# ---- block 1 ----
Figure 1. Clock wires, drivers and flops (block 1).
(4 px per µm)
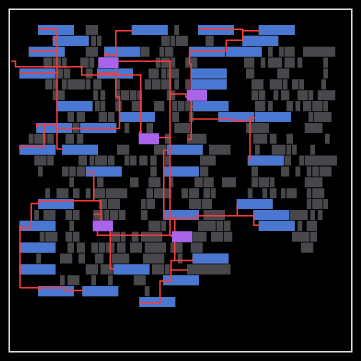
Figure 2. I/O nets highlighted (block 1).
(3 px per µm)
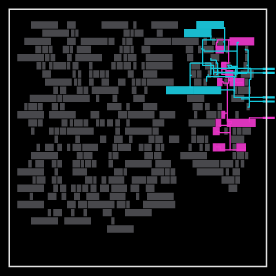
===== config.mk =====
export PLATFORM = sky130hd
export DESIGN_NAME = decade_sequencer
export DESIGN_NICKNAME = d
export VERILOG_FILES = /design/src/rtl/decade_sequencer.sv
export SDC_FILE = /design/constraint.sdc
export NUM_CORES = 1
export LEC_CHECK = 0
export CORE_MARGIN = 2
export CORE_UTILIZATION = 40
export CTS_CLUSTER_SIZE = 40
export DETAILED_ROUTE_END_ITERATION = 16
export DONT_BUFFER_PORTS = 1
export PLACE_DENSITY_LB_ADDON = 0.2
export SYNTH_ARGS = -nofsm -noshare
export SYNTH_HDL_FRONTEND = slang
export SYNTH_SLANG_ARGS = --single-unit

===== constraint.sdc =====
create_clock -name clk -period 6.3 [get_ports clk]
set_clock_uncertainty 0.05 [all_clocks]
set_input_delay 1.26 -clock clk [delete_from_list [all_inputs] [get_ports clk]]
set_output_delay 1.26 -clock clk [all_outputs]
set_load 0.01 [all_outputs]

===== src/rtl/decade_sequencer.sv =====
// Run/pause/clear sequencer for the two-digit BCD decade counter: prescaled tick enable, edge-detected controls.
// Optional macro SEQ_AUTOSTOP_EN: a 99->00 / 00->99 wrap returns the sequencer to IDLE.
module decade_sequencer #(
  parameter int FAST_DIV = 5000000,
  parameter int SLOW_DIV = 50000000,
  parameter int PW       = 26
) (
  input  logic       clk,
  input  logic       reset,
  input  logic       start,
  input  logic       stop,
  input  logic       clear,
  input  logic       rate_sel,
  input  logic       up_down,
  output logic       tick,
  output logic [3:0] units,
  output logic [3:0] tens,
  output logic       carry,
  output logic       running,
  output logic [1:0] state
);
  typedef enum logic [1:0] {
    IDLE  = 2'b00,
    RUN   = 2'b01,
    PAUSE = 2'b10
  } state_t;

  state_t        state_reg, state_next;
  logic [PW-1:0] pre_reg, pre_next, pre_last;
  logic [3:0]    units_reg, units_next;
  logic [3:0]    tens_reg, tens_next;
  logic          carry_reg, carry_next;
  logic          rate_reg;
  logic [2:0]    req, req_edge;
  logic          start_edge, stop_edge, clear_edge;
  logic          rate_change, tick_int, count_en, wrap;

  // One previous-value register per control: {clear, stop, start}.
  assign req = {clear, stop, start};

  genvar gi;
  generate
    for (gi = 0; gi < 3; gi = gi + 1) begin : g_edge
      logic prev_reg;
      always_ff @(posedge clk or negedge reset) begin
        if (!reset) prev_reg <= 1'b0;
        else        prev_reg <= req[gi];
      end
      assign req_edge[gi] = req[gi] & ~prev_reg;
    end
  endgenerate

  assign start_edge = req_edge[0];
  assign stop_edge  = req_edge[1];
  assign clear_edge = req_edge[2];

  assign pre_last    = rate_reg ? PW'(FAST_DIV - 1) : PW'(SLOW_DIV - 1);
  assign rate_change = (rate_sel != rate_reg);
  assign tick_int    = (state_reg == RUN) && (pre_reg == pre_last) && !rate_change;
  // A stop or clear landing on a tick cycle suppresses the count update.
  assign count_en    = tick_int && !stop_edge && !clear_edge;

  always_ff @(posedge clk or negedge reset) begin
    if (!reset) begin
      state_reg <= IDLE;
      pre_reg   <= '0;
      units_reg <= '0;
      tens_reg  <= '0;
      carry_reg <= 1'b0;
      rate_reg  <= 1'b0;
    end else begin
      state_reg <= state_next;
      pre_reg   <= pre_next;
      units_reg <= units_next;
      tens_reg  <= tens_next;
      carry_reg <= carry_next;
      rate_reg  <= rate_sel;
    end
  end

  always_comb begin
    units_next = units_reg;
    tens_next  = tens_reg;
    wrap       = 1'b0;
    if (clear_edge) begin
      units_next = 4'd0;
      tens_next  = 4'd0;
    end else if (count_en) begin
      if (up_down) begin
        if (units_reg == 4'd9) begin
          units_next = 4'd0;
          if (tens_reg == 4'd9) begin
            tens_next = 4'd0;
            wrap      = 1'b1;
          end else begin
            tens_next = tens_reg + 4'd1;
          end
        end else begin
          units_next = units_reg + 4'd1;
        end
      end else begin
        if (units_reg == 4'd0) begin
          units_next = 4'd9;
          if (tens_reg == 4'd0) begin
            tens_next = 4'd9;
            wrap      = 1'b1;
          end else begin
            tens_next = tens_reg - 4'd1;
          end
        end else begin
          units_next = units_reg - 4'd1;
        end
      end
    end
  end

  assign carry_next = wrap;

  always_comb begin
    state_next = state_reg;
    if (clear_edge) begin
      state_next = IDLE;
    end else begin
      case (state_reg)
        IDLE:    if (start_edge && !stop_edge) state_next = RUN;
        RUN: begin
          if (stop_edge) state_next = PAUSE;
`ifdef SEQ_AUTOSTOP_EN
          else if (wrap) state_next = IDLE;
`endif
        end
        PAUSE:   if (start_edge && !stop_edge) state_next = RUN;
        default: state_next = IDLE;
      endcase
    end
  end

  // Prescaler advances only across RUN->RUN edges, so a pause keeps the partial period.
  always_comb begin
    pre_next = pre_reg;
    if (state_next == IDLE || rate_change) begin
      pre_next = '0;
    end else if (state_reg == RUN && state_next == RUN) begin
      pre_next = (pre_reg == pre_last) ? '0 : pre_reg + PW'(1);
    end
  end

  assign tick    = tick_int;
  assign units   = units_reg;
  assign tens    = tens_reg;
  assign carry   = carry_reg;
  assign running = (state_reg == RUN);
  assign state   = state_reg;

endmodule


==> CHANGELOG.md <==
## Flow update

- Status: finished, final reports clean
- # diodes: 0
- # rows: 29
- EDFF count, synth: 0
- Min-Delay Path Depth: 2
- H-tree Lvls: 2
- Most common logic cells in the final layout: 41 x dfrtp_1, 37 x nor2_1, 32 x nand2_1
- Fin. max-slew vios: 0
- Gr usage total: approximately 17%
- Non-clock buffers: 1
- Init Core Util: 41.58%
- Peak Freq: ~290 MHz
- Clock buffer count: 6
- YS chip area: around 2600 µm²
- First-pass GRT wire length: 10.18 mm
- Lkg Pwr: 1.038 nW
- Root Driver: clkbuf_8
- Critical Path RT: roughly 5.0 ns
About Figure 1:
legend:
  clock-net drivers:
    color: purple
    count: 5
  flip-flops:
    color: blue
    count: 41
  clock wires:
    color: red
    length: 539 µm
routed clock nets: 6
Clk network pwr share: 42.6%
clk pwr: 0.224 mW
Late-Pin Clk Latency: 0.30 ns

About Figure 2:
legend:
  tens:
    color: cyan
    bits: 4
    direction: output
    end_cells: 4
    buffers: 0
    wire: 207 µm
  up_down:
    color: magenta
    bits: 1
    direction: input
    end_cells: 15
    buffers: 0
    wire: 88.5 µm
PortBufs: 0
I/O Pins: 20

## cells by family after synthesis
| logic type | count (synthesis) | synth area share [%] |
|---|---|---|
| compound gates | 68 | 17.96 |
| xor+xnor | 18 | 5.972 |
| fa+ha+maj | 7 | 3.317 |
| buf+inv | 25 | 3.791 |
| flops | 41 | 38.86 |
| mux | 4 | 2.464 |
| simple gates | 136 | 27.63 |
## metrics by stage
step	util [%]	setup slack (ns)	std cells	hold WS [ns]
final	44.35	2.819	374	0.4993
after global routing	44.35	2.633	374	0.5264
after CTS	44.35	2.822	374	0.4971
after detailed placement	42.46	2.740	366	0.4735
after global placement	42.46	2.771	366	0.4723
after floorplan	-	3.264	299	0.4529
## layer usage
layer	GRT usage (%)	share of wire [%]	up-vias
met2	27.41	47	35
met5	0	0	-
met3	3.113	3.5	6
met1	23.94	49	1042
li1	-	-	1076
met4	3.896	0.98	0
## where the power goes
part           internal [mW]  leakage (nW)  switching [mW]
Combinational        0.00933         0.418          0.0240
Clock                  0.129        0.0574          0.0952
Sequential             0.266         0.563         0.00362
Total                  0.404          1.04           0.123
## tightest hold or removal path, stage by stage, from the launching register on
cell and delay [ns]:
dfrtp_1 0.38, inv_1 0.05, a221oi_1 0.07

# ---- block 2 ----
==> src/rtl/btn_pkg.sv <==
// Shared definitions for the push-button conditioning front end: channel
// bit map and the per-channel debounce state type.
package btn_pkg;

    localparam int N_BTN = 5;

    localparam int BTN_C = 0;
    localparam int BTN_L = 1;
    localparam int BTN_U = 2;
    localparam int BTN_R = 3;
    localparam int BTN_D = 4;

    typedef enum logic [1:0] {
        IDLE0,
        CHK1,
        HELD1,
        CHK0
    } db_state_t;

endpackage

==> src/rtl/btn_debounce.sv <==
// Single button channel: synchroniser, debounce FSM and press strobe.
// Optional hold-to-repeat strobes when BTN_AUTOREPEAT_EN is defined.
module btn_debounce
    import btn_pkg::*;
#(
    parameter int SYNC_STAGES     = 2,
    parameter int DEBOUNCE_CYCLES = 1000000
`ifdef BTN_AUTOREPEAT_EN
    ,
    parameter int REPEAT_DELAY    = 50000000,
    parameter int REPEAT_PERIOD   = 20000000
`endif
) (
    input  logic clk,
    input  logic rst_n,
    input  logic raw,
    output logic level,
    output logic pulse
);

    localparam int CW = $clog2(DEBOUNCE_CYCLES);
    localparam logic [CW-1:0] CNT_TERM = CW'(DEBOUNCE_CYCLES - 1);

    logic [SYNC_STAGES-1:0] sync;
    logic                   s;

    db_state_t      state, stateNext;
    logic [CW-1:0]  cnt, cntNext;
    logic           levelNext;
    logic           pulseNext;
    logic           pulseAll;

    always_ff @(posedge clk or negedge rst_n) begin
        if (!rst_n) begin
            sync <= '0;
        end else begin
            sync <= {sync[SYNC_STAGES-2:0], raw};
        end
    end

    assign s = sync[SYNC_STAGES-1];

    always_ff @(posedge clk or negedge rst_n) begin
        if (!rst_n) begin
            state <= IDLE0;
            cnt   <= '0;
            level <= 1'b0;
            pulse <= 1'b0;
        end else begin
            state <= stateNext;
            cnt   <= cntNext;
            level <= levelNext;
            pulse <= pulseAll;
        end
    end

    // Any reversal of s while checking drops the count back to zero.
    always_comb begin
        stateNext = state;
        cntNext   = cnt;
        levelNext = level;
        pulseNext = 1'b0;
        case (state)
            IDLE0: begin
                if (s) begin
                    stateNext = CHK1;
                    cntNext   = CW'(1);
                end else begin
                    cntNext   = '0;
                end
            end
            CHK1: begin
                if (!s) begin
                    stateNext = IDLE0;
                    cntNext   = '0;
                end else if (cnt == CNT_TERM) begin
                    stateNext = HELD1;
                    cntNext   = '0;
                    levelNext = 1'b1;
                    pulseNext = 1'b1;
                end else begin
                    cntNext   = cnt + CW'(1);
                end
            end
            HELD1: begin
                if (!s) begin
                    stateNext = CHK0;
                    cntNext   = CW'(1);
                end
            end
            CHK0: begin
                if (s) begin
                    stateNext = HELD1;
                    cntNext   = '0;
                end else if (cnt == CNT_TERM) begin
                    stateNext = IDLE0;
                    cntNext   = '0;
                    levelNext = 1'b0;
                end else begin
                    cntNext   = cnt + CW'(1);
                end
            end
            default: begin
                stateNext = IDLE0;
                cntNext   = '0;
                levelNext = 1'b0;
            end
        endcase
    end

`ifdef BTN_AUTOREPEAT_EN
    localparam int RW = $clog2(REPEAT_DELAY + 1);
    localparam logic [RW-1:0] RCNT_TERM   = RW'(REPEAT_DELAY - 1);
    localparam logic [RW-1:0] RCNT_RELOAD = RW'(REPEAT_DELAY - REPEAT_PERIOD);

    logic [RW-1:0] rcnt, rcntNext;
    logic          repeatHit;

    always_ff @(posedge clk or negedge rst_n) begin
        if (!rst_n) begin
            rcnt <= '0;
        end else begin
            rcnt <= rcntNext;
        end
    end

    // Reloading to DELAY-PERIOD makes every later strobe land PERIOD apart.
    always_comb begin
        rcntNext  = '0;
        repeatHit = 1'b0;
        if (state == HELD1 && s) begin
            if (rcnt == RCNT_TERM) begin
                repeatHit = 1'b1;
                rcntNext  = RCNT_RELOAD;
            end else begin
                rcntNext  = rcnt + RW'(1);
            end
        end
    end

    assign pulseAll = pulseNext | repeatHit;
`else
    assign pulseAll = pulseNext;
`endif

endmodule

==> src/rtl/btn_conditioner.sv <==
// Conditions the raw push-buttons into stable levels and press strobes.
// Define BTN_AUTOREPEAT_EN to add hold-to-repeat strobes on every channel.
module btn_conditioner #(
    parameter int N_BTN           = btn_pkg::N_BTN,
    parameter int SYNC_STAGES     = 2,
    parameter int DEBOUNCE_CYCLES = 1000000,
    parameter int REPEAT_DELAY    = 50000000,
    parameter int REPEAT_PERIOD   = 20000000
) (
    input  logic             clk,
    input  logic             rst_n,
    input  logic [N_BTN-1:0] btn_raw,
    output logic [N_BTN-1:0] btn_level,
    output logic [N_BTN-1:0] btn_pulse
);

    if (SYNC_STAGES < 2 || DEBOUNCE_CYCLES < 2 ||
        REPEAT_PERIOD < 1 || REPEAT_DELAY < REPEAT_PERIOD) begin : g_bad_params
        $error("btn_conditioner: invalid parameter set");
    end

    for (genvar i = 0; i < N_BTN; i++) begin : g_chan
        btn_debounce #(
            .SYNC_STAGES     (SYNC_STAGES),
            .DEBOUNCE_CYCLES (DEBOUNCE_CYCLES)
`ifdef BTN_AUTOREPEAT_EN
            ,
            .REPEAT_DELAY    (REPEAT_DELAY),
            .REPEAT_PERIOD   (REPEAT_PERIOD)
`endif
        ) u_db (
            .clk   (clk),
            .rst_n (rst_n),
            .raw   (btn_raw[i]),
            .level (btn_level[i]),
            .pulse (btn_pulse[i])
        );
    end

endmodule

==> config.mk <==
export PLATFORM = sky130hd
export DESIGN_NAME = btn_conditioner
export DESIGN_NICKNAME = d
export VERILOG_FILES = /design/src/rtl/btn_pkg.sv /design/src/rtl/btn_debounce.sv /design/src/rtl/btn_conditioner.sv
export SDC_FILE = /design/constraint.sdc
export NUM_CORES = 1
export LEC_CHECK = 0
export CAP_MARGIN = 5
export CORE_MARGIN = 5
export CORE_UTILIZATION = 24
export DETAILED_ROUTE_END_ITERATION = 8
export HOLD_SLACK_MARGIN = 0.05
export SLEW_MARGIN = 20
export SYNTH_ARGS = -nofsm -noshare
export SYNTH_HDL_FRONTEND = slang
export SYNTH_SLANG_ARGS = --single-unit
==> constraint.sdc <==
create_clock -name clk -period 2.5 [get_ports clk]
set_input_delay 0.75 -clock clk [delete_from_list [all_inputs] [get_ports clk]]
set_output_delay 0.75 -clock clk [all_outputs]
set_load 0.005 [all_outputs]
Figure 3. Congestion heat map (block 2).
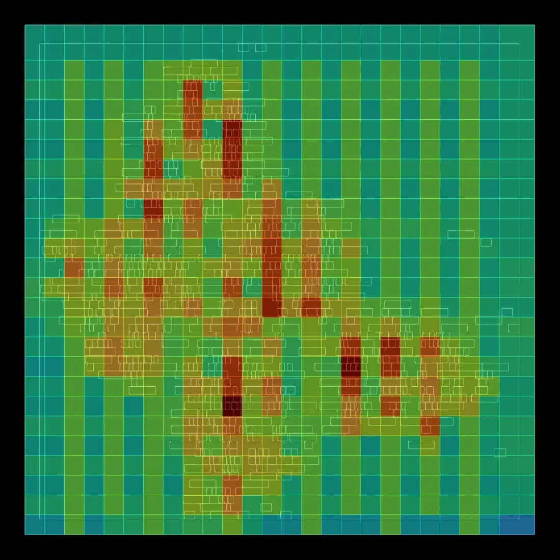
met2 GRT Util: 14.63%
busiest grt layer: met2
WL per Instance: 12.41 µm
Global Route met3 Usage: 2.024%
grt met1 use: 13.32%

==> CHANGELOG.md <==
## Flow update

- Post-synth top area cell: dfrtp_1
- Max layer used: met4
- Post-Syn Nets: 752
- Total wire length: 14.20 mm
- Area after DPL: between 7000 and 8000 µm²
- Yosys simple share: 23.78%
- First drt pass iteration count: 5
- Non-filler cells in the finished layout: 1,144
- Number of global-route vias before repair: 5,287
- Synthesized area: 6766 µm²
- Status: finished, final reports clean
- Adder Area Share: 0.9246%
- Initial antenna violation count: 0
- Layout area overhead: 17.83%
- Clk network pwr share: 50.2%
- Layout cells sized above 1: under 10%
Figure 4. I/O nets highlighted (block 2).
(1.5 px per µm)
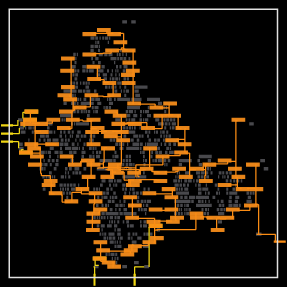
legend:
  rst_n:
    color: orange
    bits: 1
    direction: input
    end_cells: 130
    buffers: 4
    wire: 1,210 µm
  btn_raw:
    color: yellow
    bits: 5
    direction: input
    end_cells: 5
    buffers: 5
    wire: 97.3 µm
PortBufs: 16
I/O Pins: 17

final cells by class:
type                            instances  area (µm²)  area share [%]
Sequential cell                       130        3253           40.80
Multi-Input combinational cell        547        3228           40.49
Tap cell                              378       473.0           5.932
Clock buffer                           17       425.4           5.336
Timing Repair Buffer                   37       356.6           4.473
Clock inverter                         15       161.4           2.024
Inverter                               20       75.07          0.9416
what timing repair did:
action | CTS | global route
setup endpoints to repair | 0 | 3
setup buffers | 0 | 0
resized | 0 | 1
placed cells by master (no fill, tap or decap), types with 18 or more instances in the layout:
cell     synthesis  final
o21ai_0         39     39
nand2_1         90     90
a21oi_1         67     66
a31oi_1         63     63
nand3_1         49     49
nor2_1          38     38
and3_1          18     18
buf_4           10     18
nand4_1         25     25
inv_1           20     20
dfrtp_1        130    130
sequential cells by signal, indices dropped and copies added (netlist names), named ones only:
register and flops:
g_chan.u_db.cnt 100, g_chan.u_db.state 5, g_chan.u_db.level 5, g_chan.u_db.pulse 5, g_chan.u_db.sync 10
power groups by stage:
stage,logic (mW),clock network (mW),registers (mW)
after floorplan,0.129,0,2.24
after global placement,0.209,0,2.26
after detailed placement,0.214,0,2.26
after CTS,0.214,2.53,2.22
after global routing,0.246,2.62,2.23
final,0.208,2.45,2.22

# ---- block 3 ----
Figure 5. Congestion heat map (block 3).
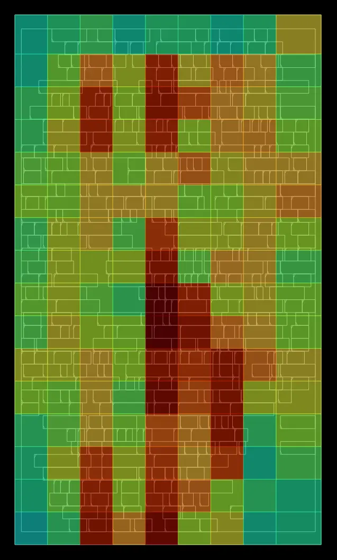
Figure 6. Clock wires, drivers and flops (block 3).
(4 px per µm)
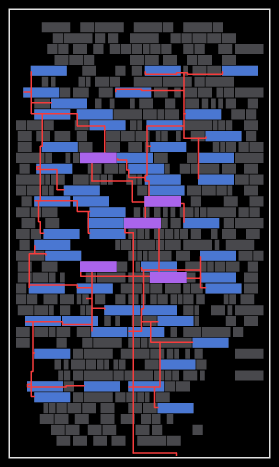
Figure 7. Local utilization (block 3).
(4 px per µm) The die is cut into 6 by 11 equal tiles; dark blue is low, red is high, 0 to 100% covered.
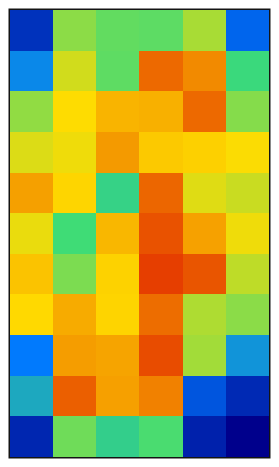
`src/rtl/mem_if_pkg.sv`:
```
// Shared types and defaults for the memory-side MAR/MDR register stage.
// The depth constant is also used by the word-addressed memory model.
package mem_if_pkg;

    localparam int DEF_DATA_WIDTH = 32;
    localparam int DEF_ADDR_WIDTH = 9;
    localparam int DEF_TIMEOUT    = 15;
    localparam int MEM_DEPTH      = 1 << DEF_ADDR_WIDTH;

    typedef enum logic [1:0] {
        IDLE    = 2'd0,
        RD_WAIT = 2'd1,
        WR_WAIT = 2'd2
    } state_e;

endpackage

```
`src/rtl/mem_wait_timer.sv`:
```
// Wait-cycle counter for a pending memory transaction.
// Flags expiry on the cycle whose count reaches TIMEOUT; saturates, never wraps.
module mem_wait_timer
    import mem_if_pkg::*;
#(
    parameter int TIMEOUT = DEF_TIMEOUT
) (
    input  logic clock,
    input  logic clear,
    input  logic start,
    input  logic enable,
    output logic expired
);

    localparam int CW = $clog2(TIMEOUT + 1);
    localparam logic [CW-1:0] LIMIT = CW'(TIMEOUT);

    logic [CW-1:0] cnt_q;
    logic [CW-1:0] cnt_d;
    logic [CW-1:0] cnt_inc;

    // cnt_inc counts the wait cycle in progress, so expiry lands on edge N+TIMEOUT
    always_comb begin
        cnt_inc = (cnt_q == LIMIT) ? cnt_q : cnt_q + 1'b1;
        cnt_d   = cnt_q;
        expired = 1'b0;
        if (start) begin
            cnt_d = '0;
        end else if (enable) begin
            cnt_d   = cnt_inc;
            expired = (cnt_inc >= LIMIT);
        end
    end

    always_ff @(posedge clock or negedge clear) begin
        if (!clear) begin
            cnt_q <= '0;
        end else begin
            cnt_q <= cnt_d;
        end
    end

endmodule

```
`src/rtl/mem_data_interface.sv`:
```
// MAR/MDR register stage with a request/ready handshake to word memory.
// MDR feeds the bus mux; the control unit strobes read/write and waits on busy/done.
module mem_data_interface
    import mem_if_pkg::*;
#(
    parameter int DATA_WIDTH = DEF_DATA_WIDTH,
    parameter int ADDR_WIDTH = DEF_ADDR_WIDTH,
    parameter int TIMEOUT    = DEF_TIMEOUT
) (
    input  logic                  clock,
    input  logic                  clear,
    input  logic [DATA_WIDTH-1:0] bus_mux_out,
    input  logic                  mar_in,
    input  logic                  mdr_in,
    input  logic                  read,
    input  logic                  write,
    input  logic [DATA_WIDTH-1:0] mem_data_in,
    input  logic                  mem_ready,
    output logic [DATA_WIDTH-1:0] mdr_out,
    output logic [ADDR_WIDTH-1:0] mem_addr,
    output logic [DATA_WIDTH-1:0] mem_data_out,
    output logic                  mem_rd,
    output logic                  mem_wr,
    output logic                  busy,
    output logic                  done,
    output logic                  error
);

    state_e state_q, state_d;

    logic [ADDR_WIDTH-1:0] mar_q, mar_d;
    logic [DATA_WIDTH-1:0] mdr_q, mdr_d;
    logic mem_rd_q, mem_rd_d;
    logic mem_wr_q, mem_wr_d;
    logic busy_q, busy_d;
    logic done_q, done_d;
    logic error_q, error_d;

    logic start;
    logic wait_en;
    logic expired;

    assign wait_en = (state_q != IDLE);

    mem_wait_timer #(
        .TIMEOUT(TIMEOUT)
    ) u_timer (
        .clock  (clock),
        .clear  (clear),
        .start  (start),
        .enable (wait_en),
        .expired(expired)
    );

    always_comb begin
        state_d  = state_q;
        mar_d    = mar_q;
        mdr_d    = mdr_q;
        mem_rd_d = mem_rd_q;
        mem_wr_d = mem_wr_q;
        busy_d   = busy_q;
        done_d   = 1'b0;
        error_d  = error_q;
        start    = 1'b0;

        unique case (state_q)
            IDLE: begin
                if (mar_in) mar_d = bus_mux_out[ADDR_WIDTH-1:0];
                if (mdr_in) mdr_d = bus_mux_out;
                // read has priority; a simultaneous write is dropped
                if (read) begin
                    state_d  = RD_WAIT;
                    mem_rd_d = 1'b1;
                    busy_d   = 1'b1;
                    error_d  = 1'b0;
                    start    = 1'b1;
                end else if (write) begin
                    state_d  = WR_WAIT;
                    mem_wr_d = 1'b1;
                    busy_d   = 1'b1;
                    error_d  = 1'b0;
                    start    = 1'b1;
                end
            end
            RD_WAIT, WR_WAIT: begin
                if (mem_ready) begin
                    if (state_q == RD_WAIT) mdr_d = mem_data_in;
                    state_d  = IDLE;
                    mem_rd_d = 1'b0;
                    mem_wr_d = 1'b0;
                    busy_d   = 1'b0;
                    done_d   = 1'b1;
                end else if (expired) begin
                    state_d  = IDLE;
                    mem_rd_d = 1'b0;
                    mem_wr_d = 1'b0;
                    busy_d   = 1'b0;
                    error_d  = 1'b1;
                end
            end
            default: begin
                state_d  = IDLE;
                mem_rd_d = 1'b0;
                mem_wr_d = 1'b0;
                busy_d   = 1'b0;
            end
        endcase
    end

    always_ff @(posedge clock or negedge clear) begin
        if (!clear) begin
            state_q  <= IDLE;
            mar_q    <= '0;
            mdr_q    <= '0;
            mem_rd_q <= 1'b0;
            mem_wr_q <= 1'b0;
            busy_q   <= 1'b0;
            done_q   <= 1'b0;
            error_q  <= 1'b0;
        end else begin
            state_q  <= state_d;
            mar_q    <= mar_d;
            mdr_q    <= mdr_d;
            mem_rd_q <= mem_rd_d;
            mem_wr_q <= mem_wr_d;
            busy_q   <= busy_d;
            done_q   <= done_d;
            error_q  <= error_d;
        end
    end

    assign mdr_out      = mdr_q;
    assign mem_addr     = mar_q;
    assign mem_data_out = mem_wr_q ? mdr_q : '0;
    assign mem_rd       = mem_rd_q;
    assign mem_wr       = mem_wr_q;
    assign busy         = busy_q;
    assign done         = done_q;
    assign error        = error_q;

endmodule
```
`config.mk`:
```
export PLATFORM = sky130hd
export DESIGN_NAME = mem_data_interface
export DESIGN_NICKNAME = d
export VERILOG_FILES = /design/src/rtl/mem_if_pkg.sv /design/src/rtl/mem_wait_timer.sv /design/src/rtl/mem_data_interface.sv
export SDC_FILE = /design/constraint.sdc
export NUM_CORES = 1
export LEC_CHECK = 0
export CAP_MARGIN = 5
export CORE_ASPECT_RATIO = 1.75
export CORE_MARGIN = 1
export CORE_UTILIZATION = 39
export DETAILED_ROUTE_END_ITERATION = 16
export MAX_ROUTING_LAYER = met4
export PLACE_DENSITY = 0.86
export SYNTH_ARGS = -nofsm -noshare
export SYNTH_HDL_FRONTEND = slang
export SYNTH_SLANG_ARGS = --single-unit
```
`constraint.sdc`:
```
create_clock -name clock -period 2.1 [get_ports clock]
set_input_delay 0.315 -clock clock [delete_from_list [all_inputs] [get_ports clock]]
set_output_delay 0.315 -clock clock [all_outputs]
set_load 0.1 [all_outputs]
```
==> CHANGELOG.md <==
## Flow update

- Status: finished, final reports clean
- Period Utilization, post-route: approximately nine tenths
- Total negative slack: 0 ns
- Number of global-route vias before repair: around 2,600
- Mapped Avg Cell Area: 10.06 µm²
- Gr usage total: between 20% and 30%
- Setup WS post-layout: 0.2426 ns
- FF-to-FF Start: u_timer.cnt_q[1]
- Synth Instances: 267
- Crit path kind: flip-flop to flip-flop
- Reg2reg setup slack: approximately 0.24 ns
- I/O Pins: between 100 and 150
- # rows: 39
Notes on Figure 5 above:
utilization after layout: 71.21%
busiest grt layer: met2

Notes on Figure 6 above:
legend:
  flip-flops:
    color: blue
    count: 52
  clock wires:
    color: red
    length: 581 µm
  clock-net drivers:
    color: purple
    count: 5
routed clock nets: 6
Clock Skews: 0.003899 ns

Notes on Figure 7 above:
nearly empty tiles: 1.5%
fullest tile: 93%
tiles over 75% full: 42%
emptiest ninth of the die: south-east
CORE AREA: 6588 µm²
Init Core Util: 40.76%

[sequential cells by signal, summed over array words and instances (netlist names)]
signal         flops
mdr_out           32
mem_addr           9
u_timer.cnt_q      4
state_q            2
busy               1
done               1
error              1
mem_rd             1
mem_wr             1
[cell type report]
class / count / area (µm²)
Fill cell: 475 / 1897
Timing Repair Buffer: 156 / 1767
Multi-Input combinational cell: 195 / 1338
Sequential cell: 52 / 1301
Clock buffer: 6 / 128.9
Tap cell: 82 / 102.6
Clock inverter: 2 / 35.03
Inverter: 5 / 18.77
[synthesized netlist by cell type (2+ instances only)]
cell type,n,share of area (%)
dfrtp_1,52,48
nor2_1,39,5.5
a21oi_1,37,6.9
mux2i_1,35,13
and2_1,33,7.7
buf_2,11,2.1
mux2_2,10,4.2
nand2_1,8,1.1
inv_1,5,0.70
clkbuf_1,4,0.56
ha_1,3,1.4
nand3_1,3,0.56
nor3_1,3,0.56
o21ai_0,3,0.56
a31oi_1,2,0.47
nor2b_1,2,0.47
[worst max-delay path: stages, from the launching register on]
cell and delay, ns:
dfrtp_1 0.46, ha_1 0.28, and3_2 0.27, mux2i_1 0.33
a21oi_1 0.16, o31ai_1 0.27

# ---- block 4 ----
Figure 8. Clock wires, drivers and flops (block 4).
(6 px per µm)
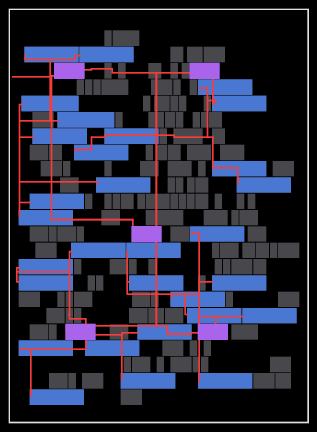
File: src/rtl/uart_receiver_fsm.sv
// Purpose : 8N1 UART receiver, 16x oversampled, one-cycle valid/error strobes.
// Latency : rxd -> rxd_s is 2 clk_i; strobes appear the cycle after the mid-stop-bit tick.
// Backpr. : none; data is overwritten by the next good frame (consumer must take it on rx_valid).
//
// Ports:
//   clk_i     system clock
//   rstb_i    asynchronous active-low reset
//   rxd       serial input, asynchronous to clk_i, idle high
//   baud_x16  single-cycle enable, OVERSAMPLE pulses per bit period
//   data      last correctly received byte
//   rx_valid  one-cycle pulse, data updated
//   frame_err one-cycle pulse, stop bit sampled low
//   busy      high whenever the FSM is not idle
module uart_receiver_fsm #(
  parameter int DATA_BITS  = 8,
  parameter int OVERSAMPLE = 16
) (
  input  logic                 clk_i,
  input  logic                 rstb_i,
  input  logic                 rxd,
  input  logic                 baud_x16,
  output logic [DATA_BITS-1:0] data,
  output logic                 rx_valid,
  output logic                 frame_err,
  output logic                 busy
);

  localparam int CW = $clog2(OVERSAMPLE);
  localparam int IW = (DATA_BITS > 1) ? $clog2(DATA_BITS) : 1;

  localparam logic [CW-1:0] CNT_HALF = CW'(OVERSAMPLE/2 - 1);
  localparam logic [CW-1:0] CNT_LAST = CW'(OVERSAMPLE - 1);
  localparam logic [IW-1:0] IDX_LAST = IW'(DATA_BITS - 1);

  typedef enum logic [2:0] {
    S_IDLE  = 3'd0,
    S_START = 3'd1,
    S_DATA  = 3'd2,
    S_STOP  = 3'd3,
    S_BREAK = 3'd4
  } state_t;

  state_t                state_q, state_nxt;
  logic                  rxd_meta, rxd_s;
  logic [CW-1:0]         cnt_q, cnt_nxt;
  logic [IW-1:0]         idx_q, idx_nxt;
  logic [DATA_BITS-1:0]  shift_q, shift_nxt;
  logic [DATA_BITS-1:0]  data_q;
  logic                  rx_valid_q, frame_err_q;
  logic                  good_stop, bad_stop;

  // State register plus datapath registers
  always_ff @(posedge clk_i or negedge rstb_i) begin
    if (!rstb_i) begin
      rxd_meta    <= 1'b1;
      rxd_s       <= 1'b1;
      state_q     <= S_IDLE;
      cnt_q       <= '0;
      idx_q       <= '0;
      shift_q     <= '0;
      data_q      <= '0;
      rx_valid_q  <= 1'b0;
      frame_err_q <= 1'b0;
    end else begin
      rxd_meta    <= rxd;
      rxd_s       <= rxd_meta;
      state_q     <= state_nxt;
      cnt_q       <= cnt_nxt;
      idx_q       <= idx_nxt;
      shift_q     <= shift_nxt;
      rx_valid_q  <= good_stop;
      frame_err_q <= bad_stop;
      if (good_stop) begin
        data_q <= shift_q;
      end
    end
  end

  // Next-state and datapath update
  always_comb begin
    state_nxt = state_q;
    idx_nxt   = idx_q;
    shift_nxt = shift_q;
    cnt_nxt   = baud_x16 ? cnt_q + 1'b1 : cnt_q;
    case (state_q)
      S_IDLE: begin
        // Start edge is acted on immediately, not on a tick
        if (!rxd_s) begin
          state_nxt = S_START;
          cnt_nxt   = '0;
        end
      end
      S_START: begin
        if (baud_x16 && cnt_q == CNT_HALF) begin
          cnt_nxt = '0;
          if (!rxd_s) begin
            state_nxt = S_DATA;
            idx_nxt   = '0;
          end else begin
            state_nxt = S_IDLE;   // start bit did not hold: glitch
          end
        end
      end
      S_DATA: begin
        // Counter is aligned to mid-bit after the half-bit start wait
        if (baud_x16 && cnt_q == CNT_LAST) begin
          cnt_nxt   = '0;
          shift_nxt = {rxd_s, shift_q[DATA_BITS-1:1]};
          idx_nxt   = idx_q + 1'b1;
          if (idx_q == IDX_LAST) begin
            state_nxt = S_STOP;
          end
        end
      end
      S_STOP: begin
        // Leaving at mid-stop lets a back-to-back start edge be caught
        if (baud_x16 && cnt_q == CNT_LAST) begin
          cnt_nxt   = '0;
          state_nxt = rxd_s ? S_IDLE : S_BREAK;
        end
      end
      S_BREAK: begin
        // Line held low after a bad stop must not be taken as a new start
        if (rxd_s) begin
          state_nxt = S_IDLE;
          cnt_nxt   = '0;
        end
      end
      default: begin
        state_nxt = S_IDLE;
        cnt_nxt   = '0;
      end
    endcase
  end

  // Output decode
  always_comb begin
    busy      = (state_q != S_IDLE);
    good_stop = 1'b0;
    bad_stop  = 1'b0;
    if (state_q == S_STOP && baud_x16 && cnt_q == CNT_LAST) begin
      good_stop = rxd_s;
      bad_stop  = !rxd_s;
    end
  end

  assign data      = data_q;
  assign rx_valid  = rx_valid_q;
  assign frame_err = frame_err_q;

endmodule

File: config.mk
export PLATFORM = sky130hd
export DESIGN_NAME = uart_receiver_fsm
export DESIGN_NICKNAME = d
export VERILOG_FILES = /design/src/rtl/uart_receiver_fsm.sv
export SDC_FILE = /design/constraint.sdc
export NUM_CORES = 1
export LEC_CHECK = 0
export ABC_AREA = 1
export CAP_MARGIN = 20
export CORE_ASPECT_RATIO = 1.4
export CORE_UTILIZATION = 45
export CTS_BUF_LIST = sky130_fd_sc_hd__clkbuf_8 sky130_fd_sc_hd__clkbuf_16
export CTS_CLUSTER_SIZE = 40
export DETAILED_ROUTE_END_ITERATION = 10
export GPL_ROUTABILITY_DRIVEN = 0
export PLACE_DENSITY = 0.66
export SLEW_MARGIN = 30
export SYNTH_ARGS = -nofsm -noshare
export SYNTH_HDL_FRONTEND = slang
export SYNTH_SLANG_ARGS = --single-unit
export TNS_END_PERCENT = 30
File: constraint.sdc
create_clock -name clk_i -period 3.15 [get_ports clk_i]
set_input_delay 0.63 -clock clk_i [delete_from_list [all_inputs] [get_ports clk_i]]
set_output_delay 0.63 -clock clk_i [all_outputs]
set_load 0.03 [all_outputs]
==> CHANGELOG.md <==
## Flow update

- Status: finished, final reports clean
- # diodes: 0
- WL met3: about 90 µm
- Root Driver: clkbuf_8
- Layout cells sized above 1: 27.27%
- Period Utilization, post-route: 71.21%
- Number of global-route vias before repair: 996
- Number of well taps: 37
- Peak Freq: 445.8 MHz
- Worst path depth: 3
- CORE AREA: a little under 3000 µm²
- Slew of the pin with the lowest slew margin: 0.3705 ns
- Worst setup startpoint: state_q[1]
- Main power group: sequential cells
- Setup violations, final: 0
- Nets: 171
- # placed instances: between 150 and 200
- Setup WS post-layout: 0.9068 ns
- Min-Delay Path Depth: 0
- Clk pwr: 0.306 mW
- Final min period: 2.243 ns
- Largest net degree at the start of global routing: 31
Notes on Figure 8 above:
legend:
  flip-flops:
    color: blue
    count: 30
  clock wires:
    color: red
    length: 396 µm
  clock-net drivers:
    color: purple
    count: 5
flops lie: spread over the die
routed clock nets: 6
Late-Pin Clk Latency: 0.28 ns
Clk network pwr share: 31.7%
Clock Skews: 0.004173 ns

## synth_stat cells
cell | n | share of area (%)
a31o_2 | 1 | 0.61
buf_6 | 2 | 1.6
clkinv_4 | 1 | 0.61
dfrtp_1 | 28 | 49
dfstp_2 | 2 | 3.7
ha_1 | 3 | 2.6
inv_1 | 15 | 3.9
inv_2 | 3 | 0.79
mux2i_1 | 1 | 0.70
nand2_1 | 40 | 11
nand2_2 | 5 | 2.2
nand2_4 | 4 | 3.2
nand3_1 | 1 | 0.35
nand3_2 | 1 | 0.70
nand3_4 | 1 | 1.2
nand3b_1 | 1 | 0.53
nand4_1 | 2 | 0.88
nor2_1 | 7 | 1.8
nor2_2 | 4 | 1.8
nor2_4 | 1 | 0.79
o21ai_1 | 1 | 0.35
o21ai_2 | 15 | 9.2
o21bai_1 | 1 | 0.53
or2_0 | 1 | 0.44
xnor2_1 | 1 | 0.61
xor2_1 | 2 | 1.2
## cell families after synthesis
group                    share of synthesized area, %
AND/OR/NAND/NOR                                 24.39
flip-flops                                      52.81
buffers and inverters                           6.929
AND-OR/OR-AND                                   10.70
XOR/XNOR                                        1.842
adder cells (fa/ha/maj)                         2.632
multiplexers                                   0.7018

# ---- block 5 ----
Figure 9. Local utilization (block 5).
(1.5 px per µm) The die is cut into 22 by 22 equal tiles; dark blue is low, red is high, 0 to 100% covered.
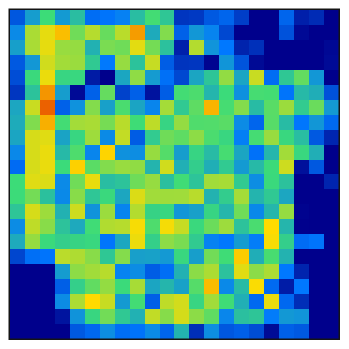
Figure 10. Congestion heat map (block 5).
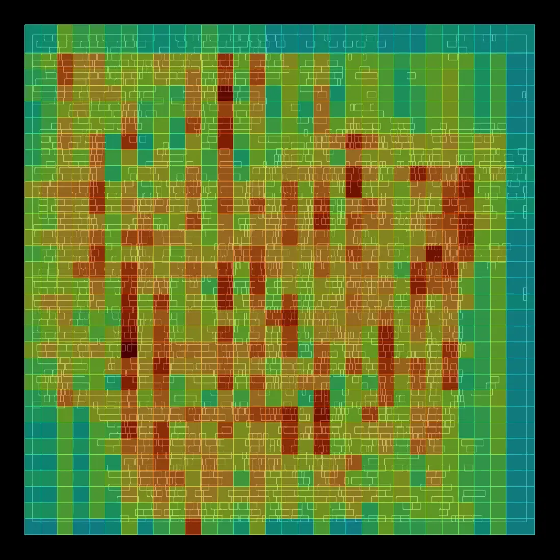
===== config.mk =====
export PLATFORM = sky130hd
export DESIGN_NAME = ring_write_scheduler
export DESIGN_NICKNAME = d
export VERILOG_FILES = /design/src/rtl/ring_sched_pkg.sv /design/src/rtl/ring_ptr_calc.sv /design/src/rtl/ring_write_scheduler.sv
export SDC_FILE = /design/constraint.sdc
export NUM_CORES = 1
export LEC_CHECK = 0
export ABC_CLOCK_PERIOD_IN_PS = 21600
export CORE_MARGIN = 3
export CORE_UTILIZATION = 35
export DETAILED_ROUTE_END_ITERATION = 8
export HOLD_SLACK_MARGIN = 0.1
export SLEW_MARGIN = 20
export SYNTH_ARGS = -nofsm -noshare
export SYNTH_HDL_FRONTEND = slang
export SYNTH_SLANG_ARGS = --single-unit

===== constraint.sdc =====
create_clock -name ACLK -period 21.6 [get_ports ACLK]
set_clock_uncertainty 0.1 [all_clocks]
set_input_delay 3.24 -clock ACLK [delete_from_list [all_inputs] [get_ports ACLK]]
set_output_delay 3.24 -clock ACLK [all_outputs]
set_load 0.02 [all_outputs]

===== src/rtl/ring_sched_pkg.sv =====
// Shared types and helpers for the ring write scheduler: FSM encoding,
// ring fill-level arithmetic and byte/word address scaling.
package ring_sched_pkg;

  typedef enum logic [2:0] {
    S_IDLE      = 3'd0,
    S_CALC      = 3'd1,
    S_ISSUE     = 3'd2,
    S_WAIT_BUSY = 3'd3,
    S_WAIT_DONE = 3'd4,
    S_COMMIT    = 3'd5
  } state_e;

  // Widest ring offset the fill helper handles; callers zero-extend into it.
  localparam int RING_W = 32;

  function automatic int word_shift(input int bytes_per_word);
    return $clog2(bytes_per_word);
  endfunction

  localparam int DEFAULT_WORD_SHIFT = word_shift(4);

  // Words written but not yet consumed. An inconsistent read pointer yields a
  // value above size (or an underflowed huge value), which callers treat as full.
  function automatic logic [RING_W:0] ring_fill(
    input logic [RING_W-1:0] wr_off,
    input logic              wr_wrp,
    input logic [RING_W-1:0] rd_off,
    input logic              rd_wrp,
    input logic [RING_W-1:0] ring_size
  );
    if (wr_wrp == rd_wrp) return {1'b0, wr_off} - {1'b0, rd_off};
    else                  return {1'b0, ring_size} - {1'b0, rd_off} + {1'b0, wr_off};
  endfunction

endpackage


===== src/rtl/ring_ptr_calc.sv =====
// Combinational chunk sizing: free space, distance to the ring end and the
// length of the next writer command, plus the decision whether to issue it.
module ring_ptr_calc
  import ring_sched_pkg::*;
#(
  parameter int PTR_W = 20,
  parameter int CNT_W = 12
) (
  input  logic [PTR_W-1:0] wr_ptr,
  input  logic             wr_wrap,
  input  logic [PTR_W-1:0] rd_ptr,
  input  logic             rd_wrap,
  input  logic [PTR_W-1:0] size,
  input  logic [PTR_W-1:0] chunk_len,
  input  logic [CNT_W-1:0] fifo_count,
  input  logic             flush_pending,
  output logic [PTR_W:0]   free,
  output logic [PTR_W:0]   len,
  output logic             go
);

  localparam int PW = PTR_W + 1;
  localparam int XW = RING_W + 1;
  localparam int CW = (CNT_W > PW) ? CNT_W : PW;

  logic [XW-1:0] fill_x;
  logic [PW-1:0] size_n;
  logic [PW-1:0] to_end;
  logic [PW-1:0] base_len;
  logic [CW-1:0] fifo_c;
  logic [CW-1:0] base_c;
  logic          fifo_short;

  always_comb begin
    size_n   = PW'(size);
    fill_x   = ring_fill(RING_W'(wr_ptr), wr_wrap, RING_W'(rd_ptr), rd_wrap, RING_W'(size));
    free     = (fill_x > XW'(size)) ? '0 : size_n - PW'(fill_x);
    to_end   = size_n - PW'(wr_ptr);
    base_len = PW'(chunk_len);
    if (to_end < base_len) base_len = to_end;
    if (free < base_len)   base_len = free;
    fifo_c     = CW'(fifo_count);
    base_c     = CW'(base_len);
    fifo_short = fifo_c < base_c;
    // A pending flush lets a short FIFO residue go out as a partial chunk.
    len = (flush_pending && fifo_short) ? PW'(fifo_count) : base_len;
    go  = (base_len != '0) && (!fifo_short || (flush_pending && (fifo_count != '0)));
  end

endmodule


===== src/rtl/ring_write_scheduler.sv =====
// Carves a FIFO stream into burst-writer commands landing in a circular
// buffer, tracking the write pointer/wrap bit and throttling on the reader.
module ring_write_scheduler
  import ring_sched_pkg::*;
#(
  parameter int ADDR_W         = 32,
  parameter int LEN_W          = 32,
  parameter int PTR_W          = 20,
  parameter int BYTES_PER_WORD = 4,
  parameter int CNT_W          = 12
) (
  input  logic              ACLK,
  input  logic              ARESETn,
  input  logic              cfg_enable,
  input  logic [ADDR_W-1:0] cfg_ring_base,
  input  logic [PTR_W-1:0]  cfg_ring_size,
  input  logic [PTR_W-1:0]  cfg_chunk_len,
  input  logic              flush,
  input  logic [CNT_W-1:0]  fifo_count,
  input  logic [PTR_W-1:0]  rd_ptr,
  input  logic              rd_wrap,
  output logic [ADDR_W-1:0] wr_base_addr,
  output logic [LEN_W-1:0]  wr_len,
  output logic              wr_start,
  input  logic              wr_busy,
  input  logic              wr_done,
  output logic [PTR_W-1:0]  wr_ptr,
  output logic              wr_wrap,
  output logic              chunk_irq,
  output logic              flush_done,
  output logic              active,
  output logic              stalled_full,
  output state_e            dbg_state
);

  localparam int SHIFT = word_shift(BYTES_PER_WORD);
  localparam int CW    = (CNT_W > PTR_W + 1) ? CNT_W : PTR_W + 1;

  // Writer handshake: wr_start is a single-cycle command strobe issued only
  // with no command outstanding; wr_busy/wr_done from the writer close it out.
  state_e             state, state_d;
  logic               en_q;
  logic [ADDR_W-1:0]  base_q;
  logic [PTR_W-1:0]   size_q;
  logic [PTR_W-1:0]   chunk_q;
  logic [PTR_W:0]     len_q;
  logic               flush_pending;
  logic               flush_done_q;

  logic [PTR_W:0]     free;
  logic [PTR_W:0]     len;
  logic               go;
  logic [PTR_W:0]     ptr_sum;
  logic               load_cfg, take_cmd, flush_clr, flush_fin, stall;

  ring_ptr_calc #(.PTR_W(PTR_W), .CNT_W(CNT_W)) u_calc (
    .wr_ptr        (wr_ptr),
    .wr_wrap       (wr_wrap),
    .rd_ptr        (rd_ptr),
    .rd_wrap       (rd_wrap),
    .size          (size_q),
    .chunk_len     (chunk_q),
    .fifo_count    (fifo_count),
    .flush_pending (flush_pending),
    .free          (free),
    .len           (len),
    .go            (go)
  );

  assign ptr_sum = {1'b0, wr_ptr} + len_q;

  always_comb begin
    state_d   = state;
    load_cfg  = 1'b0;
    take_cmd  = 1'b0;
    flush_clr = 1'b0;
    flush_fin = 1'b0;
    stall     = 1'b0;
    case (state)
      S_IDLE: begin
        flush_fin = flush;
        if (cfg_enable && !en_q) begin
          load_cfg = 1'b1;
          state_d  = S_CALC;
        end
      end
      S_CALC: begin
        // Disable wins over a ready chunk so nothing new starts once it drops.
        if (!cfg_enable && !flush_pending) begin
          state_d = S_IDLE;
        end else if (go) begin
          take_cmd = 1'b1;
          state_d  = S_ISSUE;
        end else if (flush_pending && (fifo_count == '0)) begin
          flush_clr = 1'b1;
          flush_fin = 1'b1;
        end else if ((free == '0) && (fifo_count != '0)) begin
          stall = 1'b1;
        end
      end
      S_ISSUE:     state_d = S_WAIT_BUSY;
      S_WAIT_BUSY: begin
        if (wr_done)      state_d = S_COMMIT;
        else if (wr_busy) state_d = S_WAIT_DONE;
      end
      S_WAIT_DONE: if (wr_done) state_d = S_COMMIT;
      S_COMMIT: begin
        state_d = S_CALC;
        if (flush_pending && (CW'(fifo_count) == CW'(len_q))) begin
          flush_clr = 1'b1;
          flush_fin = 1'b1;
        end
      end
      default: state_d = S_IDLE;
    endcase
  end

  always_ff @(posedge ACLK or negedge ARESETn) begin
    if (!ARESETn) begin
      state         <= S_IDLE;
      en_q          <= 1'b0;
      base_q        <= '0;
      size_q        <= '0;
      chunk_q       <= '0;
      len_q         <= '0;
      wr_ptr        <= '0;
      wr_wrap       <= 1'b0;
      wr_base_addr  <= '0;
      wr_len        <= '0;
      flush_pending <= 1'b0;
      flush_done_q  <= 1'b0;
    end else begin
      state        <= state_d;
      en_q         <= cfg_enable;
      flush_done_q <= flush_fin;
      if (flush_clr) flush_pending <= 1'b0;
      if (flush && (state != S_IDLE)) flush_pending <= 1'b1;
      if (load_cfg) begin
        base_q  <= cfg_ring_base;
        size_q  <= cfg_ring_size;
        chunk_q <= cfg_chunk_len;
        wr_ptr  <= '0;
        wr_wrap <= 1'b0;
      end
      if (take_cmd) begin
        len_q        <= len;
        wr_base_addr <= base_q + (ADDR_W'(wr_ptr) << SHIFT);
        wr_len       <= LEN_W'(len);
      end
      if (state == S_COMMIT) begin
        if (ptr_sum == {1'b0, size_q}) begin
          wr_ptr  <= '0;
          wr_wrap <= ~wr_wrap;
        end else begin
          wr_ptr <= ptr_sum[PTR_W-1:0];
        end
      end
    end
  end

  assign wr_start     = (state == S_ISSUE);
  assign chunk_irq    = (state == S_COMMIT);
  assign flush_done   = flush_done_q;
  assign active       = (state != S_IDLE);
  assign stalled_full = stall;
  assign dbg_state    = state;

endmodule


==> CHANGELOG.md <==
## Flow update

- Main flop type after synthesis: dfrtp_1
- Root Driver: clkbuf_16
- Late-Pin Clk Latency: 0.48 ns
- Non-filler cells in the finished layout: 2,611
- Post-CTS sizing: 0
- Area after DPL: 18,420 µm²
- Flops after synth: around 150
- Slew of the pin with the lowest slew margin: 1.113 ns
- CP max-delay cell: clkdlybuf4s50_1
- Status: finished, final reports clean
- Most frequent CP cell: a21o_1
- Post-synthesis async set-or-reset flop share: 100.0%
- Yosys aoi share: 19.72%
- Setup WS post-layout: between 1 and 1.5 ns
- Critical Path End Type: primary output
- # diodes: 0
- Synthesized area: 15,890 µm²
- Max-cap violations: 0
- Crit path kind: primary input to primary output
- Worst setup startpoint: rd_ptr[1]
- Worst r2r path cells: 56
- Die area: 47,990 µm²
- Layout area overhead: 19.98%
- Cell Type Count: 77
- Largest net degree at the start of global routing: 94
About Figure 9:
mean over tiles: 38%
fullest tile: 89%
emptiest ninth of the die: north-east
tiles over 75% full: 2.5%
nearly empty tiles: 13%
utilization after layout: 42.83%
Init Core Util: 35.70%
CORE AREA: 44,510 µm²

About Figure 10:
grt met1 use: 28.03%
gr usage total: 21.69%

layer usage:
metal	global-route usage, %	wire length [µm]	vias to the layer above
met5	0	33	-
met4	6.956	1286	4
met3	4.209	2558	69
met2	36.48	24850	372
met1	28.03	23190	6875
li1	-	-	6958
final cells by class:
cell class | instances | area, µm²
clock buffers | 17 | 425.4
clock inverters | 15 | 201.4
fillers | 4457 | 25440
inverters | 163 | 611.8
multi-input cells | 1470 | 11280
flip-flops and latches | 152 | 3804
well taps | 592 | 740.7
repair buffers | 202 | 1998
logic make-up (layout without fill, tap and decap cells):
logic type	after synthesis	in the layout
XOR/XNOR	143	143
flip-flops	152	152
AND/OR/NAND/NOR	470	470
adder cells (fa/ha/maj)	216	216
other	2	12
multiplexers	152	152
buffers and inverters	216	397
AND-OR/OR-AND	477	477
state kept, by name, summed over array words and instances, names as in the netlist, 3 cells and up:
name / flops
base_q: 32
wr_base_addr: 32
wr_len: 21
chunk_q: 20
size_q: 20
wr_ptr: 20
dbg_state: 3
critical path: cells and delay by family:
family,cells,cell delay [ns]
fa+ha+maj,5,1.67
xor+xnor,2,0.21
buf+inv,4,1.55
simple gates,10,1.88
compound gates,37,8.52

# ---- block 6 ----
<file path="src/rtl/lh_pkg.sv">
// Shared types for the lighthouse pulse path: pulse record layout, frame byte index, byte mapping.
// Latency: none (types and pure functions only).
// Backpressure: not applicable.
package lh_pkg;

    localparam int SENSOR_W    = 2;
    localparam int WIDTH_W     = 16;
    localparam int TS_W        = 24;
    localparam int FRAME_BYTES = 6;
    localparam int REC_W       = SENSOR_W + WIDTH_W + TS_W;   // 42 bits

    typedef struct packed {
        logic [SENSOR_W-1:0] sensor;
        logic [WIDTH_W-1:0]  width;
        logic [TS_W-1:0]     ts;
    } pulse_rec_t;

    typedef enum logic [2:0] {
        BYTE0 = 3'd0,
        BYTE1 = 3'd1,
        BYTE2 = 3'd2,
        BYTE3 = 3'd3,
        BYTE4 = 3'd4,
        BYTE5 = 3'd5
    } byte_idx_t;

    // Frame layout, MSB first: sensor, width hi/lo, timestamp hi/mid/lo.
    function automatic logic [7:0] frame_byte(input pulse_rec_t rec, input byte_idx_t idx);
        logic [7:0] b;
        case (idx)
            BYTE0:   b = {6'b0, rec.sensor};
            BYTE1:   b = rec.width[15:8];
            BYTE2:   b = rec.width[7:0];
            BYTE3:   b = rec.ts[23:16];
            BYTE4:   b = rec.ts[15:8];
            BYTE5:   b = rec.ts[7:0];
            default: b = 8'h00;
        endcase
        return b;
    endfunction

    function automatic byte_idx_t next_idx(input byte_idx_t idx);
        byte_idx_t n;
        case (idx)
            BYTE0:   n = BYTE1;
            BYTE1:   n = BYTE2;
            BYTE2:   n = BYTE3;
            BYTE3:   n = BYTE4;
            BYTE4:   n = BYTE5;
            default: n = BYTE0;
        endcase
        return n;
    endfunction

endpackage

</file>
<file path="src/rtl/sync_fifo.sv">
// Generic single-clock FIFO with registered level; head data is visible combinationally from storage.
// Latency: a pushed entry is at the head one cycle after the push into an empty FIFO.
// Backpressure: push ignored when full unless popped in the same cycle; pop ignored when empty.
// Ports: clk/rst (sync, active-high), push/push_dat, pop/head_dat, full, empty, level.
module sync_fifo #(
    parameter int DEPTH = 8,
    parameter int W     = 42
) (
    input  logic                     clk,
    input  logic                     rst,
    input  logic                     push,
    input  logic [W-1:0]             push_dat,
    input  logic                     pop,
    output logic [W-1:0]             head_dat,
    output logic                     full,
    output logic                     empty,
    output logic [$clog2(DEPTH):0]   level
);

    localparam int AW = $clog2(DEPTH);

    logic [W-1:0]  mem [DEPTH];
    logic [AW-1:0] wr_ptr;
    logic [AW-1:0] rd_ptr;
    logic          do_push;
    logic          do_pop;

    assign full     = (level == (AW+1)'(DEPTH));
    assign empty    = (level == '0);
    assign do_pop   = pop && !empty;
    // When full, the slot being written is the one being popped this cycle.
    assign do_push  = push && (!full || do_pop);
    assign head_dat = mem[rd_ptr];

    always_ff @(posedge clk) begin
        if (do_push) begin
            mem[wr_ptr] <= push_dat;
        end
    end

    always_ff @(posedge clk) begin
        if (rst) begin
            wr_ptr <= '0;
            rd_ptr <= '0;
            level  <= '0;
        end else begin
            if (do_push) begin
                wr_ptr <= wr_ptr + 1'b1;
            end
            if (do_pop) begin
                rd_ptr <= rd_ptr + 1'b1;
            end
            case ({do_push, do_pop})
                2'b10:   level <= level + 1'b1;
                2'b01:   level <= level - 1'b1;
                default: ;
            endcase
        end
    end

endmodule

</file>
<file path="src/rtl/pulse_packetizer.sv">
// Buffers pulse records and serialises each into a 6-byte frame on a valid/ready byte stream.
// Latency: valid_tx rises one cycle after a write into an empty FIFO; back-to-back frames have no bubble.
// Backpressure: ready_tx stalls the byte stream; pulse input cannot stall, so records arriving when full are dropped and counted.
// Ports: clk/rst (sync, active-high); pulse_valid/sensor/width/ts in; n_cs (synchronised);
//        data_tx/valid_tx/ready_tx byte stream; fifo_level, overflow (sticky), drop_count (saturating).
module pulse_packetizer #(
    parameter int DEPTH   = 8,
    parameter int TS_W    = 24,
    parameter int WIDTH_W = 16
) (
    input  logic                    clk,
    input  logic                    rst,
    input  logic                    pulse_valid,
    input  logic [1:0]              pulse_sensor,
    input  logic [WIDTH_W-1:0]      pulse_width,
    input  logic [TS_W-1:0]         pulse_ts,
    input  logic                    n_cs,
    output logic [7:0]              data_tx,
    output logic                    valid_tx,
    input  logic                    ready_tx,
    output logic [$clog2(DEPTH):0]  fifo_level,
    output logic                    overflow,
    output logic [7:0]              drop_count
);

    import lh_pkg::*;

    pulse_rec_t   in_rec;
    pulse_rec_t   head_rec;
    logic [REC_W-1:0] head_bits;
    logic         fifo_full;
    logic         fifo_empty;
    byte_idx_t    idx;
    logic         ncs_q;
    logic         hs;
    logic         abort;
    logic         adv;
    logic         pop;
    logic         push;
    logic         drop;

    assign in_rec   = '{sensor: pulse_sensor, width: pulse_width, ts: pulse_ts};
    assign head_rec = pulse_rec_t'(head_bits);

    assign valid_tx = !fifo_empty;
    assign data_tx  = valid_tx ? frame_byte(head_rec, idx) : 8'h00;

    assign hs    = valid_tx && ready_tx;
    // Chip-select released mid-frame: rewind so the head record is resent whole.
    assign abort = n_cs && !ncs_q && (idx != BYTE0);
    assign adv   = hs && !abort;
    assign pop   = adv && (idx == BYTE5);
    assign push  = pulse_valid && (!fifo_full || pop);
    assign drop  = pulse_valid && fifo_full && !pop;

    sync_fifo #(
        .DEPTH (DEPTH),
        .W     (REC_W)
    ) u_fifo (
        .clk      (clk),
        .rst      (rst),
        .push     (push),
        .push_dat (in_rec),
        .pop      (pop),
        .head_dat (head_bits),
        .full     (fifo_full),
        .empty    (fifo_empty),
        .level    (fifo_level)
    );

    always_ff @(posedge clk) begin
        if (rst) begin
            idx        <= BYTE0;
            ncs_q      <= 1'b1;
            overflow   <= 1'b0;
            drop_count <= 8'h00;
        end else begin
            ncs_q <= n_cs;
            if (abort) begin
                idx <= BYTE0;
            end else if (adv) begin
                idx <= next_idx(idx);
            end
            if (drop) begin
                overflow <= 1'b1;
                if (drop_count != 8'hFF) begin
                    drop_count <= drop_count + 8'd1;
                end
            end
        end
    end

endmodule

</file>
<file path="config.mk">
export PLATFORM = sky130hd
export DESIGN_NAME = pulse_packetizer
export DESIGN_NICKNAME = d
export VERILOG_FILES = /design/src/rtl/lh_pkg.sv /design/src/rtl/sync_fifo.sv /design/src/rtl/pulse_packetizer.sv
export SDC_FILE = /design/constraint.sdc
export NUM_CORES = 1
export LEC_CHECK = 0
export CORE_UTILIZATION = 35
export DETAILED_ROUTE_END_ITERATION = 12
export PLACE_DENSITY = 0.57
export SETUP_SLACK_MARGIN = 0.1
export SLEW_MARGIN = 20
export SYNTH_ARGS = -nofsm -noshare
export SYNTH_HDL_FRONTEND = slang
export SYNTH_HIERARCHICAL = 1
export SYNTH_SLANG_ARGS = --single-unit
</file>
<file path="constraint.sdc">
create_clock -name clk -period 7.6 [get_ports clk]
set_input_delay 1.52 -clock clk [delete_from_list [all_inputs] [get_ports clk]]
set_output_delay 1.52 -clock clk [all_outputs]
set_load 0.1 [all_outputs]
</file>
Figure 11. I/O nets highlighted (block 6).
(1.5 px per µm)
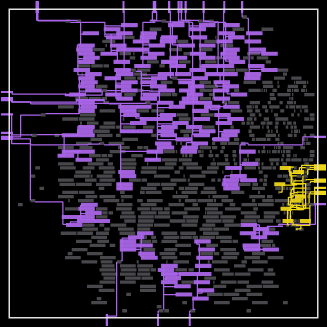
legend:
  drop_count:
    color: yellow
    bits: 8
    direction: output
    end_cells: 8
    buffers: 8
    wire: 361 µm
  pulse_ts:
    color: purple
    bits: 24
    direction: input
    end_cells: 192
    buffers: 24
    wire: 2,610 µm
I/O Pins: 69
PortBufs: 68

Figure 12. Clock wires, drivers and flops (block 6).
(2 px per µm)
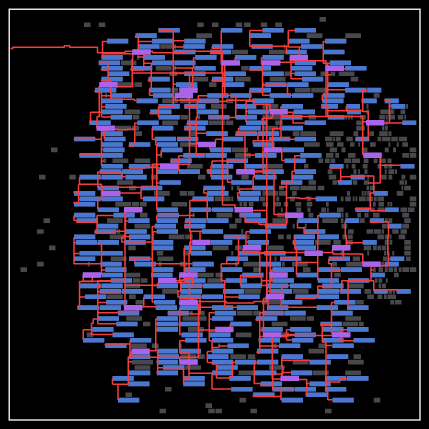
legend:
  clock wires:
    color: red
    length: 4,290 µm
  clock-net drivers:
    color: purple
    count: 38
  flip-flops:
    color: blue
    count: 362
routed clock nets: 39
Clk network pwr share: 41.6%
clk pwr: 1.76 mW
Late-Pin Clk Latency: 0.52 ns

==> CHANGELOG.md <==
## Flow update

- Peak Freq: 171.3 MHz
- Post-CTS Hold Buffers: 0
- Top cell family by delay on the critical path: buffers and inverters
- Fin. max-slew vios: 0
- Die area: 41,860 µm²
- Layout area overhead: 17.36%
- Crit path kind: flip-flop to primary output
- # placed instances: roughly 1,300
- # rows: 73
- Largest net degree at the start of global routing: around 62
- Non-clock buffers: between 80 and 90
- Post-Place Setup Slack: around 2.2 ns
- Rel. slew slack: a little under a third
- Lkg Pwr: ~5.1 nW
- Area after DPL: 15,670 µm²
- Post-synth top area cell: edfxtp_1
- Invs w/o clock: 7
- Remaining Overflow, GRT: 0
- Status: finished, final reports clean
- Clock-cell share of area: 7.051%
## cell usage after synthesis (9+ instances only)
cell type	n
a21oi_1	16
clkbuf_1	14
mux4_2	84
buf_6	9
edfxtp_1	336
nand2_1	11
dfxtp_1	26
mux2i_1	12
buf_2	14
a211oi_1	10
nor2_1	34
mux2_2	43
## final timing paths
check / from / end / slack [ns] / cells after the start
setup / recovery: flip-flop / data_tx[2] / 1.76 / 8
hold / removal: overflow / overflow / 0.47 / 2
setup reg to reg: u_fifo/level[0] / u_fifo/mem[6][7] / 3.69 / 11
hold reg to reg: overflow / overflow / 0.47 / 2
## kinds of logic after synthesis
family | count (synthesis) | share of synthesized area [%]
AND/OR/NAND/NOR | 89 | 3.083
XOR/XNOR | 6 | 0.3659
buffers and inverters | 46 | 1.794
AND-OR/OR-AND | 55 | 2.718
adder cells (fa/ha/maj) | 7 | 0.6446
multiplexers | 141 | 17.53
flip-flops | 362 | 73.86
## where the power goes
group / internal [mW] / switching [mW]
sequential: 2.22 / 0.0158
clock: 1.02 / 0.743
combinational: 0.0787 / 0.154

# ---- block 7 ----
Figure 13. I/O nets highlighted (block 7).
(6 px per µm)
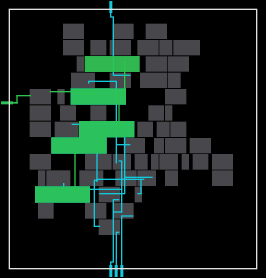
Figure 14. Local utilization (block 7).
(8 px per µm) The die is cut into 8 by 9 equal tiles; dark blue is low, red is high, 0 to 100% covered.
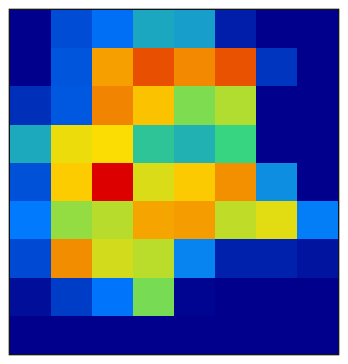
Figure 15. Congestion heat map (block 7).
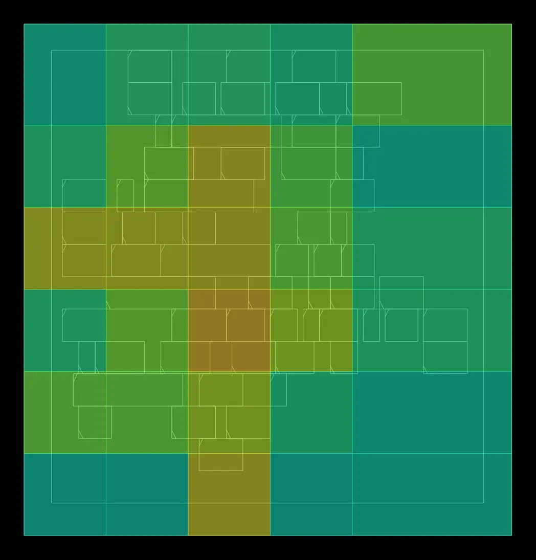
[src/rtl/arm_pkg.sv]
// Shared ARM condition-code encodings and flag bit positions used by the
// condition unit and its decode sub-module.
package arm_pkg;

  localparam logic [3:0] COND_EQ = 4'b0000;
  localparam logic [3:0] COND_NE = 4'b0001;
  localparam logic [3:0] COND_CS = 4'b0010;
  localparam logic [3:0] COND_CC = 4'b0011;
  localparam logic [3:0] COND_MI = 4'b0100;
  localparam logic [3:0] COND_PL = 4'b0101;
  localparam logic [3:0] COND_VS = 4'b0110;
  localparam logic [3:0] COND_VC = 4'b0111;
  localparam logic [3:0] COND_HI = 4'b1000;
  localparam logic [3:0] COND_LS = 4'b1001;
  localparam logic [3:0] COND_GE = 4'b1010;
  localparam logic [3:0] COND_LT = 4'b1011;
  localparam logic [3:0] COND_GT = 4'b1100;
  localparam logic [3:0] COND_LE = 4'b1101;
  localparam logic [3:0] COND_AL = 4'b1110;
  localparam logic [3:0] COND_NV = 4'b1111;

  // Flags are packed {N,Z,C,V}
  localparam int FLAG_N = 3;
  localparam int FLAG_Z = 2;
  localparam int FLAG_C = 1;
  localparam int FLAG_V = 0;

endpackage

[src/rtl/cond_eval.sv]
// Combinational condition decode: maps the 4-bit cond field and the current
// {N,Z,C,V} flags to a single execute decision.
module cond_eval
  import arm_pkg::*;
#(
  parameter bit RESERVED_EXEC = 1'b0
) (
  input  logic [3:0] Cond,
  input  logic [3:0] Flags,
  output logic       result
);

  logic n, z, c, v, ge;

  assign n  = Flags[FLAG_N];
  assign z  = Flags[FLAG_Z];
  assign c  = Flags[FLAG_C];
  assign v  = Flags[FLAG_V];
  assign ge = (n == v);

  always_comb begin
    result = 1'b0;
    case (Cond)
      COND_EQ: result = z;
      COND_NE: result = ~z;
      COND_CS: result = c;
      COND_CC: result = ~c;
      COND_MI: result = n;
      COND_PL: result = ~n;
      COND_VS: result = v;
      COND_VC: result = ~v;
      COND_HI: result = c & ~z;
      COND_LS: result = ~c | z;
      COND_GE: result = ge;
      COND_LT: result = ~ge;
      COND_GT: result = ~z & ge;
      COND_LE: result = z | ~ge;
      COND_AL: result = 1'b1;
      COND_NV: result = RESERVED_EXEC;
      default: result = 1'b0;
    endcase
  end

endmodule

[src/rtl/cond_unit.sv]
// Conditional-execution unit: holds the architectural flags and the captured
// execute decision, and gates the datapath write enables with it.
module cond_unit
  import arm_pkg::*;
#(
  parameter bit RESERVED_EXEC = 1'b0
) (
  input  logic       clk,
  input  logic       reset,
  input  logic [3:0] Cond,
  input  logic [3:0] ALUFlags,
  input  logic       CondCapture,
  input  logic [1:0] FlagW,
  input  logic       PCS,
  input  logic       NextPC,
  input  logic       RegW,
  input  logic       MemW,
  output logic       PCWrite,
  output logic       RegWrite,
  output logic       MemWrite,
  output logic [3:0] Flags,
  output logic       CondEx
);

  logic [3:0] flags_q, flags_d;
  logic       cond_ex_q, cond_ex_d;
  logic       cond_result;

  cond_eval #(
    .RESERVED_EXEC(RESERVED_EXEC)
  ) u_cond_eval (
    .Cond  (Cond),
    .Flags (flags_q),
    .result(cond_result)
  );

  // Flag writes are gated by the decision already held, never the one being captured.
  always_comb begin
    flags_d   = flags_q;
    cond_ex_d = cond_ex_q;
    if (FlagW[1] && cond_ex_q) begin
      flags_d[FLAG_N] = ALUFlags[FLAG_N];
      flags_d[FLAG_Z] = ALUFlags[FLAG_Z];
    end
    if (FlagW[0] && cond_ex_q) begin
      flags_d[FLAG_C] = ALUFlags[FLAG_C];
      flags_d[FLAG_V] = ALUFlags[FLAG_V];
    end
    if (CondCapture) begin
      cond_ex_d = cond_result;
    end
  end

  always_ff @(posedge clk or negedge reset) begin
    if (!reset) begin
      flags_q   <= 4'b0000;
      cond_ex_q <= 1'b0;
    end else begin
      flags_q   <= flags_d;
      cond_ex_q <= cond_ex_d;
    end
  end

  assign Flags    = flags_q;
  assign CondEx   = cond_ex_q;
  assign RegWrite = RegW & cond_ex_q;
  assign MemWrite = MemW & cond_ex_q;
  // Sequential PC increments bypass the condition so fetch never stalls.
  assign PCWrite  = (PCS & cond_ex_q) | NextPC;

endmodule
[config.mk]
export PLATFORM = sky130hd
export DESIGN_NAME = cond_unit
export DESIGN_NICKNAME = d
export VERILOG_FILES = /design/src/rtl/arm_pkg.sv /design/src/rtl/cond_eval.sv /design/src/rtl/cond_unit.sv
export SDC_FILE = /design/constraint.sdc
export NUM_CORES = 1
export LEC_CHECK = 0
export CORE_AREA = 2 2 39 41
export DETAILED_ROUTE_END_ITERATION = 8
export DIE_AREA = 0 0 41 43
export PLACE_DENSITY = 0.73
export SLEW_MARGIN = 5
export SYNTH_ARGS = -nofsm -noshare
export SYNTH_HDL_FRONTEND = slang
export SYNTH_SLANG_ARGS = --single-unit
[constraint.sdc]
create_clock -name clk -period 1.95 [get_ports clk]
set_input_delay 0.39 -clock clk [delete_from_list [all_inputs] [get_ports clk]]
set_output_delay 0.39 -clock clk [all_outputs]
set_load 0.02 [all_outputs]
==> CHANGELOG.md <==
## Flow update

- Adder Area Share: 0%
- Layout cells sized above 1: 11.67%
- H-tree Lvls: 1
- Number of well taps: 16
- Late-Pin Clk Latency: 0.23 ns
- Clock-pin slew on the worst setup and hold paths: 0.04 ns
- Post-synth top area cell: dfrtp_1
- CP max-delay cell: clkdlybuf4s50_1
- Yosys simple share: ~21%
- Slew of the pin with the lowest slew margin: around 0.26 ns
- Max incr delay on CP: roughly 0.64 ns
- # placed instances: 72
- Multi-In Gates: 26
- Most common logic cells in the final layout: 21 x clkdlybuf4s50_1, 5 x dfrtp_1, 4 x nand2_1, 4 x mux2_2
- MUX area fraction: 20.16%
- Setup violations, final: 0
- Critical path data arrival time: 1.30 ns
- GPL Wtd Cong: 0.6120
- Final ANT Viol Nets: 0
- Status: finished, final reports clean
- Layout fillers: 147
- Root Driver: clkbuf_4
- Setup WS post-layout: 0.2632 ns
- DRT met1 WL: around 340 µm
- Synth Instances: 32
- Top cell family by delay on the critical path: buffers and inverters
- Remaining Overflow, GRT: 0
- Final min period: about 1.7 ns
- CTS Buffer Depth: 2
Notes on Figure 13 above:
legend:
  Flags:
    color: cyan
    bits: 4
    direction: output
    end_cells: 4
    buffers: 4
    wire: 144 µm
  reset:
    color: green
    bits: 1
    direction: input
    end_cells: 5
    buffers: 1
    wire: 35.9 µm
PortBufs: 24
I/O Pins: 25

Notes on Figure 14 above:
mean over tiles: 34%
nearly empty tiles: 31%
tiles over 75% full: 18%
utilization after layout: 44.57%
Init Core Util: 23.33%
CORE AREA: 1384 µm²

Notes on Figure 15 above:
WL per Instance: 10.71 µm
grt met1 use: 12.50%
gr usage total: 9.606%
Global Route met3 Usage: 4.712%
met2 GRT Util: 12.19%

## what timing repair did
action | 4_1_cts | 5_1_grt
gates resized | 0 | 3
endpoints found under the setup margin | 0 | 3
hold buffers | 0 | 0
## path summary, 6_finish.rpt
path	slack (ns)	end	from	depth (start not counted)
min	0.38	Flags[0]	reset	1
min reg2reg	0.58	Flags[1]	Flags[1]	1
max	0.26	CondEx	CondEx	1
max in group asynchronous	1.38	Flags[3]	reset	1
min in group clk	0.58	Flags[1]	Flags[1]	1
max reg2reg	0.69	CondEx	Flags[2]	4
## power by group
group / internal, mW / total [mW] / switching, mW
Combinational: 0.223 / 0.397 / 0.174
Clock: 0.0771 / 0.116 / 0.0385
Sequential: 0.155 / 0.215 / 0.0598
Total: 0.455 / 0.727 / 0.273
## synthesized netlist by cell type
library cell and n:
dfrtp_1 5, mux2_2 4, nand2_1 4, a31oi_1 2
and2_1 2, mux2i_1 2, a21boi_0 1, a21o_1 1
a22o_1 1, a311o_1 1, and2b_1 1, inv_1 1
nand3_1 1, nor2_1 1, nor2b_1 1, nor4b_1 1
o211ai_1 1, or2b_1 1, xnor2_1 1
## registers in the layout, indices dropped and copies added, names as in the netlist
| name | flops |
|---|---|
| Flags | 4 |
| CondEx | 1 |

# ---- block 8 ----
Figure 16. Local utilization (block 8).
(4 px per µm) The die is cut into 10 by 10 equal tiles; dark blue is low, red is high, 0 to 100% covered.
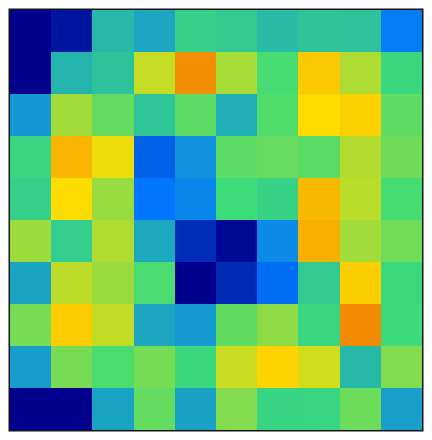
Figure 17. Congestion heat map (block 8).
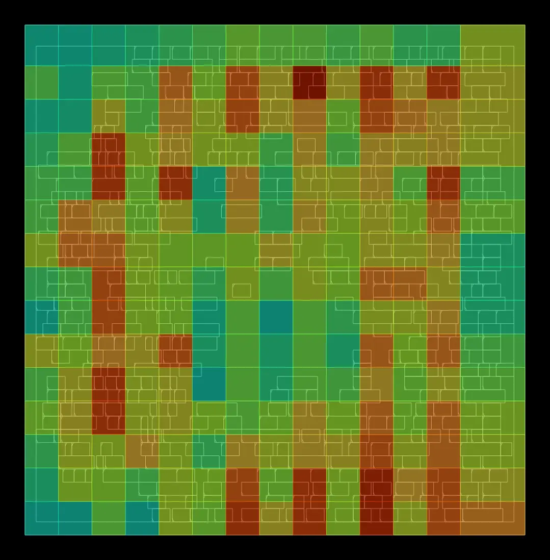
[src/rtl/row_uram_arbiter.sv]
// Round-robin arbiter that lets NUM_CORES cores share one row URAM.
// It also tracks how many words were written and whether the host has drained the URAM since.
module row_uram_arbiter #(
  parameter int unsigned NUM_CORES   = 4,
  parameter int unsigned WRCNT_WIDTH = 13
) (
  input  logic                      clk,
  input  logic                      reset,
  input  logic [NUM_CORES-1:0]      i_core_req,
  input  logic [NUM_CORES-1:0]      i_core_locked,
  output logic [NUM_CORES-1:0]      o_core_grant,
  input  logic [NUM_CORES-1:0]      i_URAM_en,
  input  logic [12*NUM_CORES-1:0]   i_URAM_addr,
  input  logic [32*NUM_CORES-1:0]   i_URAM_wr_data,
  input  logic [NUM_CORES-1:0]      i_URAM_wr_en,
  output logic                      o_URAM_en,
  output logic [11:0]               o_URAM_addr,
  output logic [31:0]               o_URAM_wr_data,
  output logic                      o_URAM_wr_en,
  input  logic                      i_host_drain_done,
  output logic                      o_uram_emptied,
  output logic [WRCNT_WIDTH-1:0]    o_wr_count
);

  localparam int unsigned GW = (NUM_CORES > 1) ? $clog2(NUM_CORES) : 1;
  localparam logic [WRCNT_WIDTH-1:0] WR_SAT = WRCNT_WIDTH'(4096);

  typedef enum logic {IDLE, OWNED} state_t;

  state_t                 state_q, state_d;
  logic [GW-1:0]          g_q, g_d, p_q, p_d;
  logic [NUM_CORES-1:0]   grant_q, grant_d;
  logic [GW-1:0]          sel_idx;
  logic                   sel_found;
  logic [GW:0]            cand;
  logic                   emptied_q, emptied_d;
  logic                   pend_q, pend_d;
  logic [WRCNT_WIDTH-1:0] cnt_q, cnt_d;
  logic                   owned;
  logic                   wr;

  assign owned = (state_q == OWNED);

  // First requester at or after p, wrapping modulo NUM_CORES.
  always_comb begin
    sel_idx   = '0;
    sel_found = 1'b0;
    cand      = '0;
    for (int unsigned i = 0; i < NUM_CORES; i++) begin
      cand = {1'b0, p_q} + (GW+1)'(i);
      if (cand >= (GW+1)'(NUM_CORES)) cand = cand - (GW+1)'(NUM_CORES);
      if (!sel_found && i_core_req[cand[GW-1:0]]) begin
        sel_found = 1'b1;
        sel_idx   = cand[GW-1:0];
      end
    end
  end

  always_comb begin
    state_d = state_q;
    g_d     = g_q;
    p_d     = p_q;
    case (state_q)
      IDLE: begin
        if (sel_found) begin
          g_d     = sel_idx;
          state_d = OWNED;
        end
      end
      OWNED: begin
        if (!(i_core_req[g_q] | i_core_locked[g_q])) begin
          state_d = IDLE;
          p_d     = (g_q == GW'(NUM_CORES - 1)) ? '0 : g_q + GW'(1);
        end
      end
      default: state_d = IDLE;
    endcase
    grant_d = (state_d == OWNED) ? (NUM_CORES'(1) << g_d) : '0;
  end

  always_comb begin
    o_URAM_en      = 1'b0;
    o_URAM_addr    = '0;
    o_URAM_wr_data = '0;
    o_URAM_wr_en   = 1'b0;
    if (owned) begin
      o_URAM_en      = i_URAM_en[g_q];
      o_URAM_addr    = i_URAM_addr[12*32'(g_q) +: 12];
      o_URAM_wr_data = i_URAM_wr_data[32*32'(g_q) +: 32];
      o_URAM_wr_en   = i_URAM_wr_en[g_q];
    end
  end

  assign wr = o_URAM_en & o_URAM_wr_en;

  // A write beats a coincident drain; a drain seen while owned waits for IDLE
  // and is discarded if a write lands before then.
  always_comb begin
    emptied_d = emptied_q;
    cnt_d     = cnt_q;
    pend_d    = pend_q;
    if (wr) begin
      emptied_d = 1'b0;
      pend_d    = 1'b0;
      if (cnt_q != WR_SAT) cnt_d = cnt_q + WRCNT_WIDTH'(1);
    end else if (!owned && (i_host_drain_done || pend_q)) begin
      emptied_d = 1'b1;
      cnt_d     = '0;
      pend_d    = 1'b0;
    end else if (owned && i_host_drain_done) begin
      pend_d = 1'b1;
    end
  end

  always_ff @(posedge clk) begin
    if (reset) begin
      state_q   <= IDLE;
      g_q       <= '0;
      p_q       <= '0;
      grant_q   <= '0;
      emptied_q <= 1'b1;
      pend_q    <= 1'b0;
      cnt_q     <= '0;
    end else begin
      state_q   <= state_d;
      g_q       <= g_d;
      p_q       <= p_d;
      grant_q   <= grant_d;
      emptied_q <= emptied_d;
      pend_q    <= pend_d;
      cnt_q     <= cnt_d;
    end
  end

  assign o_core_grant   = grant_q;
  assign o_uram_emptied = emptied_q;
  assign o_wr_count     = cnt_q;

endmodule

[config.mk]
export PLATFORM = sky130hd
export DESIGN_NAME = row_uram_arbiter
export DESIGN_NICKNAME = d
export VERILOG_FILES = /design/src/rtl/row_uram_arbiter.sv
export SDC_FILE = /design/constraint.sdc
export NUM_CORES = 1
export LEC_CHECK = 0
export CORE_AREA = 2 2 101 103
export CTS_BUF_LIST = sky130_fd_sc_hd__clkbuf_4 sky130_fd_sc_hd__clkbuf_8
export DETAILED_ROUTE_END_ITERATION = 12
export DIE_AREA = 0 0 103 105
export PLACE_DENSITY_LB_ADDON = 0.2
export SYNTH_ARGS = -nofsm -noshare
export SYNTH_HDL_FRONTEND = slang
export SYNTH_SLANG_ARGS = --single-unit
[constraint.sdc]
create_clock -name clk -period 6.04 [get_ports clk]
set_input_delay 1.208 -clock clk [delete_from_list [all_inputs] [get_ports clk]]
set_output_delay 1.208 -clock clk [all_outputs]
set_load 0.03 [all_outputs]
==> CHANGELOG.md <==
## Flow update

- Period Utilization, post-route: just over 70%
- YS chip area: 2700 µm²
- Sw Ratio: 33.00%
- Layout fillers: 901
- DRC: 0
- Critical path data arrival time: 3.07 ns
- Total negative slack: 0 ns
- Hold_ws: 0.4996 ns
- Yosys Instances: roughly 260
- Status: finished, final reports clean
- CTS Buffer Depth: 2
- Lkg Pwr: 1.834 nW
- Int Pwr: 0.4670 mW
- Initial antenna violation count: 3
- Root Driver: clkbuf_8
- Tool warning count: 27
- Flip-flops: 24
- Post-synthesis async set-or-reset flop share: 0%
- Invs w/o clock: 5
- Cell Type Count: 43
- H-tree Lvls: 1
Notes on Figure 16 above:
emptiest ninth of the die: center
fullest tile: 84%
mean over tiles: 49%
nearly empty tiles: 6.0%
tiles over 75% full: 11%
utilization after layout: 56.31%
Init Core Util: 28.01%
CORE AREA: 9639 µm²

Notes on Figure 17 above:
WL per Instance: 20.10 µm
met2 GRT Util: 39.61%
grt met1 use: 24.89%
Global Route met3 Usage: 7.157%
gr usage total: 21.98%

## per-layer routing
metal  part of all wire [%]  routed length, µm  vias up  GRT usage, %
met5                   0.12                 16        -             0
met4                    1.6                202        2         4.511
met3                     10               1313       16         7.157
met2                     50               6490      133         39.61
met1                     38               4838     1556         24.89
li1                       -                  -     1517             -
## cell usage in the layout (no fill, tap or decap), drive strengths merged, types with 5 or more instances in the layout
master	count
dfxtp	24
mux4	45
o31ai	5
mux2i	12
o21ai	6
or2	7
inv	5
and2	45
a21oi	9
clkdlybuf4s50	258
nand2	10
nor4	6
nand3	6
or4	6
nand4	5
or3	5
nor2	10
## registers in the layout, indices dropped and copies added, names as in the netlist
signal / flops
o_uram_emptied: 1
g_q: 2
owned: 1
o_wr_count: 13
o_core_grant: 4
pend_q: 1
p_q: 2
## cell usage after synthesis (all sizes together), types with 5 or more instances
library cell,n,area share [%]
a21oi,9,1.7
and2,45,10
buf,13,2.4
clkbuf,8,1.1
dfxtp,24,18
inv,5,0.70
mux2i,12,4.4
mux4,45,38
nand2,10,1.4
nand3,6,1.1
nand4,5,1.2
nor2,10,1.4
nor4,6,1.4
o21ai,6,1.1
o31ai,5,1.4
or2,7,1.6
or3,5,1.2
or4,6,1.7

# ---- block 9 ----
`src/rtl/dlx_mem_pkg.sv`:
```
// Shared types for the DLX memory router: FSM states, access size codes, lane masks.
// No logic of its own; imported by the router and its lane aligner.
package dlx_mem_pkg;

   typedef enum logic [1:0] {
      ST_IDLE   = 2'd0,
      ST_ACCESS = 2'd1,
      ST_WAIT   = 2'd2,
      ST_RESP   = 2'd3
   } state_t;

   localparam logic [1:0] SIZE_BYTE = 2'b00;
   localparam logic [1:0] SIZE_HALF = 2'b01;
   localparam logic [1:0] SIZE_WORD = 2'b10;
   localparam logic [1:0] SIZE_RSVD = 2'b11;

   localparam int unsigned REGION_RAM = 0;

   function automatic logic [3:0] lane_mask(input logic [1:0] size, input logic [1:0] a);
      logic [3:0] m;
      case (size)
         SIZE_BYTE: m = 4'b0001 << a;
         SIZE_HALF: m = a[1] ? 4'b1100 : 4'b0011;
         SIZE_WORD: m = 4'b1111;
         default:   m = 4'b0000;
      endcase
      return m;
   endfunction

endpackage

```
`src/rtl/dlx_lane_align.sv`:
```
// Byte-lane mask, misalign/size fault, write replication and read right-alignment.
// Purely combinational, zero latency, no flow control.
module dlx_lane_align
   import dlx_mem_pkg::*;
(
   input  logic [1:0]  size,
   input  logic [1:0]  a,
   input  logic [31:0] wdata,
   input  logic [31:0] rdata_raw,
   output logic [3:0]  mask,
   output logic        fault,
   output logic [31:0] wdata_rep,
   output logic [31:0] rdata_al
);

   always_comb begin
      mask      = lane_mask(size, a);
      fault     = (size == SIZE_RSVD) ||
                  ((size == SIZE_HALF) && a[0]) ||
                  ((size == SIZE_WORD) && (a != 2'b00));
      wdata_rep = wdata;
      rdata_al  = rdata_raw;
      case (size)
         SIZE_BYTE: begin
            wdata_rep = {4{wdata[7:0]}};
            rdata_al  = {24'b0, rdata_raw[{a, 3'b000} +: 8]};
         end
         SIZE_HALF: begin
            wdata_rep = {2{wdata[15:0]}};
            rdata_al  = {16'b0, (a[1] ? rdata_raw[31:16] : rdata_raw[15:0])};
         end
         default: ;
      endcase
   end

endmodule

```
`src/rtl/dlx_mem_router.sv`:
```
// Routes DLX data accesses to byte-lane RAM or 1-bit VRAM banks: ack 2+WS cycles after sample (faults 1).
// Requester holds cpu_req until cpu_ack; the VGA read port is a free-running 2-stage pipe.
module dlx_mem_router
   import dlx_mem_pkg::*;
#(
   parameter int ADDR_W     = 16,
   parameter int BANK_AW    = 12,
   parameter int VRAM_BANKS = 5,
   parameter int RAM_WS     = 0,
   parameter int VRAM_WS    = 1
) (
   input  logic                  clk,
   input  logic                  reset,
   input  logic                  cpu_req,
   input  logic                  cpu_we,
   input  logic [1:0]            cpu_size,
   input  logic [ADDR_W-1:0]     cpu_addr,
   input  logic [31:0]           cpu_wdata,
   output logic                  cpu_ack,
   output logic [31:0]           cpu_rdata,
   output logic                  cpu_err,
   output logic                  err_sticky,
   input  logic                  err_clr,
   output logic [3:0]            ram_en,
   output logic                  ram_we,
   output logic [BANK_AW-3:0]    ram_addr,
   output logic [31:0]           ram_wdata,
   input  logic [31:0]           ram_rdata,
   output logic [VRAM_BANKS-1:0] vram_en,
   output logic                  vram_we,
   output logic [BANK_AW-1:0]    vram_addr,
   output logic                  vram_wdata,
   input  logic [VRAM_BANKS-1:0] vram_rdata,
   input  logic [ADDR_W-1:0]     vga_addr,
   output logic [BANK_AW-1:0]    vga_baddr,
   input  logic [VRAM_BANKS-1:0] vga_bdata,
   output logic                  vga_pixel
);

   localparam int RW = ADDR_W - BANK_AW;
   localparam logic [RW-1:0] LAST_BANK = RW'(VRAM_BANKS);

   state_t               state_q, state_d;
   logic [RW-1:0]        region_q;
   logic [BANK_AW-1:0]   addr_q;
   logic                 we_q;
   logic [1:0]           size_q;
   logic [31:0]          wdata_q;
   logic                 err_q;
   logic [3:0]           cnt_q;

   logic                 idle, is_ram, dec_fault, al_fault, vbit, accept;
   logic [RW-1:0]        cpu_region;
   logic [3:0]           ws_sel, al_mask;
   logic [1:0]           al_size, al_a;
   logic [31:0]          al_wdata, al_rdata;

   assign idle       = (state_q == ST_IDLE);
   assign cpu_region = cpu_addr[ADDR_W-1:BANK_AW];
   assign is_ram     = (region_q == RW'(REGION_RAM));
   assign ws_sel     = is_ram ? 4'(RAM_WS) : 4'(VRAM_WS);

   // One aligner serves both the IDLE decode (live inputs) and the access itself (latched).
   assign al_size = idle ? cpu_size       : size_q;
   assign al_a    = idle ? cpu_addr[1:0]  : addr_q[1:0];

   dlx_lane_align u_align (
      .size      (al_size),
      .a         (al_a),
      .wdata     (wdata_q),
      .rdata_raw (ram_rdata),
      .mask      (al_mask),
      .fault     (al_fault),
      .wdata_rep (al_wdata),
      .rdata_al  (al_rdata)
   );

   assign dec_fault  = al_fault || (cpu_region > LAST_BANK);
   assign accept     = idle && cpu_req;
   assign ram_addr   = addr_q[BANK_AW-1:2];
   assign ram_wdata  = al_wdata;
   assign vram_addr  = addr_q;
   assign vram_wdata = wdata_q[0];

   always_comb begin
      state_d   = state_q;
      ram_en    = 4'b0000;
      ram_we    = 1'b0;
      vram_en   = '0;
      vram_we   = 1'b0;
      cpu_ack   = 1'b0;
      cpu_err   = 1'b0;
      cpu_rdata = 32'b0;
      vbit      = 1'b0;
      for (int b = 0; b < VRAM_BANKS; b++) begin
         if (region_q == RW'(b + 1)) vbit = vram_rdata[b];
      end
      case (state_q)
         ST_IDLE: begin
            if (cpu_req) state_d = dec_fault ? ST_RESP : ST_ACCESS;
         end
         ST_ACCESS: begin
            if (is_ram) begin
               ram_en = al_mask;
               ram_we = we_q;
            end else begin
               for (int b = 0; b < VRAM_BANKS; b++) begin
                  vram_en[b] = (region_q == RW'(b + 1));
               end
               vram_we = we_q;
            end
            state_d = (ws_sel != 4'd0) ? ST_WAIT : ST_RESP;
         end
         ST_WAIT: begin
            if (cnt_q == 4'd0) state_d = ST_RESP;
         end
         ST_RESP: begin
            cpu_ack = 1'b1;
            cpu_err = err_q;
            if (!err_q) cpu_rdata = is_ram ? al_rdata : {31'b0, vbit};
            state_d = ST_IDLE;
         end
         default: state_d = ST_IDLE;
      endcase
   end

   always_ff @(posedge clk or negedge reset) begin
      if (!reset) begin
         state_q    <= ST_IDLE;
         region_q   <= '0;
         addr_q     <= '0;
         we_q       <= 1'b0;
         size_q     <= SIZE_BYTE;
         wdata_q    <= 32'b0;
         err_q      <= 1'b0;
         cnt_q      <= 4'd0;
         err_sticky <= 1'b0;
      end else begin
         state_q <= state_d;
         if (accept) begin
            region_q <= cpu_region;
            addr_q   <= cpu_addr[BANK_AW-1:0];
            we_q     <= cpu_we;
            size_q   <= cpu_size;
            wdata_q  <= cpu_wdata;
            err_q    <= dec_fault;
         end
         // WAIT lasts exactly ws_sel cycles: load ws-1, leave on zero.
         if (state_q == ST_ACCESS) cnt_q <= ws_sel - 4'd1;
         else if ((state_q == ST_WAIT) && (cnt_q != 4'd0)) cnt_q <= cnt_q - 4'd1;
         if (accept && dec_fault) err_sticky <= 1'b1;
         else if (err_clr)        err_sticky <= 1'b0;
      end
   end

   // VGA pipe: banks register the pixel address themselves, we carry the bank index alongside.
   logic [RW-1:0] vga_region, vga_bank_q;
   logic          vga_ok_q, vga_pix_d;

   assign vga_region = vga_addr[ADDR_W-1:BANK_AW];
   assign vga_baddr  = vga_addr[BANK_AW-1:0];

   always_comb begin
      vga_pix_d = 1'b0;
      for (int b = 0; b < VRAM_BANKS; b++) begin
         if (vga_ok_q && (vga_bank_q == RW'(b))) vga_pix_d = vga_bdata[b];
      end
   end

   always_ff @(posedge clk or negedge reset) begin
      if (!reset) begin
         vga_bank_q <= '0;
         vga_ok_q   <= 1'b0;
         vga_pixel  <= 1'b0;
      end else begin
         vga_bank_q <= vga_region - RW'(1);
         vga_ok_q   <= (vga_region != '0) && (vga_region <= LAST_BANK);
         vga_pixel  <= vga_pix_d;
      end
   end

endmodule

```
`config.mk`:
```
export PLATFORM = sky130hd
export DESIGN_NAME = dlx_mem_router
export DESIGN_NICKNAME = d
export VERILOG_FILES = /design/src/rtl/dlx_mem_pkg.sv /design/src/rtl/dlx_lane_align.sv /design/src/rtl/dlx_mem_router.sv
export SDC_FILE = /design/constraint.sdc
export NUM_CORES = 1
export LEC_CHECK = 0
export CAP_MARGIN = 20
export CORE_MARGIN = 2
export CORE_UTILIZATION = 33
export CTS_BUF_LIST = sky130_fd_sc_hd__clkbuf_4 sky130_fd_sc_hd__clkbuf_8
export CTS_CLUSTER_DIAMETER = 100
export DETAILED_ROUTE_END_ITERATION = 6
export GPL_ROUTABILITY_DRIVEN = 0
export PLACE_DENSITY = 0.79
export SLEW_MARGIN = 20
export SYNTH_ARGS = -nofsm -noshare
export SYNTH_HDL_FRONTEND = slang
export SYNTH_SLANG_ARGS = --single-unit
```
`constraint.sdc`:
```
create_clock -name clk -period 2.5 [get_ports clk]
set_input_delay 0.5 -clock clk [delete_from_list [all_inputs] [get_ports clk]]
set_output_delay 0.5 -clock clk [all_outputs]
set_load 0.03 [all_outputs]
```
Figure 18. Clock wires, drivers and flops (block 9).
(3 px per µm)
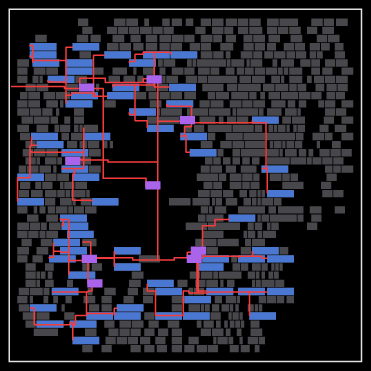
legend:
  clock wires:
    color: red
    length: 857 µm
  clock-net drivers:
    color: purple
    count: 9
  flip-flops:
    color: blue
    count: 65
routed clock nets: 10
Clk network pwr share: 9.9%
Late-Pin Clk Latency: 0.34 ns
clk pwr: 1.01 mW
Clock Skews: 0.003089 ns

final cells by class:
| cell class | instances | area [µm²] | area share, % |
|---|---|---|---|
| multi-input cells | 288 | 2650 | 35.35 |
| inverters | 12 | 45.04 | 0.6008 |
| clock inverters | 5 | 77.57 | 1.035 |
| repair buffers | 266 | 2731 | 36.43 |
| clock buffers | 11 | 151.4 | 2.019 |
| well taps | 172 | 215.2 | 2.870 |
| flip-flops and latches | 65 | 1627 | 21.70 |
how the worst max path moves through the flow:
stage | slack [ns] | end | cells past startpoint | from
6_report | -0.29 | cpu_rdata[11] | 7 | state_q[1]
5_1_grt | -0.41 | cpu_rdata[2] | 10 | state_q[0]
4_1_cts | -0.30 | cpu_rdata[0] | 8 | state_q[1]
3_5_place_dp | -0.44 | ram_wdata[15] | 6 | cpu_size[0]
3_3_place_gp | -0.40 | ram_wdata[13] | 6 | cpu_size[0]
2_1_floorplan | -0.12 | cpu_rdata[0] | 8 | state_q[0]
logic make-up (layout without fill, tap and decap cells):
group	after synthesis	in the layout
adder cells (fa/ha/maj)	8	8
multiplexers	75	75
buffers and inverters	62	294
XOR/XNOR	5	5
AND-OR/OR-AND	87	87
AND/OR/NAND/NOR	113	113
flip-flops	65	65
==> CHANGELOG.md <==
## Flow update

- Lkg Pwr: between 3 and 4 nW
- Num CTS Buffers: 9
- Status: finished with violations
- Kind of start point of the critical path: flip-flop
- Top cell excl fill/tap: clkdlybuf4s50_1
- Placed wire-length estimate: 10.00 mm
- Mapped Avg Cell Area: 10.15 µm²
- I/O Pins: between 200 and 250
- Top-count cell post-synth: dfrtp_1
- YS warnings: 0
- Number of global-route vias before repair: 4,291
- Global Route met3 Usage: 5.149%
- Critical Path RT: 2.00 ns
- Int Pwr: 5.634 mW
- Unrepaired setup endpoints after global routing: true
- H-tree Lvls: 3
- FF-to-FF Start: state_q[1]
- Failing checks: setup timing
- Setup WS post-layout: -0.2925 ns
- DRT met1 WL: 5.364 mm
- Initial DRC Count: 212
- Setup violations, final: around 55
- Post-CTS Hold Buffers: 0
- Logic pwr share: approximately 70%

# ---- block 10 ----
===== config.mk =====
export PLATFORM = sky130hd
export DESIGN_NAME = inert_spi_resp
export DESIGN_NICKNAME = d
export VERILOG_FILES = /design/src/rtl/inert_spi_resp.sv
export SDC_FILE = /design/constraint.sdc
export NUM_CORES = 1
export LEC_CHECK = 0
export CAP_MARGIN = 20
export CORE_MARGIN = 10
export CORE_UTILIZATION = 53
export CTS_BUF_LIST = sky130_fd_sc_hd__clkbuf_4 sky130_fd_sc_hd__clkbuf_8 sky130_fd_sc_hd__clkbuf_16
export DETAILED_ROUTE_END_ITERATION = 10
export PLACE_DENSITY = 0.76
export SETUP_SLACK_MARGIN = 0.02
export SLEW_MARGIN = 10
export SYNTH_ARGS = -nofsm -noshare
export SYNTH_HDL_FRONTEND = slang
export SYNTH_SLANG_ARGS = --single-unit
export TNS_END_PERCENT = 5

===== constraint.sdc =====
create_clock -name clk -period 1.9 [get_ports clk]
set_clock_uncertainty 0.1 [all_clocks]
set_input_delay 0.285 -clock clk [delete_from_list [all_inputs] [get_ports clk]]
set_output_delay 0.285 -clock clk [all_outputs]
set_load 0.05 [all_outputs]

===== src/rtl/inert_spi_resp.sv =====
// SPI-slave model of an inertial sensor: a small config register map, a sampled
// pitch-rate/Z-accel snapshot, and a data-ready interrupt driven by an ODR divider.
module inert_spi_resp #(
   parameter logic [17:0] ODR_DIV = 18'd240385,
   parameter logic [7:0]  WHOAMI  = 8'h6A
) (
   input  logic        clk,
   input  logic        rst,
   input  logic        SS_n,
   input  logic        SCLK,
   input  logic        MOSI,
   output logic        MISO,
   output logic        INT,
   input  logic [15:0] ptch_rt_in,
   input  logic [15:0] az_in
);

   logic        r_ss_s1, r_ss_s2, r_ss_s3;
   logic        r_sclk_s1, r_sclk_s2, r_sclk_s3;
   logic        r_mosi_s1, r_mosi_s2;
   logic [1:0]  r_rdy;
   logic        r_armed, r_in_frame;
   logic [4:0]  r_cnt;
   logic [15:0] r_rx;
   logic [7:0]  r_rd_byte;
   logic        r_miso, r_int, r_pend;
   logic [7:0]  r_int1, r_ctrl1, r_ctrl2, r_ctrl5;
   logic [15:0] r_ptch, r_az;
   logic [17:0] r_odr;

   logic        w_ss_fall, w_ss_rise, w_sclk_rise, w_sclk_fall;
   logic        w_end, w_full, w_wr, w_clr;
   logic        w_hdr_rd;
   logic [6:0]  w_hdr_addr;
   logic [7:0]  w_rd_val;
   logic        w_odr_en, w_tick, w_snap;

   assign w_ss_fall   =  r_ss_s3 & ~r_ss_s2;
   assign w_ss_rise   = ~r_ss_s3 &  r_ss_s2;
   assign w_sclk_rise = ~r_sclk_s3 &  r_sclk_s2;
   assign w_sclk_fall =  r_sclk_s3 & ~r_sclk_s2;

   // Header as it will stand after the 8th rise's shift completes.
   assign w_hdr_rd   = r_rx[6];
   assign w_hdr_addr = {r_rx[5:0], r_mosi_s2};

   assign w_end  = r_in_frame & w_ss_rise;
   assign w_full = (r_cnt == 5'd16);
   assign w_wr   = w_end & w_full & ~r_rx[15];
   assign w_clr  = w_end & w_full &  r_rx[15] & (r_rx[14:8] == 7'h2D);

   assign w_odr_en = r_int1[1] & (r_ctrl2 != 8'h00);
   assign w_tick   = w_odr_en & (r_odr == ODR_DIV - 18'd1);
   assign w_snap   = (w_tick | r_pend) & ~r_in_frame;

   assign MISO = r_miso;
   assign INT  = r_int;

   always_comb begin
      w_rd_val = 8'h00;
      case (w_hdr_addr)
         7'h0D:   w_rd_val = r_int1;
         7'h0F:   w_rd_val = WHOAMI;
         7'h10:   w_rd_val = r_ctrl1;
         7'h11:   w_rd_val = r_ctrl2;
         7'h14:   w_rd_val = r_ctrl5;
         7'h22:   w_rd_val = r_ptch[7:0];
         7'h23:   w_rd_val = r_ptch[15:8];
         7'h2C:   w_rd_val = r_az[7:0];
         7'h2D:   w_rd_val = r_az[15:8];
         default: w_rd_val = 8'h00;
      endcase
   end

   always_ff @(posedge clk) begin
      if (rst) begin
         {r_ss_s1, r_ss_s2, r_ss_s3}       <= 3'b111;
         {r_sclk_s1, r_sclk_s2, r_sclk_s3} <= 3'b111;
         {r_mosi_s1, r_mosi_s2}            <= 2'b00;
      end else begin
         {r_ss_s1, r_ss_s2, r_ss_s3}       <= {SS_n, r_ss_s1, r_ss_s2};
         {r_sclk_s1, r_sclk_s2, r_sclk_s3} <= {SCLK, r_sclk_s1, r_sclk_s2};
         {r_mosi_s1, r_mosi_s2}            <= {MOSI, r_mosi_s1};
      end
   end

   // r_rdy lets the sync chain flush so r_armed sees the real pin, not the reset value.
   always_ff @(posedge clk) begin
      if (rst) begin
         r_rdy      <= 2'b00;
         r_armed    <= 1'b0;
         r_in_frame <= 1'b0;
         r_cnt      <= 5'd0;
         r_rx       <= 16'h0000;
         r_rd_byte  <= 8'h00;
         r_miso     <= 1'b0;
      end else begin
         r_rdy <= {r_rdy[0], 1'b1};
         if (r_rdy[1] && r_ss_s2) r_armed <= 1'b1;

         if (w_ss_fall && r_armed && !r_in_frame) begin
            r_in_frame <= 1'b1;
            r_cnt      <= 5'd0;
         end else if (r_in_frame) begin
            if (w_ss_rise) begin
               r_in_frame <= 1'b0;
            end else if (w_sclk_rise) begin
               r_rx <= {r_rx[14:0], r_mosi_s2};
               if (r_cnt != 5'd31) r_cnt <= r_cnt + 5'd1;
               if (r_cnt == 5'd7) r_rd_byte <= w_hdr_rd ? w_rd_val : 8'h00;
            end
         end

         if (!r_in_frame || r_ss_s2)
            r_miso <= 1'b0;
         else if (w_sclk_fall)
            r_miso <= (r_cnt[4:3] == 2'b01) ? r_rd_byte[~r_cnt[2:0]] : 1'b0;
      end
   end

   always_ff @(posedge clk) begin
      if (rst) begin
         r_int1  <= 8'h00;
         r_ctrl1 <= 8'h00;
         r_ctrl2 <= 8'h00;
         r_ctrl5 <= 8'h00;
      end else if (w_wr) begin
         case (r_rx[14:8])
            7'h0D:   r_int1  <= r_rx[7:0];
            7'h10:   r_ctrl1 <= r_rx[7:0];
            7'h11:   r_ctrl2 <= r_rx[7:0];
            7'h14:   r_ctrl5 <= r_rx[7:0];
            default: ;
         endcase
      end
   end

   always_ff @(posedge clk) begin
      if (rst || !w_odr_en)
         r_odr <= 18'd0;
      else if (w_tick)
         r_odr <= 18'd0;
      else
         r_odr <= r_odr + 18'd1;
   end

   // Snapshots never land mid-frame so a read sees a coherent old sample.
   always_ff @(posedge clk) begin
      if (rst) begin
         r_int  <= 1'b0;
         r_pend <= 1'b0;
         r_ptch <= 16'h0000;
         r_az   <= 16'h0000;
      end else if (!r_int1[1]) begin
         r_int  <= 1'b0;
         r_pend <= 1'b0;
      end else if (w_snap) begin
         r_ptch <= ptch_rt_in;
         r_az   <= az_in;
         r_pend <= 1'b0;
         r_int  <= 1'b1;
      end else begin
         if (w_tick) r_pend <= 1'b1;
         if (w_clr)  r_int  <= 1'b0;
      end
   end

endmodule


Figure 19. Clock wires, drivers and flops (block 10).
(3 px per µm)
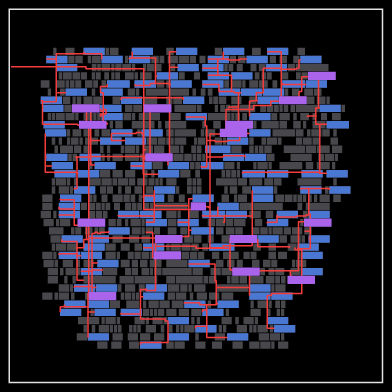
legend:
  flip-flops:
    color: blue
    count: 126
  clock wires:
    color: red
    length: 1,580 µm
  clock-net drivers:
    color: purple
    count: 17
routed clock nets: 18
flops lie: spread over the die
Late-Pin Clk Latency: 0.53 ns
Clk network pwr share: 54.2%
clk pwr: 3.39 mW

==> repair_timing <==
item                                    4_1_cts  5_1_grt
gates resized                                 9       23
endpoints found under the setup margin       45       91
gates cloned                                  2        1
buffers inserted                              4        2
pin swaps                                     6        9
==> worst min path at each step <==
stage	from	to	slack (ns)	depth (start not counted)
5_1_grt	rst	r_ctrl5[4]	0.08	2
3_3_place_gp	r_sclk_s1	r_sclk_s2	0.29	1
2_1_floorplan	SCLK	r_sclk_s1	0.29	1
4_1_cts	rst	r_ctrl1[4]	0.04	2
6_report	rst	r_mosi_s1	0.06	2
3_5_place_dp	r_sclk_s1	r_sclk_s2	0.29	1
==> cell families (layout without fill, tap and decap cells) <==
| family | Yosys count | in the layout | share of synthesized area (%) |
|---|---|---|---|
| XOR/XNOR | 19 | 19 | 2.906 |
| AND/OR/NAND/NOR | 281 | 281 | 25.37 |
| flip-flops | 126 | 126 | 44.06 |
| buffers and inverters | 44 | 163 | 3.977 |
| multiplexers | 76 | 76 | 13.83 |
| adder cells (fa/ha/maj) | 5 | 5 | 1.093 |
| AND-OR/OR-AND | 78 | 78 | 8.763 |
==> CHANGELOG.md <==
## Flow update

- PwrDens: 820.8 nW/µm²
- # placed instances: 844
- Non-clock buffers: 123
- Peak supply drop: 639.4 µV
- Comb/total area: around two fifths
- Failing checks: setup timing
- CORE AREA: 10,420 µm²
- Final hold vios: 0
- Fraction of area in registers: 33.39%
- Worst r2r path cells: 7
- Max layer used: met4
- Reg power frac: 42.6%
- Total negative slack: -17.36 ns
- I/O Pins: 39
- Status: finished with violations
- Rel. slew slack: roughly two thirds
- Via-per-instance ratio: 5.681
- Setup violations, final: 54
- Busiest grt layer: met2
- Mapped Avg Cell Area: 9.103 µm²
- DRC: 0
- Final min period: 2.314 ns
- FF-to-FF Start: r_odr[2]
- Synth Instances: 629
- Number of global-route vias before repair: 5,000
- P_sw: ~1.3 mW
- Post-Syn Nets: around 670
- # rows: 37
- Setup WS post-layout: -0.4136 ns
- Grt met1 use: 25.45%

# ---- block 11 ----
Figure 20. Congestion heat map (block 11).
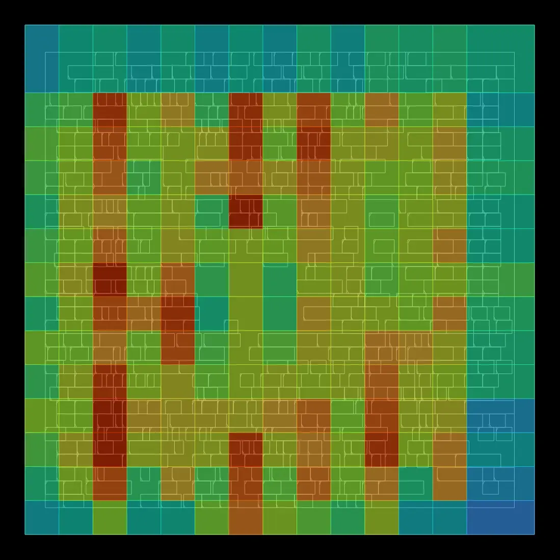
**src/rtl/alu_share_ctrl_pkg.sv**
```systemverilog
// Shared opcode, width and state definitions for the ALU-sharing controller.
// Pure declarations, no logic and no latency.
// No flow control lives here.
package alu_pkg;

  localparam int DATA_W = 16;

  localparam logic [2:0] OP_ADDC  = 3'b000;
  localparam logic [2:0] OP_2AB   = 3'b001;
  localparam logic [2:0] OP_INC   = 3'b010;
  localparam logic [2:0] OP_SCALE = 3'b011;
  localparam logic [2:0] OP_AND   = 3'b100;
  localparam logic [2:0] OP_OR    = 3'b101;
  localparam logic [2:0] OP_NOT   = 3'b110;
  localparam logic [2:0] OP_ILL   = 3'b111;

  typedef enum logic [1:0] {
    S_IDLE = 2'd0,
    S_EXEC = 2'd1,
    S_DONE = 2'd2
  } state_t;

endpackage

```
**src/rtl/alu_share_ctrl_if.sv**
```systemverilog
// Requester-side bus of the shared ALU: per-requester operands in, pulses/results out.
// Wires only, no latency.
// req is held until gnt; ctrl ignores req while busy.
interface alu_share_ctrl_if
  import alu_pkg::*;
#(
  parameter int N_REQ = 2,
  parameter int CNT_W = 16
);
  logic [N_REQ-1:0]             req;
  logic [N_REQ-1:0][DATA_W-1:0] req_A;
  logic [N_REQ-1:0][DATA_W-1:0] req_B;
  logic [N_REQ-1:0]             req_C;
  logic [N_REQ-1:0][2:0]        req_opc;
  logic [N_REQ-1:0]             gnt;
  logic [N_REQ-1:0]             done;
  logic [DATA_W-1:0]            rsp_W;
  logic                         rsp_zer;
  logic                         rsp_neg;
  logic                         rsp_err;
  logic                         busy;
  logic [CNT_W-1:0]             op_count;

  modport ctrl (
    input  req, req_A, req_B, req_C, req_opc,
    output gnt, done, rsp_W, rsp_zer, rsp_neg, rsp_err, busy, op_count
  );

  modport client (
    output req, req_A, req_B, req_C, req_opc,
    input  gnt, done, rsp_W, rsp_zer, rsp_neg, rsp_err, busy, op_count
  );
endinterface

```
**src/rtl/alu_share_ctrl_rr_arbiter.sv**
```systemverilog
// Round-robin pick: first set request scanning upward from ptr+1, wrapping.
// Purely combinational, zero latency.
// No backpressure; caller decides when the grant is taken.
module rr_arbiter #(
  parameter int N_REQ = 2,
  parameter int IDX_W = 1
) (
  input  logic [N_REQ-1:0] req,
  input  logic [IDX_W-1:0] ptr,
  output logic [N_REQ-1:0] gnt,
  output logic [IDX_W-1:0] idx,
  output logic             any
);

  logic [IDX_W-1:0] cand;

  // Scan candidates ptr+1 .. ptr+N_REQ (mod N_REQ); the last grantee comes last.
  always_comb begin
    gnt  = '0;
    idx  = '0;
    any  = 1'b0;
    cand = '0;
    for (int k = 1; k <= N_REQ; k++) begin
      cand = IDX_W'((int'(ptr) + k) % N_REQ);
      if (!any && req[cand]) begin
        any       = 1'b1;
        gnt[cand] = 1'b1;
        idx       = cand;
      end
    end
  end

endmodule

```
**src/rtl/alu_share_ctrl.sv**
```systemverilog
// Time-shares one combinational ALU among N_REQ requesters, round-robin.
// 3 cycles per op: gnt in IDLE, ALU evaluated in EXEC, done pulse in DONE.
// Requests are ignored while busy; losers are served on the next IDLE cycle.
module alu_share_ctrl
  import alu_pkg::*;
#(
  parameter int N_REQ = 2,
  parameter int CNT_W = 16
) (
  input  logic              clk,
  input  logic              rst_n,
  alu_share_ctrl_if.ctrl    bus,
  output logic [DATA_W-1:0] alu_A,
  output logic [DATA_W-1:0] alu_B,
  output logic              alu_C,
  output logic [2:0]        alu_opc,
  input  logic [DATA_W-1:0] alu_W,
  input  logic              alu_zer,
  input  logic              alu_neg
);

  localparam int IDX_W = (N_REQ > 1) ? $clog2(N_REQ) : 1;

  state_t             state;
  logic [IDX_W-1:0]   ptr;
  logic [IDX_W-1:0]   lat_idx;
  logic [DATA_W-1:0]  lat_A;
  logic [DATA_W-1:0]  lat_B;
  logic               lat_C;
  logic [2:0]         lat_opc;
  logic [DATA_W-1:0]  rsp_W;
  logic               rsp_zer;
  logic               rsp_neg;
  logic               rsp_err;
  logic [CNT_W-1:0]   op_count;
  logic [N_REQ-1:0]   arb_gnt;
  logic [IDX_W-1:0]   arb_idx;
  logic               arb_any;

  rr_arbiter #(.N_REQ(N_REQ), .IDX_W(IDX_W)) u_arb (
    .req (bus.req),
    .ptr (ptr),
    .gnt (arb_gnt),
    .idx (arb_idx),
    .any (arb_any)
  );

  // Sequencer: latch the winner's operands, capture the ALU result, count completions.
  always_ff @(posedge clk or negedge rst_n) begin
    if (!rst_n) begin
      state    <= S_IDLE;
      ptr      <= IDX_W'(N_REQ - 1);
      lat_idx  <= '0;
      lat_A    <= '0;
      lat_B    <= '0;
      lat_C    <= 1'b0;
      lat_opc  <= OP_ADDC;
      rsp_W    <= '0;
      rsp_zer  <= 1'b0;
      rsp_neg  <= 1'b0;
      rsp_err  <= 1'b0;
      op_count <= '0;
    end else begin
      case (state)
        S_IDLE: begin
          if (arb_any) begin
            lat_A   <= bus.req_A[arb_idx];
            lat_B   <= bus.req_B[arb_idx];
            lat_C   <= bus.req_C[arb_idx];
            lat_opc <= bus.req_opc[arb_idx];
            lat_idx <= arb_idx;
            ptr     <= arb_idx;
            state   <= S_EXEC;
          end
        end
        S_EXEC: begin
          if (lat_opc == OP_ILL) begin
            // Illegal opcode: report a zero result flagged as an error.
            rsp_W   <= '0;
            rsp_zer <= 1'b1;
            rsp_neg <= 1'b0;
            rsp_err <= 1'b1;
          end else begin
            rsp_W   <= alu_W;
            rsp_zer <= alu_zer;
            rsp_neg <= alu_neg;
            rsp_err <= 1'b0;
          end
          state <= S_DONE;
        end
        S_DONE: begin
          op_count <= op_count + 1'b1;
          state    <= S_IDLE;
        end
        default: state <= S_IDLE;
      endcase
    end
  end

  // Grant is the arbiter's choice in IDLE, forced low while reset is asserted.
  always_comb begin
    bus.gnt = '0;
    if (rst_n && state == S_IDLE) bus.gnt = arb_gnt;
  end

  // Completion pulse goes to the requester whose operands were latched.
  always_comb begin
    bus.done = '0;
    if (state == S_DONE) bus.done[lat_idx] = 1'b1;
  end

  // ALU inputs carry latched operands only in EXEC; quiet zeros otherwise.
  always_comb begin
    alu_A   = '0;
    alu_B   = '0;
    alu_C   = 1'b0;
    alu_opc = OP_ADDC;
    if (state == S_EXEC) begin
      alu_A   = lat_A;
      alu_B   = lat_B;
      alu_C   = lat_C;
      alu_opc = lat_opc;
    end
  end

  assign bus.rsp_W    = rsp_W;
  assign bus.rsp_zer  = rsp_zer;
  assign bus.rsp_neg  = rsp_neg;
  assign bus.rsp_err  = rsp_err;
  assign bus.busy     = (state != S_IDLE);
  assign bus.op_count = op_count;

endmodule

```
**src/flat_wrapper.sv**
```systemverilog
// flat-port wrapper written by rule: the top's interface ports become plain ports
module alu_share_ctrl_flat import alu_pkg::*;
#(
  parameter int N_REQ = 2,
  parameter int CNT_W = 16
)
  (clk, rst_n, alu_A, alu_B, alu_C, alu_opc, alu_W, alu_zer, alu_neg, bus_req, bus_req_A, bus_req_B, bus_req_C, bus_req_opc, bus_gnt, bus_done, bus_rsp_W, bus_rsp_zer, bus_rsp_neg, bus_rsp_err, bus_busy, bus_op_count);
  alu_share_ctrl_if #(.N_REQ(N_REQ), .CNT_W(CNT_W)) bus_i ();
  input  logic clk;
  input  logic rst_n;
  output logic [DATA_W-1:0] alu_A;
  output logic [DATA_W-1:0] alu_B;
  output logic alu_C;
  output logic [2:0] alu_opc;
  input  logic [DATA_W-1:0] alu_W;
  input  logic alu_zer;
  input  logic alu_neg;
  input wire logic [$bits(bus_i.req)-1:0] bus_req;
  input wire logic [$bits(bus_i.req_A)-1:0] bus_req_A;
  input wire logic [$bits(bus_i.req_B)-1:0] bus_req_B;
  input wire logic [$bits(bus_i.req_C)-1:0] bus_req_C;
  input wire logic [$bits(bus_i.req_opc)-1:0] bus_req_opc;
  output wire logic [$bits(bus_i.gnt)-1:0] bus_gnt;
  output wire logic [$bits(bus_i.done)-1:0] bus_done;
  output wire logic [$bits(bus_i.rsp_W)-1:0] bus_rsp_W;
  output wire logic [$bits(bus_i.rsp_zer)-1:0] bus_rsp_zer;
  output wire logic [$bits(bus_i.rsp_neg)-1:0] bus_rsp_neg;
  output wire logic [$bits(bus_i.rsp_err)-1:0] bus_rsp_err;
  output wire logic [$bits(bus_i.busy)-1:0] bus_busy;
  output wire logic [$bits(bus_i.op_count)-1:0] bus_op_count;
  assign bus_i.req = bus_req;
  assign bus_i.req_A = bus_req_A;
  assign bus_i.req_B = bus_req_B;
  assign bus_i.req_C = bus_req_C;
  assign bus_i.req_opc = bus_req_opc;
  assign bus_gnt = bus_i.gnt;
  assign bus_done = bus_i.done;
  assign bus_rsp_W = bus_i.rsp_W;
  assign bus_rsp_zer = bus_i.rsp_zer;
  assign bus_rsp_neg = bus_i.rsp_neg;
  assign bus_rsp_err = bus_i.rsp_err;
  assign bus_busy = bus_i.busy;
  assign bus_op_count = bus_i.op_count;
  alu_share_ctrl #(.N_REQ(N_REQ), .CNT_W(CNT_W)) u_core (.clk(clk), .rst_n(rst_n), .bus(bus_i), .alu_A(alu_A), .alu_B(alu_B), .alu_C(alu_C), .alu_opc(alu_opc), .alu_W(alu_W), .alu_zer(alu_zer), .alu_neg(alu_neg));
endmodule
```
**config.mk**
```make
export PLATFORM = sky130hd
export DESIGN_NAME = alu_share_ctrl_flat
export DESIGN_NICKNAME = d
export VERILOG_FILES = /design/src/rtl/alu_share_ctrl_pkg.sv /design/src/rtl/alu_share_ctrl_if.sv /design/src/rtl/alu_share_ctrl_rr_arbiter.sv /design/src/rtl/alu_share_ctrl.sv /design/src/flat_wrapper.sv
export SDC_FILE = /design/constraint.sdc
export NUM_CORES = 1
export LEC_CHECK = 0
export ABC_CLOCK_PERIOD_IN_PS = 1700
export CORE_MARGIN = 4
export CORE_UTILIZATION = 38
export CTS_BUF_LIST = sky130_fd_sc_hd__clkbuf_4 sky130_fd_sc_hd__clkbuf_8
export DETAILED_ROUTE_END_ITERATION = 8
export GPL_ROUTABILITY_DRIVEN = 0
export GPL_TIMING_DRIVEN = 0
export PLACE_DENSITY = 0.9
export SYNTH_ARGS = -nofsm -noshare
export SYNTH_HDL_FRONTEND = slang
export SYNTH_SLANG_ARGS = --single-unit
```
**constraint.sdc**
```tcl
create_clock -name clk -period 1.7 [get_ports clk]
set_input_delay 0.51 -clock clk [delete_from_list [all_inputs] [get_ports clk]]
set_output_delay 0.51 -clock clk [all_outputs]
set_load 0.02 [all_outputs]
```
==> CHANGELOG.md <==
## Flow update

- Root Driver: clkbuf_8
- Post-CTS sizing: approximately 330
- Clk pwr: ~1.4 mW
- Setup WS post-layout: -0.2882 ns
- Synthesized area: 3462 µm²
- CORE AREA: 8806 µm²
- Tot Pwr: about 10 mW
- CTS tree: done
- Yosys Instances: 317
- Critical Path RT: between 1 and 1.5 ns
- Init Core Util: 39.32%
- Setup violations, final: 43
- Synth Instances: 317
- Final hold vios: 0
- # diodes: 0
- Failing checks: setup timing
- Placed wire-length estimate: 7.810 mm
- Slew of the pin with the lowest slew margin: 0.4352 ns
- Status: finished with violations
About Figure 20:
met2 GRT Util: 36.32%
gr usage total: 19.80%
busiest grt layer: met2
utilization after layout: 67.76%
WL per Instance: 16.93 µm

## layout make-up
| type | count | area (µm²) | area share (%) |
|---|---|---|---|
| Buffer | 17 | 152.6 | 2.558 |
| Clock buffer | 11 | 145.1 | 2.432 |
| Clock inverter | 4 | 51.30 | 0.8597 |
| Inverter | 5 | 26.28 | 0.4403 |
| Multi-Input combinational cell | 217 | 1590 | 26.65 |
| Sequential cell | 75 | 1879 | 31.50 |
| Tap cell | 108 | 135.1 | 2.265 |
| Timing Repair Buffer | 194 | 1987 | 33.30 |
## flip-flops by register name, indices dropped and copies added, names as in the netlist
name	flops
u_core.bus.rsp_neg	1
u_core.lat_A	16
u_core.bus.rsp_zer	1
u_core.lat_opc	3
u_core.bus.op_count	16
u_core.bus.rsp_err	1
u_core.lat_C	1
u_core.lat_B	16
u_core.lat_idx	1
u_core.ptr	1
u_core.state	2
u_core.bus.rsp_W	16
## metal layers
layer	vias to the layer above	part of all wire [%]	GRT usage (%)
met4	0	1.4	4.880
met1	1501	39	22.62
met2	132	53	36.32
met5	-	0	0
met3	15	7.1	5.567
li1	1487	-	-

# ---- block 12 ----
Figure 21. Clock wires, drivers and flops (block 12).
(8 px per µm)
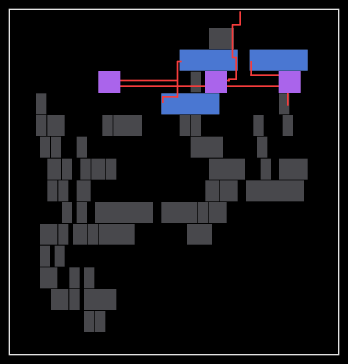
Figure 22. I/O nets highlighted (block 12).
(6 px per µm)
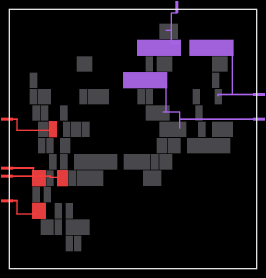
`src/rtl/rvv_backend_decode_ctrl_pkg.sv`:
```
// Shared decode-control types and default sizing for the vector backend.
package rvv_backend_decode_ctrl_pkg;

   localparam int unsigned NUM_DE_UOP_DEF      = 4;
   localparam int unsigned UOP_INDEX_WIDTH_DEF = 3;
   localparam int unsigned UQ_FREE_WIDTH_DEF   = 3;

   typedef enum logic {
      IDLE  = 1'b0,
      SPLIT = 1'b1
   } DECODE_CTRL_STATE_e;

endpackage

```
`src/rtl/rvv_backend_decode_push_mask.sv`:
```
// Combinational UQ push mask: pushes the valid slot prefix that fits in the free UQ entries.
module rvv_backend_decode_push_mask
   import rvv_backend_decode_ctrl_pkg::*;
#(
   parameter int unsigned NUM_DE_UOP    = NUM_DE_UOP_DEF,
   parameter int unsigned UQ_FREE_WIDTH = UQ_FREE_WIDTH_DEF,
   parameter int unsigned CNT_WIDTH     = $clog2(NUM_DE_UOP + 1)
) (
   input  logic                     enable,
   input  logic [NUM_DE_UOP-1:0]    de_uop_valid,
   input  logic [NUM_DE_UOP-1:0]    de_uop_last,
   input  logic [UQ_FREE_WIDTH-1:0] uq_free_cnt,
   output logic [NUM_DE_UOP-1:0]    uq_push,
   output logic [CNT_WIDTH-1:0]     n_push,
   output logic                     last_pushed
);

   always_comb begin
      uq_push = '0;
      n_push  = '0;
      for (int unsigned i = 0; i < NUM_DE_UOP; i++) begin
         if (enable && de_uop_valid[i] && (i < 32'(uq_free_cnt))) begin
            uq_push[i] = 1'b1;
         end
         n_push = n_push + CNT_WIDTH'(uq_push[i]);
      end
   end

   assign last_pushed = |(uq_push & de_uop_last);

endmodule

```
`src/rtl/rvv_backend_decode_ctrl.sv`:
```
// Decode sequencing between CQ and UQ; tracks the split-instruction resume index.
// Optional perf counters are enabled with RVV_DECODE_PERF_EN.
module rvv_backend_decode_ctrl
   import rvv_backend_decode_ctrl_pkg::*;
#(
   parameter int unsigned NUM_DE_UOP      = NUM_DE_UOP_DEF,
   parameter int unsigned UOP_INDEX_WIDTH = UOP_INDEX_WIDTH_DEF,
   parameter int unsigned UQ_FREE_WIDTH   = UQ_FREE_WIDTH_DEF
) (
   input  logic                       clk,
   input  logic                       rst,
   input  logic                       trap_flush_rvv,
   input  logic                       inst_valid_cq2de,
   input  logic [NUM_DE_UOP-1:0]      de_uop_valid,
   input  logic [NUM_DE_UOP-1:0]      de_uop_last,
   input  logic [UQ_FREE_WIDTH-1:0]   uq_free_cnt,
   output logic [UOP_INDEX_WIDTH-1:0] uop_index_remain,
   output logic [NUM_DE_UOP-1:0]      uq_push,
   output logic                       pop_de2cq
`ifdef RVV_DECODE_PERF_EN
   ,
   output logic [31:0]                perf_uq_stall_cnt,
   output logic [31:0]                perf_split_cnt
`endif
);

   localparam int unsigned CNT_WIDTH = $clog2(NUM_DE_UOP + 1);

   DECODE_CTRL_STATE_e         state, state_next;
   logic [UOP_INDEX_WIDTH-1:0] index_next;
   logic [UOP_INDEX_WIDTH:0]   index_sum;
   logic [CNT_WIDTH-1:0]       n_push;
   logic                       last_pushed;
   logic                       enable;
   logic                       discard;

   assign enable  = inst_valid_cq2de & ~trap_flush_rvv & ~rst;
   // Instruction with no decodable uops is retired silently.
   assign discard = enable & ~(|de_uop_valid);

   rvv_backend_decode_push_mask #(
      .NUM_DE_UOP    (NUM_DE_UOP),
      .UQ_FREE_WIDTH (UQ_FREE_WIDTH),
      .CNT_WIDTH     (CNT_WIDTH)
   ) u_push_mask (
      .enable       (enable),
      .de_uop_valid (de_uop_valid),
      .de_uop_last  (de_uop_last),
      .uq_free_cnt  (uq_free_cnt),
      .uq_push      (uq_push),
      .n_push       (n_push),
      .last_pushed  (last_pushed)
   );

   assign pop_de2cq = last_pushed | discard;
   assign index_sum = {1'b0, uop_index_remain} + (UOP_INDEX_WIDTH + 1)'(n_push);

   always_comb begin
      state_next = state;
      index_next = uop_index_remain;
      if (trap_flush_rvv || pop_de2cq) begin
         state_next = IDLE;
         index_next = '0;
      end else if (n_push != '0) begin
         state_next = SPLIT;
         index_next = index_sum[UOP_INDEX_WIDTH-1:0];
      end
   end

   always_ff @(posedge clk) begin
      if (rst) begin
         state            <= IDLE;
         uop_index_remain <= '0;
      end else begin
         state            <= state_next;
         uop_index_remain <= index_next;
      end
   end

`ifdef RVV_DECODE_PERF_EN
   always_ff @(posedge clk) begin
      if (rst) begin
         perf_uq_stall_cnt <= '0;
         perf_split_cnt    <= '0;
      end else begin
         if (inst_valid_cq2de && (|de_uop_valid) && (n_push == '0) && !trap_flush_rvv &&
             (perf_uq_stall_cnt != '1)) begin
            perf_uq_stall_cnt <= perf_uq_stall_cnt + 32'd1;
         end
         if (state == IDLE && state_next == SPLIT) begin
            perf_split_cnt <= perf_split_cnt + 32'd1;
         end
      end
   end
`endif

`ifdef ASSERT_ON
   always_ff @(posedge clk) begin
      if (!rst) begin
         assert ((de_uop_valid & (de_uop_valid + 1'b1)) == '0)
            else $error("de_uop_valid not contiguous from bit 0");
         assert ($onehot0(de_uop_last) && ((de_uop_last & ~de_uop_valid) == '0))
            else $error("de_uop_last multi-hot or on a non-valid slot");
         assert (!(state == SPLIT && !inst_valid_cq2de && !trap_flush_rvv))
            else $error("inst_valid_cq2de dropped during split without flush");
         assert (!(index_sum[UOP_INDEX_WIDTH] && !last_pushed && !trap_flush_rvv))
            else $error("uop index overflow without last uop");
      end
   end
`endif

endmodule

```
`config.mk`:
```
export PLATFORM = sky130hd
export DESIGN_NAME = rvv_backend_decode_ctrl
export DESIGN_NICKNAME = d
export VERILOG_FILES = /design/src/rtl/rvv_backend_decode_ctrl_pkg.sv /design/src/rtl/rvv_backend_decode_push_mask.sv /design/src/rtl/rvv_backend_decode_ctrl.sv
export SDC_FILE = /design/constraint.sdc
export NUM_CORES = 1
export LEC_CHECK = 0
export ABC_AREA = 1
export CORE_AREA = 2 2 39 41
export DETAILED_ROUTE_END_ITERATION = 7
export DIE_AREA = 0 0 41 43
export DONT_BUFFER_PORTS = 1
export PLACE_DENSITY = 0.44
export RECOVER_POWER = 25
export SETUP_SLACK_MARGIN = 0.1
export SLEW_MARGIN = 10
export SYNTH_ARGS = -nofsm -noshare
export SYNTH_HDL_FRONTEND = slang
export SYNTH_SLANG_ARGS = --single-unit
export TNS_END_PERCENT = 20
```
`constraint.sdc`:
```
create_clock -name clk -period 5.6 [get_ports clk]
set_input_delay 0.56 -clock clk [delete_from_list [all_inputs] [get_ports clk]]
set_output_delay 0.56 -clock clk [all_outputs]
set_load 0.02 [all_outputs]
```
==> CHANGELOG.md <==
## Flow update

- Status: finished, final reports clean
- Tot Pwr: just over 0.07 mW
- Non-filler cells in the finished layout: 75
- Tool warning count: 26
- Critical-path maximum fanout: 3
- DRC: 0
- Flops after synth: 3
- CORE AREA: about 1400 µm²
- Clock Skews: 0.001088 ns
- Initial antenna violation count: 0
- Root Driver: clkbuf_4
- Worst-path cell chain: nor2_2 -> nand2_1 -> nor2_1 -> ha_1 -> fa_1 -> ha_1 -> inv_1 -> fa_1 -> xor2_1 -> a21oi_1 -> xnor2_1 -> nor2_1
- RR Endpoint: uop_index_remain[2]
- Peak Freq: 325.2 MHz
- First drt pass iteration count: 4
- Biggest register: uop_index_remain
- Max incr delay on CP: roughly 0.41 ns
- Placed wire-length estimate: 678.6 µm
- Critical Path RT: 5.72 ns
- Utilization after layout: 30.29%
- Main flop type after synthesis: dfxtp_1
- Cell Type Count: 20
- Design Area, Final: 419.2 µm²
Notes on Figure 21 above:
legend:
  clock-net drivers:
    color: purple
    count: 3
  flip-flops:
    color: blue
    count: 3
  clock wires:
    color: red
    length: 60.2 µm
routed clock nets: 4
clk pwr: 0.0374 mW
Clk network pwr share: 52.9%

Notes on Figure 22 above:
legend:
  uop_index_remain:
    color: purple
    bits: 3
    direction: output
    end_cells: 3
    buffers: 0
    wire: 43.8 µm
  de_uop_last:
    color: red
    bits: 4
    direction: input
    end_cells: 4
    buffers: 0
    wire: 28.1 µm
I/O Pins: 23
PortBufs: 0

-- cell type report --
cell class	instances	area, µm²
Sequential cell	3	60.06
Multi-Input combinational cell	42	275.3
Fill cell	171	964.7
Clock buffer	4	26.28
Tap cell	16	20.02
Inverter	10	37.54
-- logic make-up (layout without fill, tap and decap cells) --
| family | Yosys count | after routing | share of synthesized area, % |
|---|---|---|---|
| fa+ha+maj | 5 | 5 | 20.81 |
| xor+xnor | 2 | 2 | 4.699 |
| buf+inv | 10 | 14 | 10.07 |
| flops | 3 | 3 | 16.11 |
| simple gates | 31 | 31 | 39.93 |
| mux | 2 | 2 | 5.705 |
| compound gates | 2 | 2 | 2.685 |
-- metal layers --
| metal | wire length (µm) | vias to the layer above | GRT usage [%] |
|---|---|---|---|
| met4 | 0 | 0 | 2.000 |
| met1 | 281 | 148 | 10.61 |
| met5 | 0 | - | 0 |
| met2 | 345 | 17 | 15.00 |
| li1 | - | 180 | - |
| met3 | 87 | 0 | 7.853 |
-- report_power, final --
part	total, mW	internal (mW)	leakage [nW]	switching, mW
registers	0.0218	0.0216	0.0242	0.000182
clock network	0.0374	0.0267	0.0150	0.0107
logic	0.0115	0.00433	0.156	0.00713


==> gallery <==
The metal 4 layer.
image #1
(2 px per µm) Supply wires on this layer in gray.
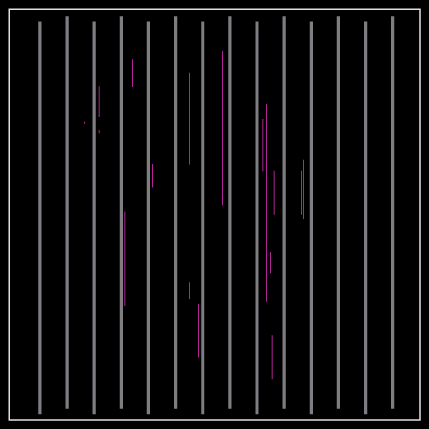
image #2
(3 px per µm) Supply wires on this layer in gray.
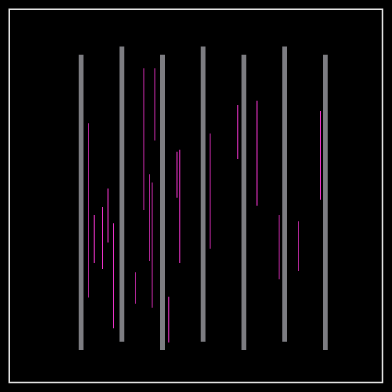
image #3
(3 px per µm) Supply wires on this layer in gray.
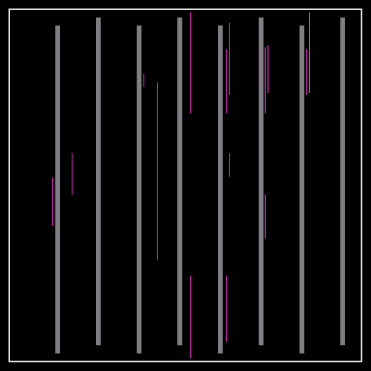
image #4
(4 px per µm) Supply wires on this layer in gray.
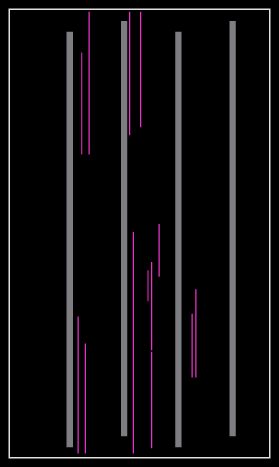
image #5
(4 px per µm) Supply wires on this layer in gray.
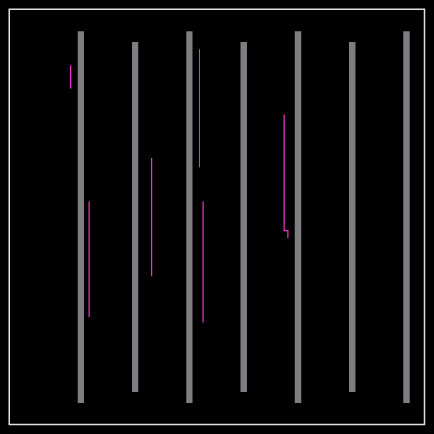
image #6
(1.5 px per µm) Supply wires on this layer in gray.
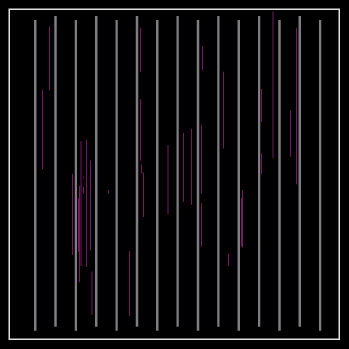
Block 11 is image #5.
Block 3 is image #4.
Block 9 is image #3.
Block 5 is image #6.
Block 10 is image #2.
Block 6 is image #1.
The one with the smallest die is image #4.

Key to image #2:
wire length on this layer: 522 µm
longest straight run: 57.8 µm


==> gallery <==
M3 wires.
shot_01.png
(4 px per µm) Cells faint in the background.
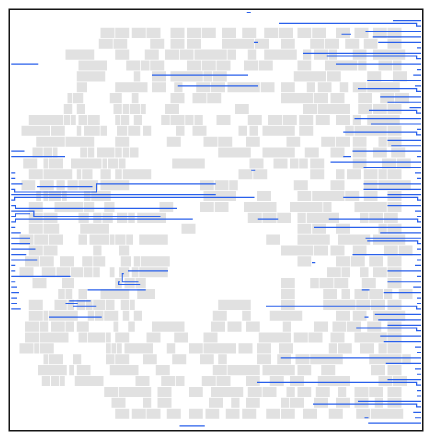
shot_02.png
(6 px per µm) Cells faint in the background.
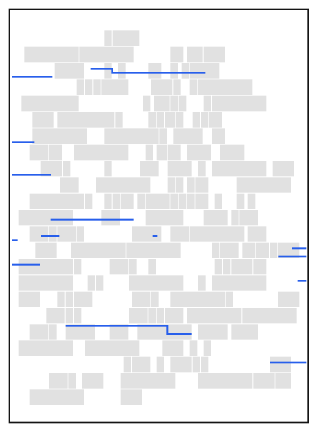
shot_03.png
(12 px per µm) Cells faint in the background.
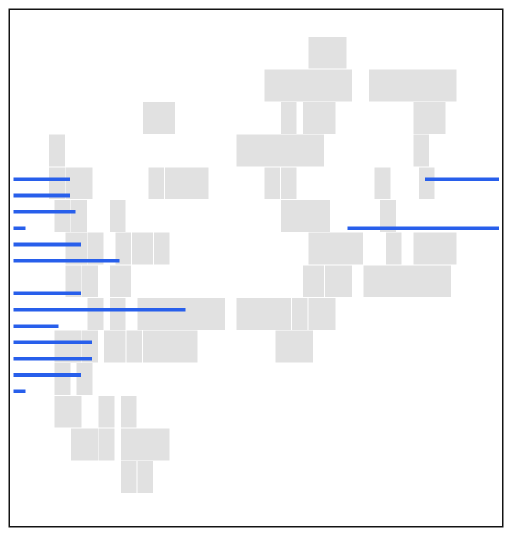
shot_04.png
(3 px per µm) Cells faint in the background.
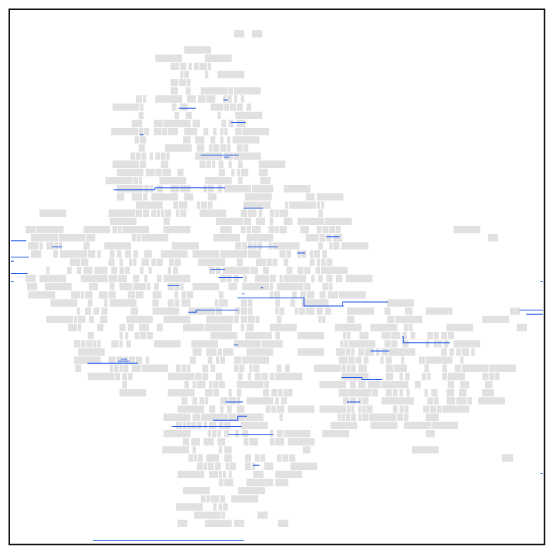
shot_05.png
(12 px per µm) Cells faint in the background.
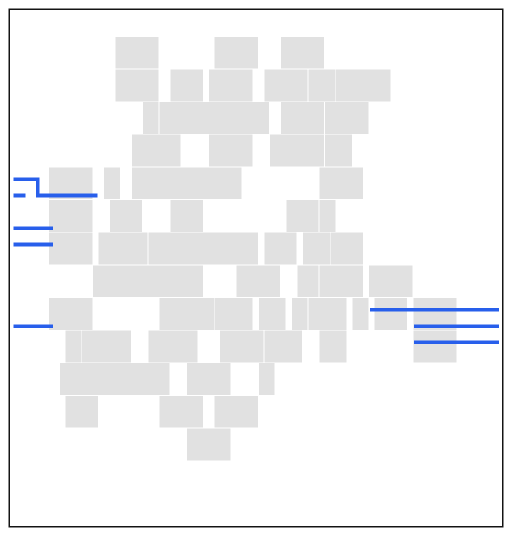
shot_06.png
(6 px per µm) Cells faint in the background.
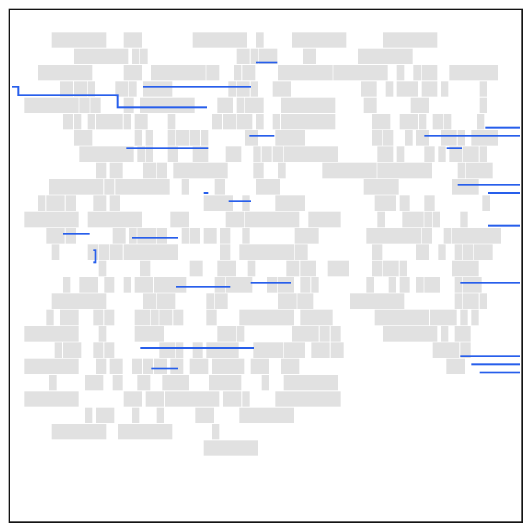
The one with the largest die is shot_04.png.
- shot_01.png = block 8
- shot_05.png = block 7
- shot_02.png = block 4
- shot_04.png = block 2
- shot_06.png = block 1
- shot_03.png = block 12

Power is estimated from default activity; no workload was simulated.
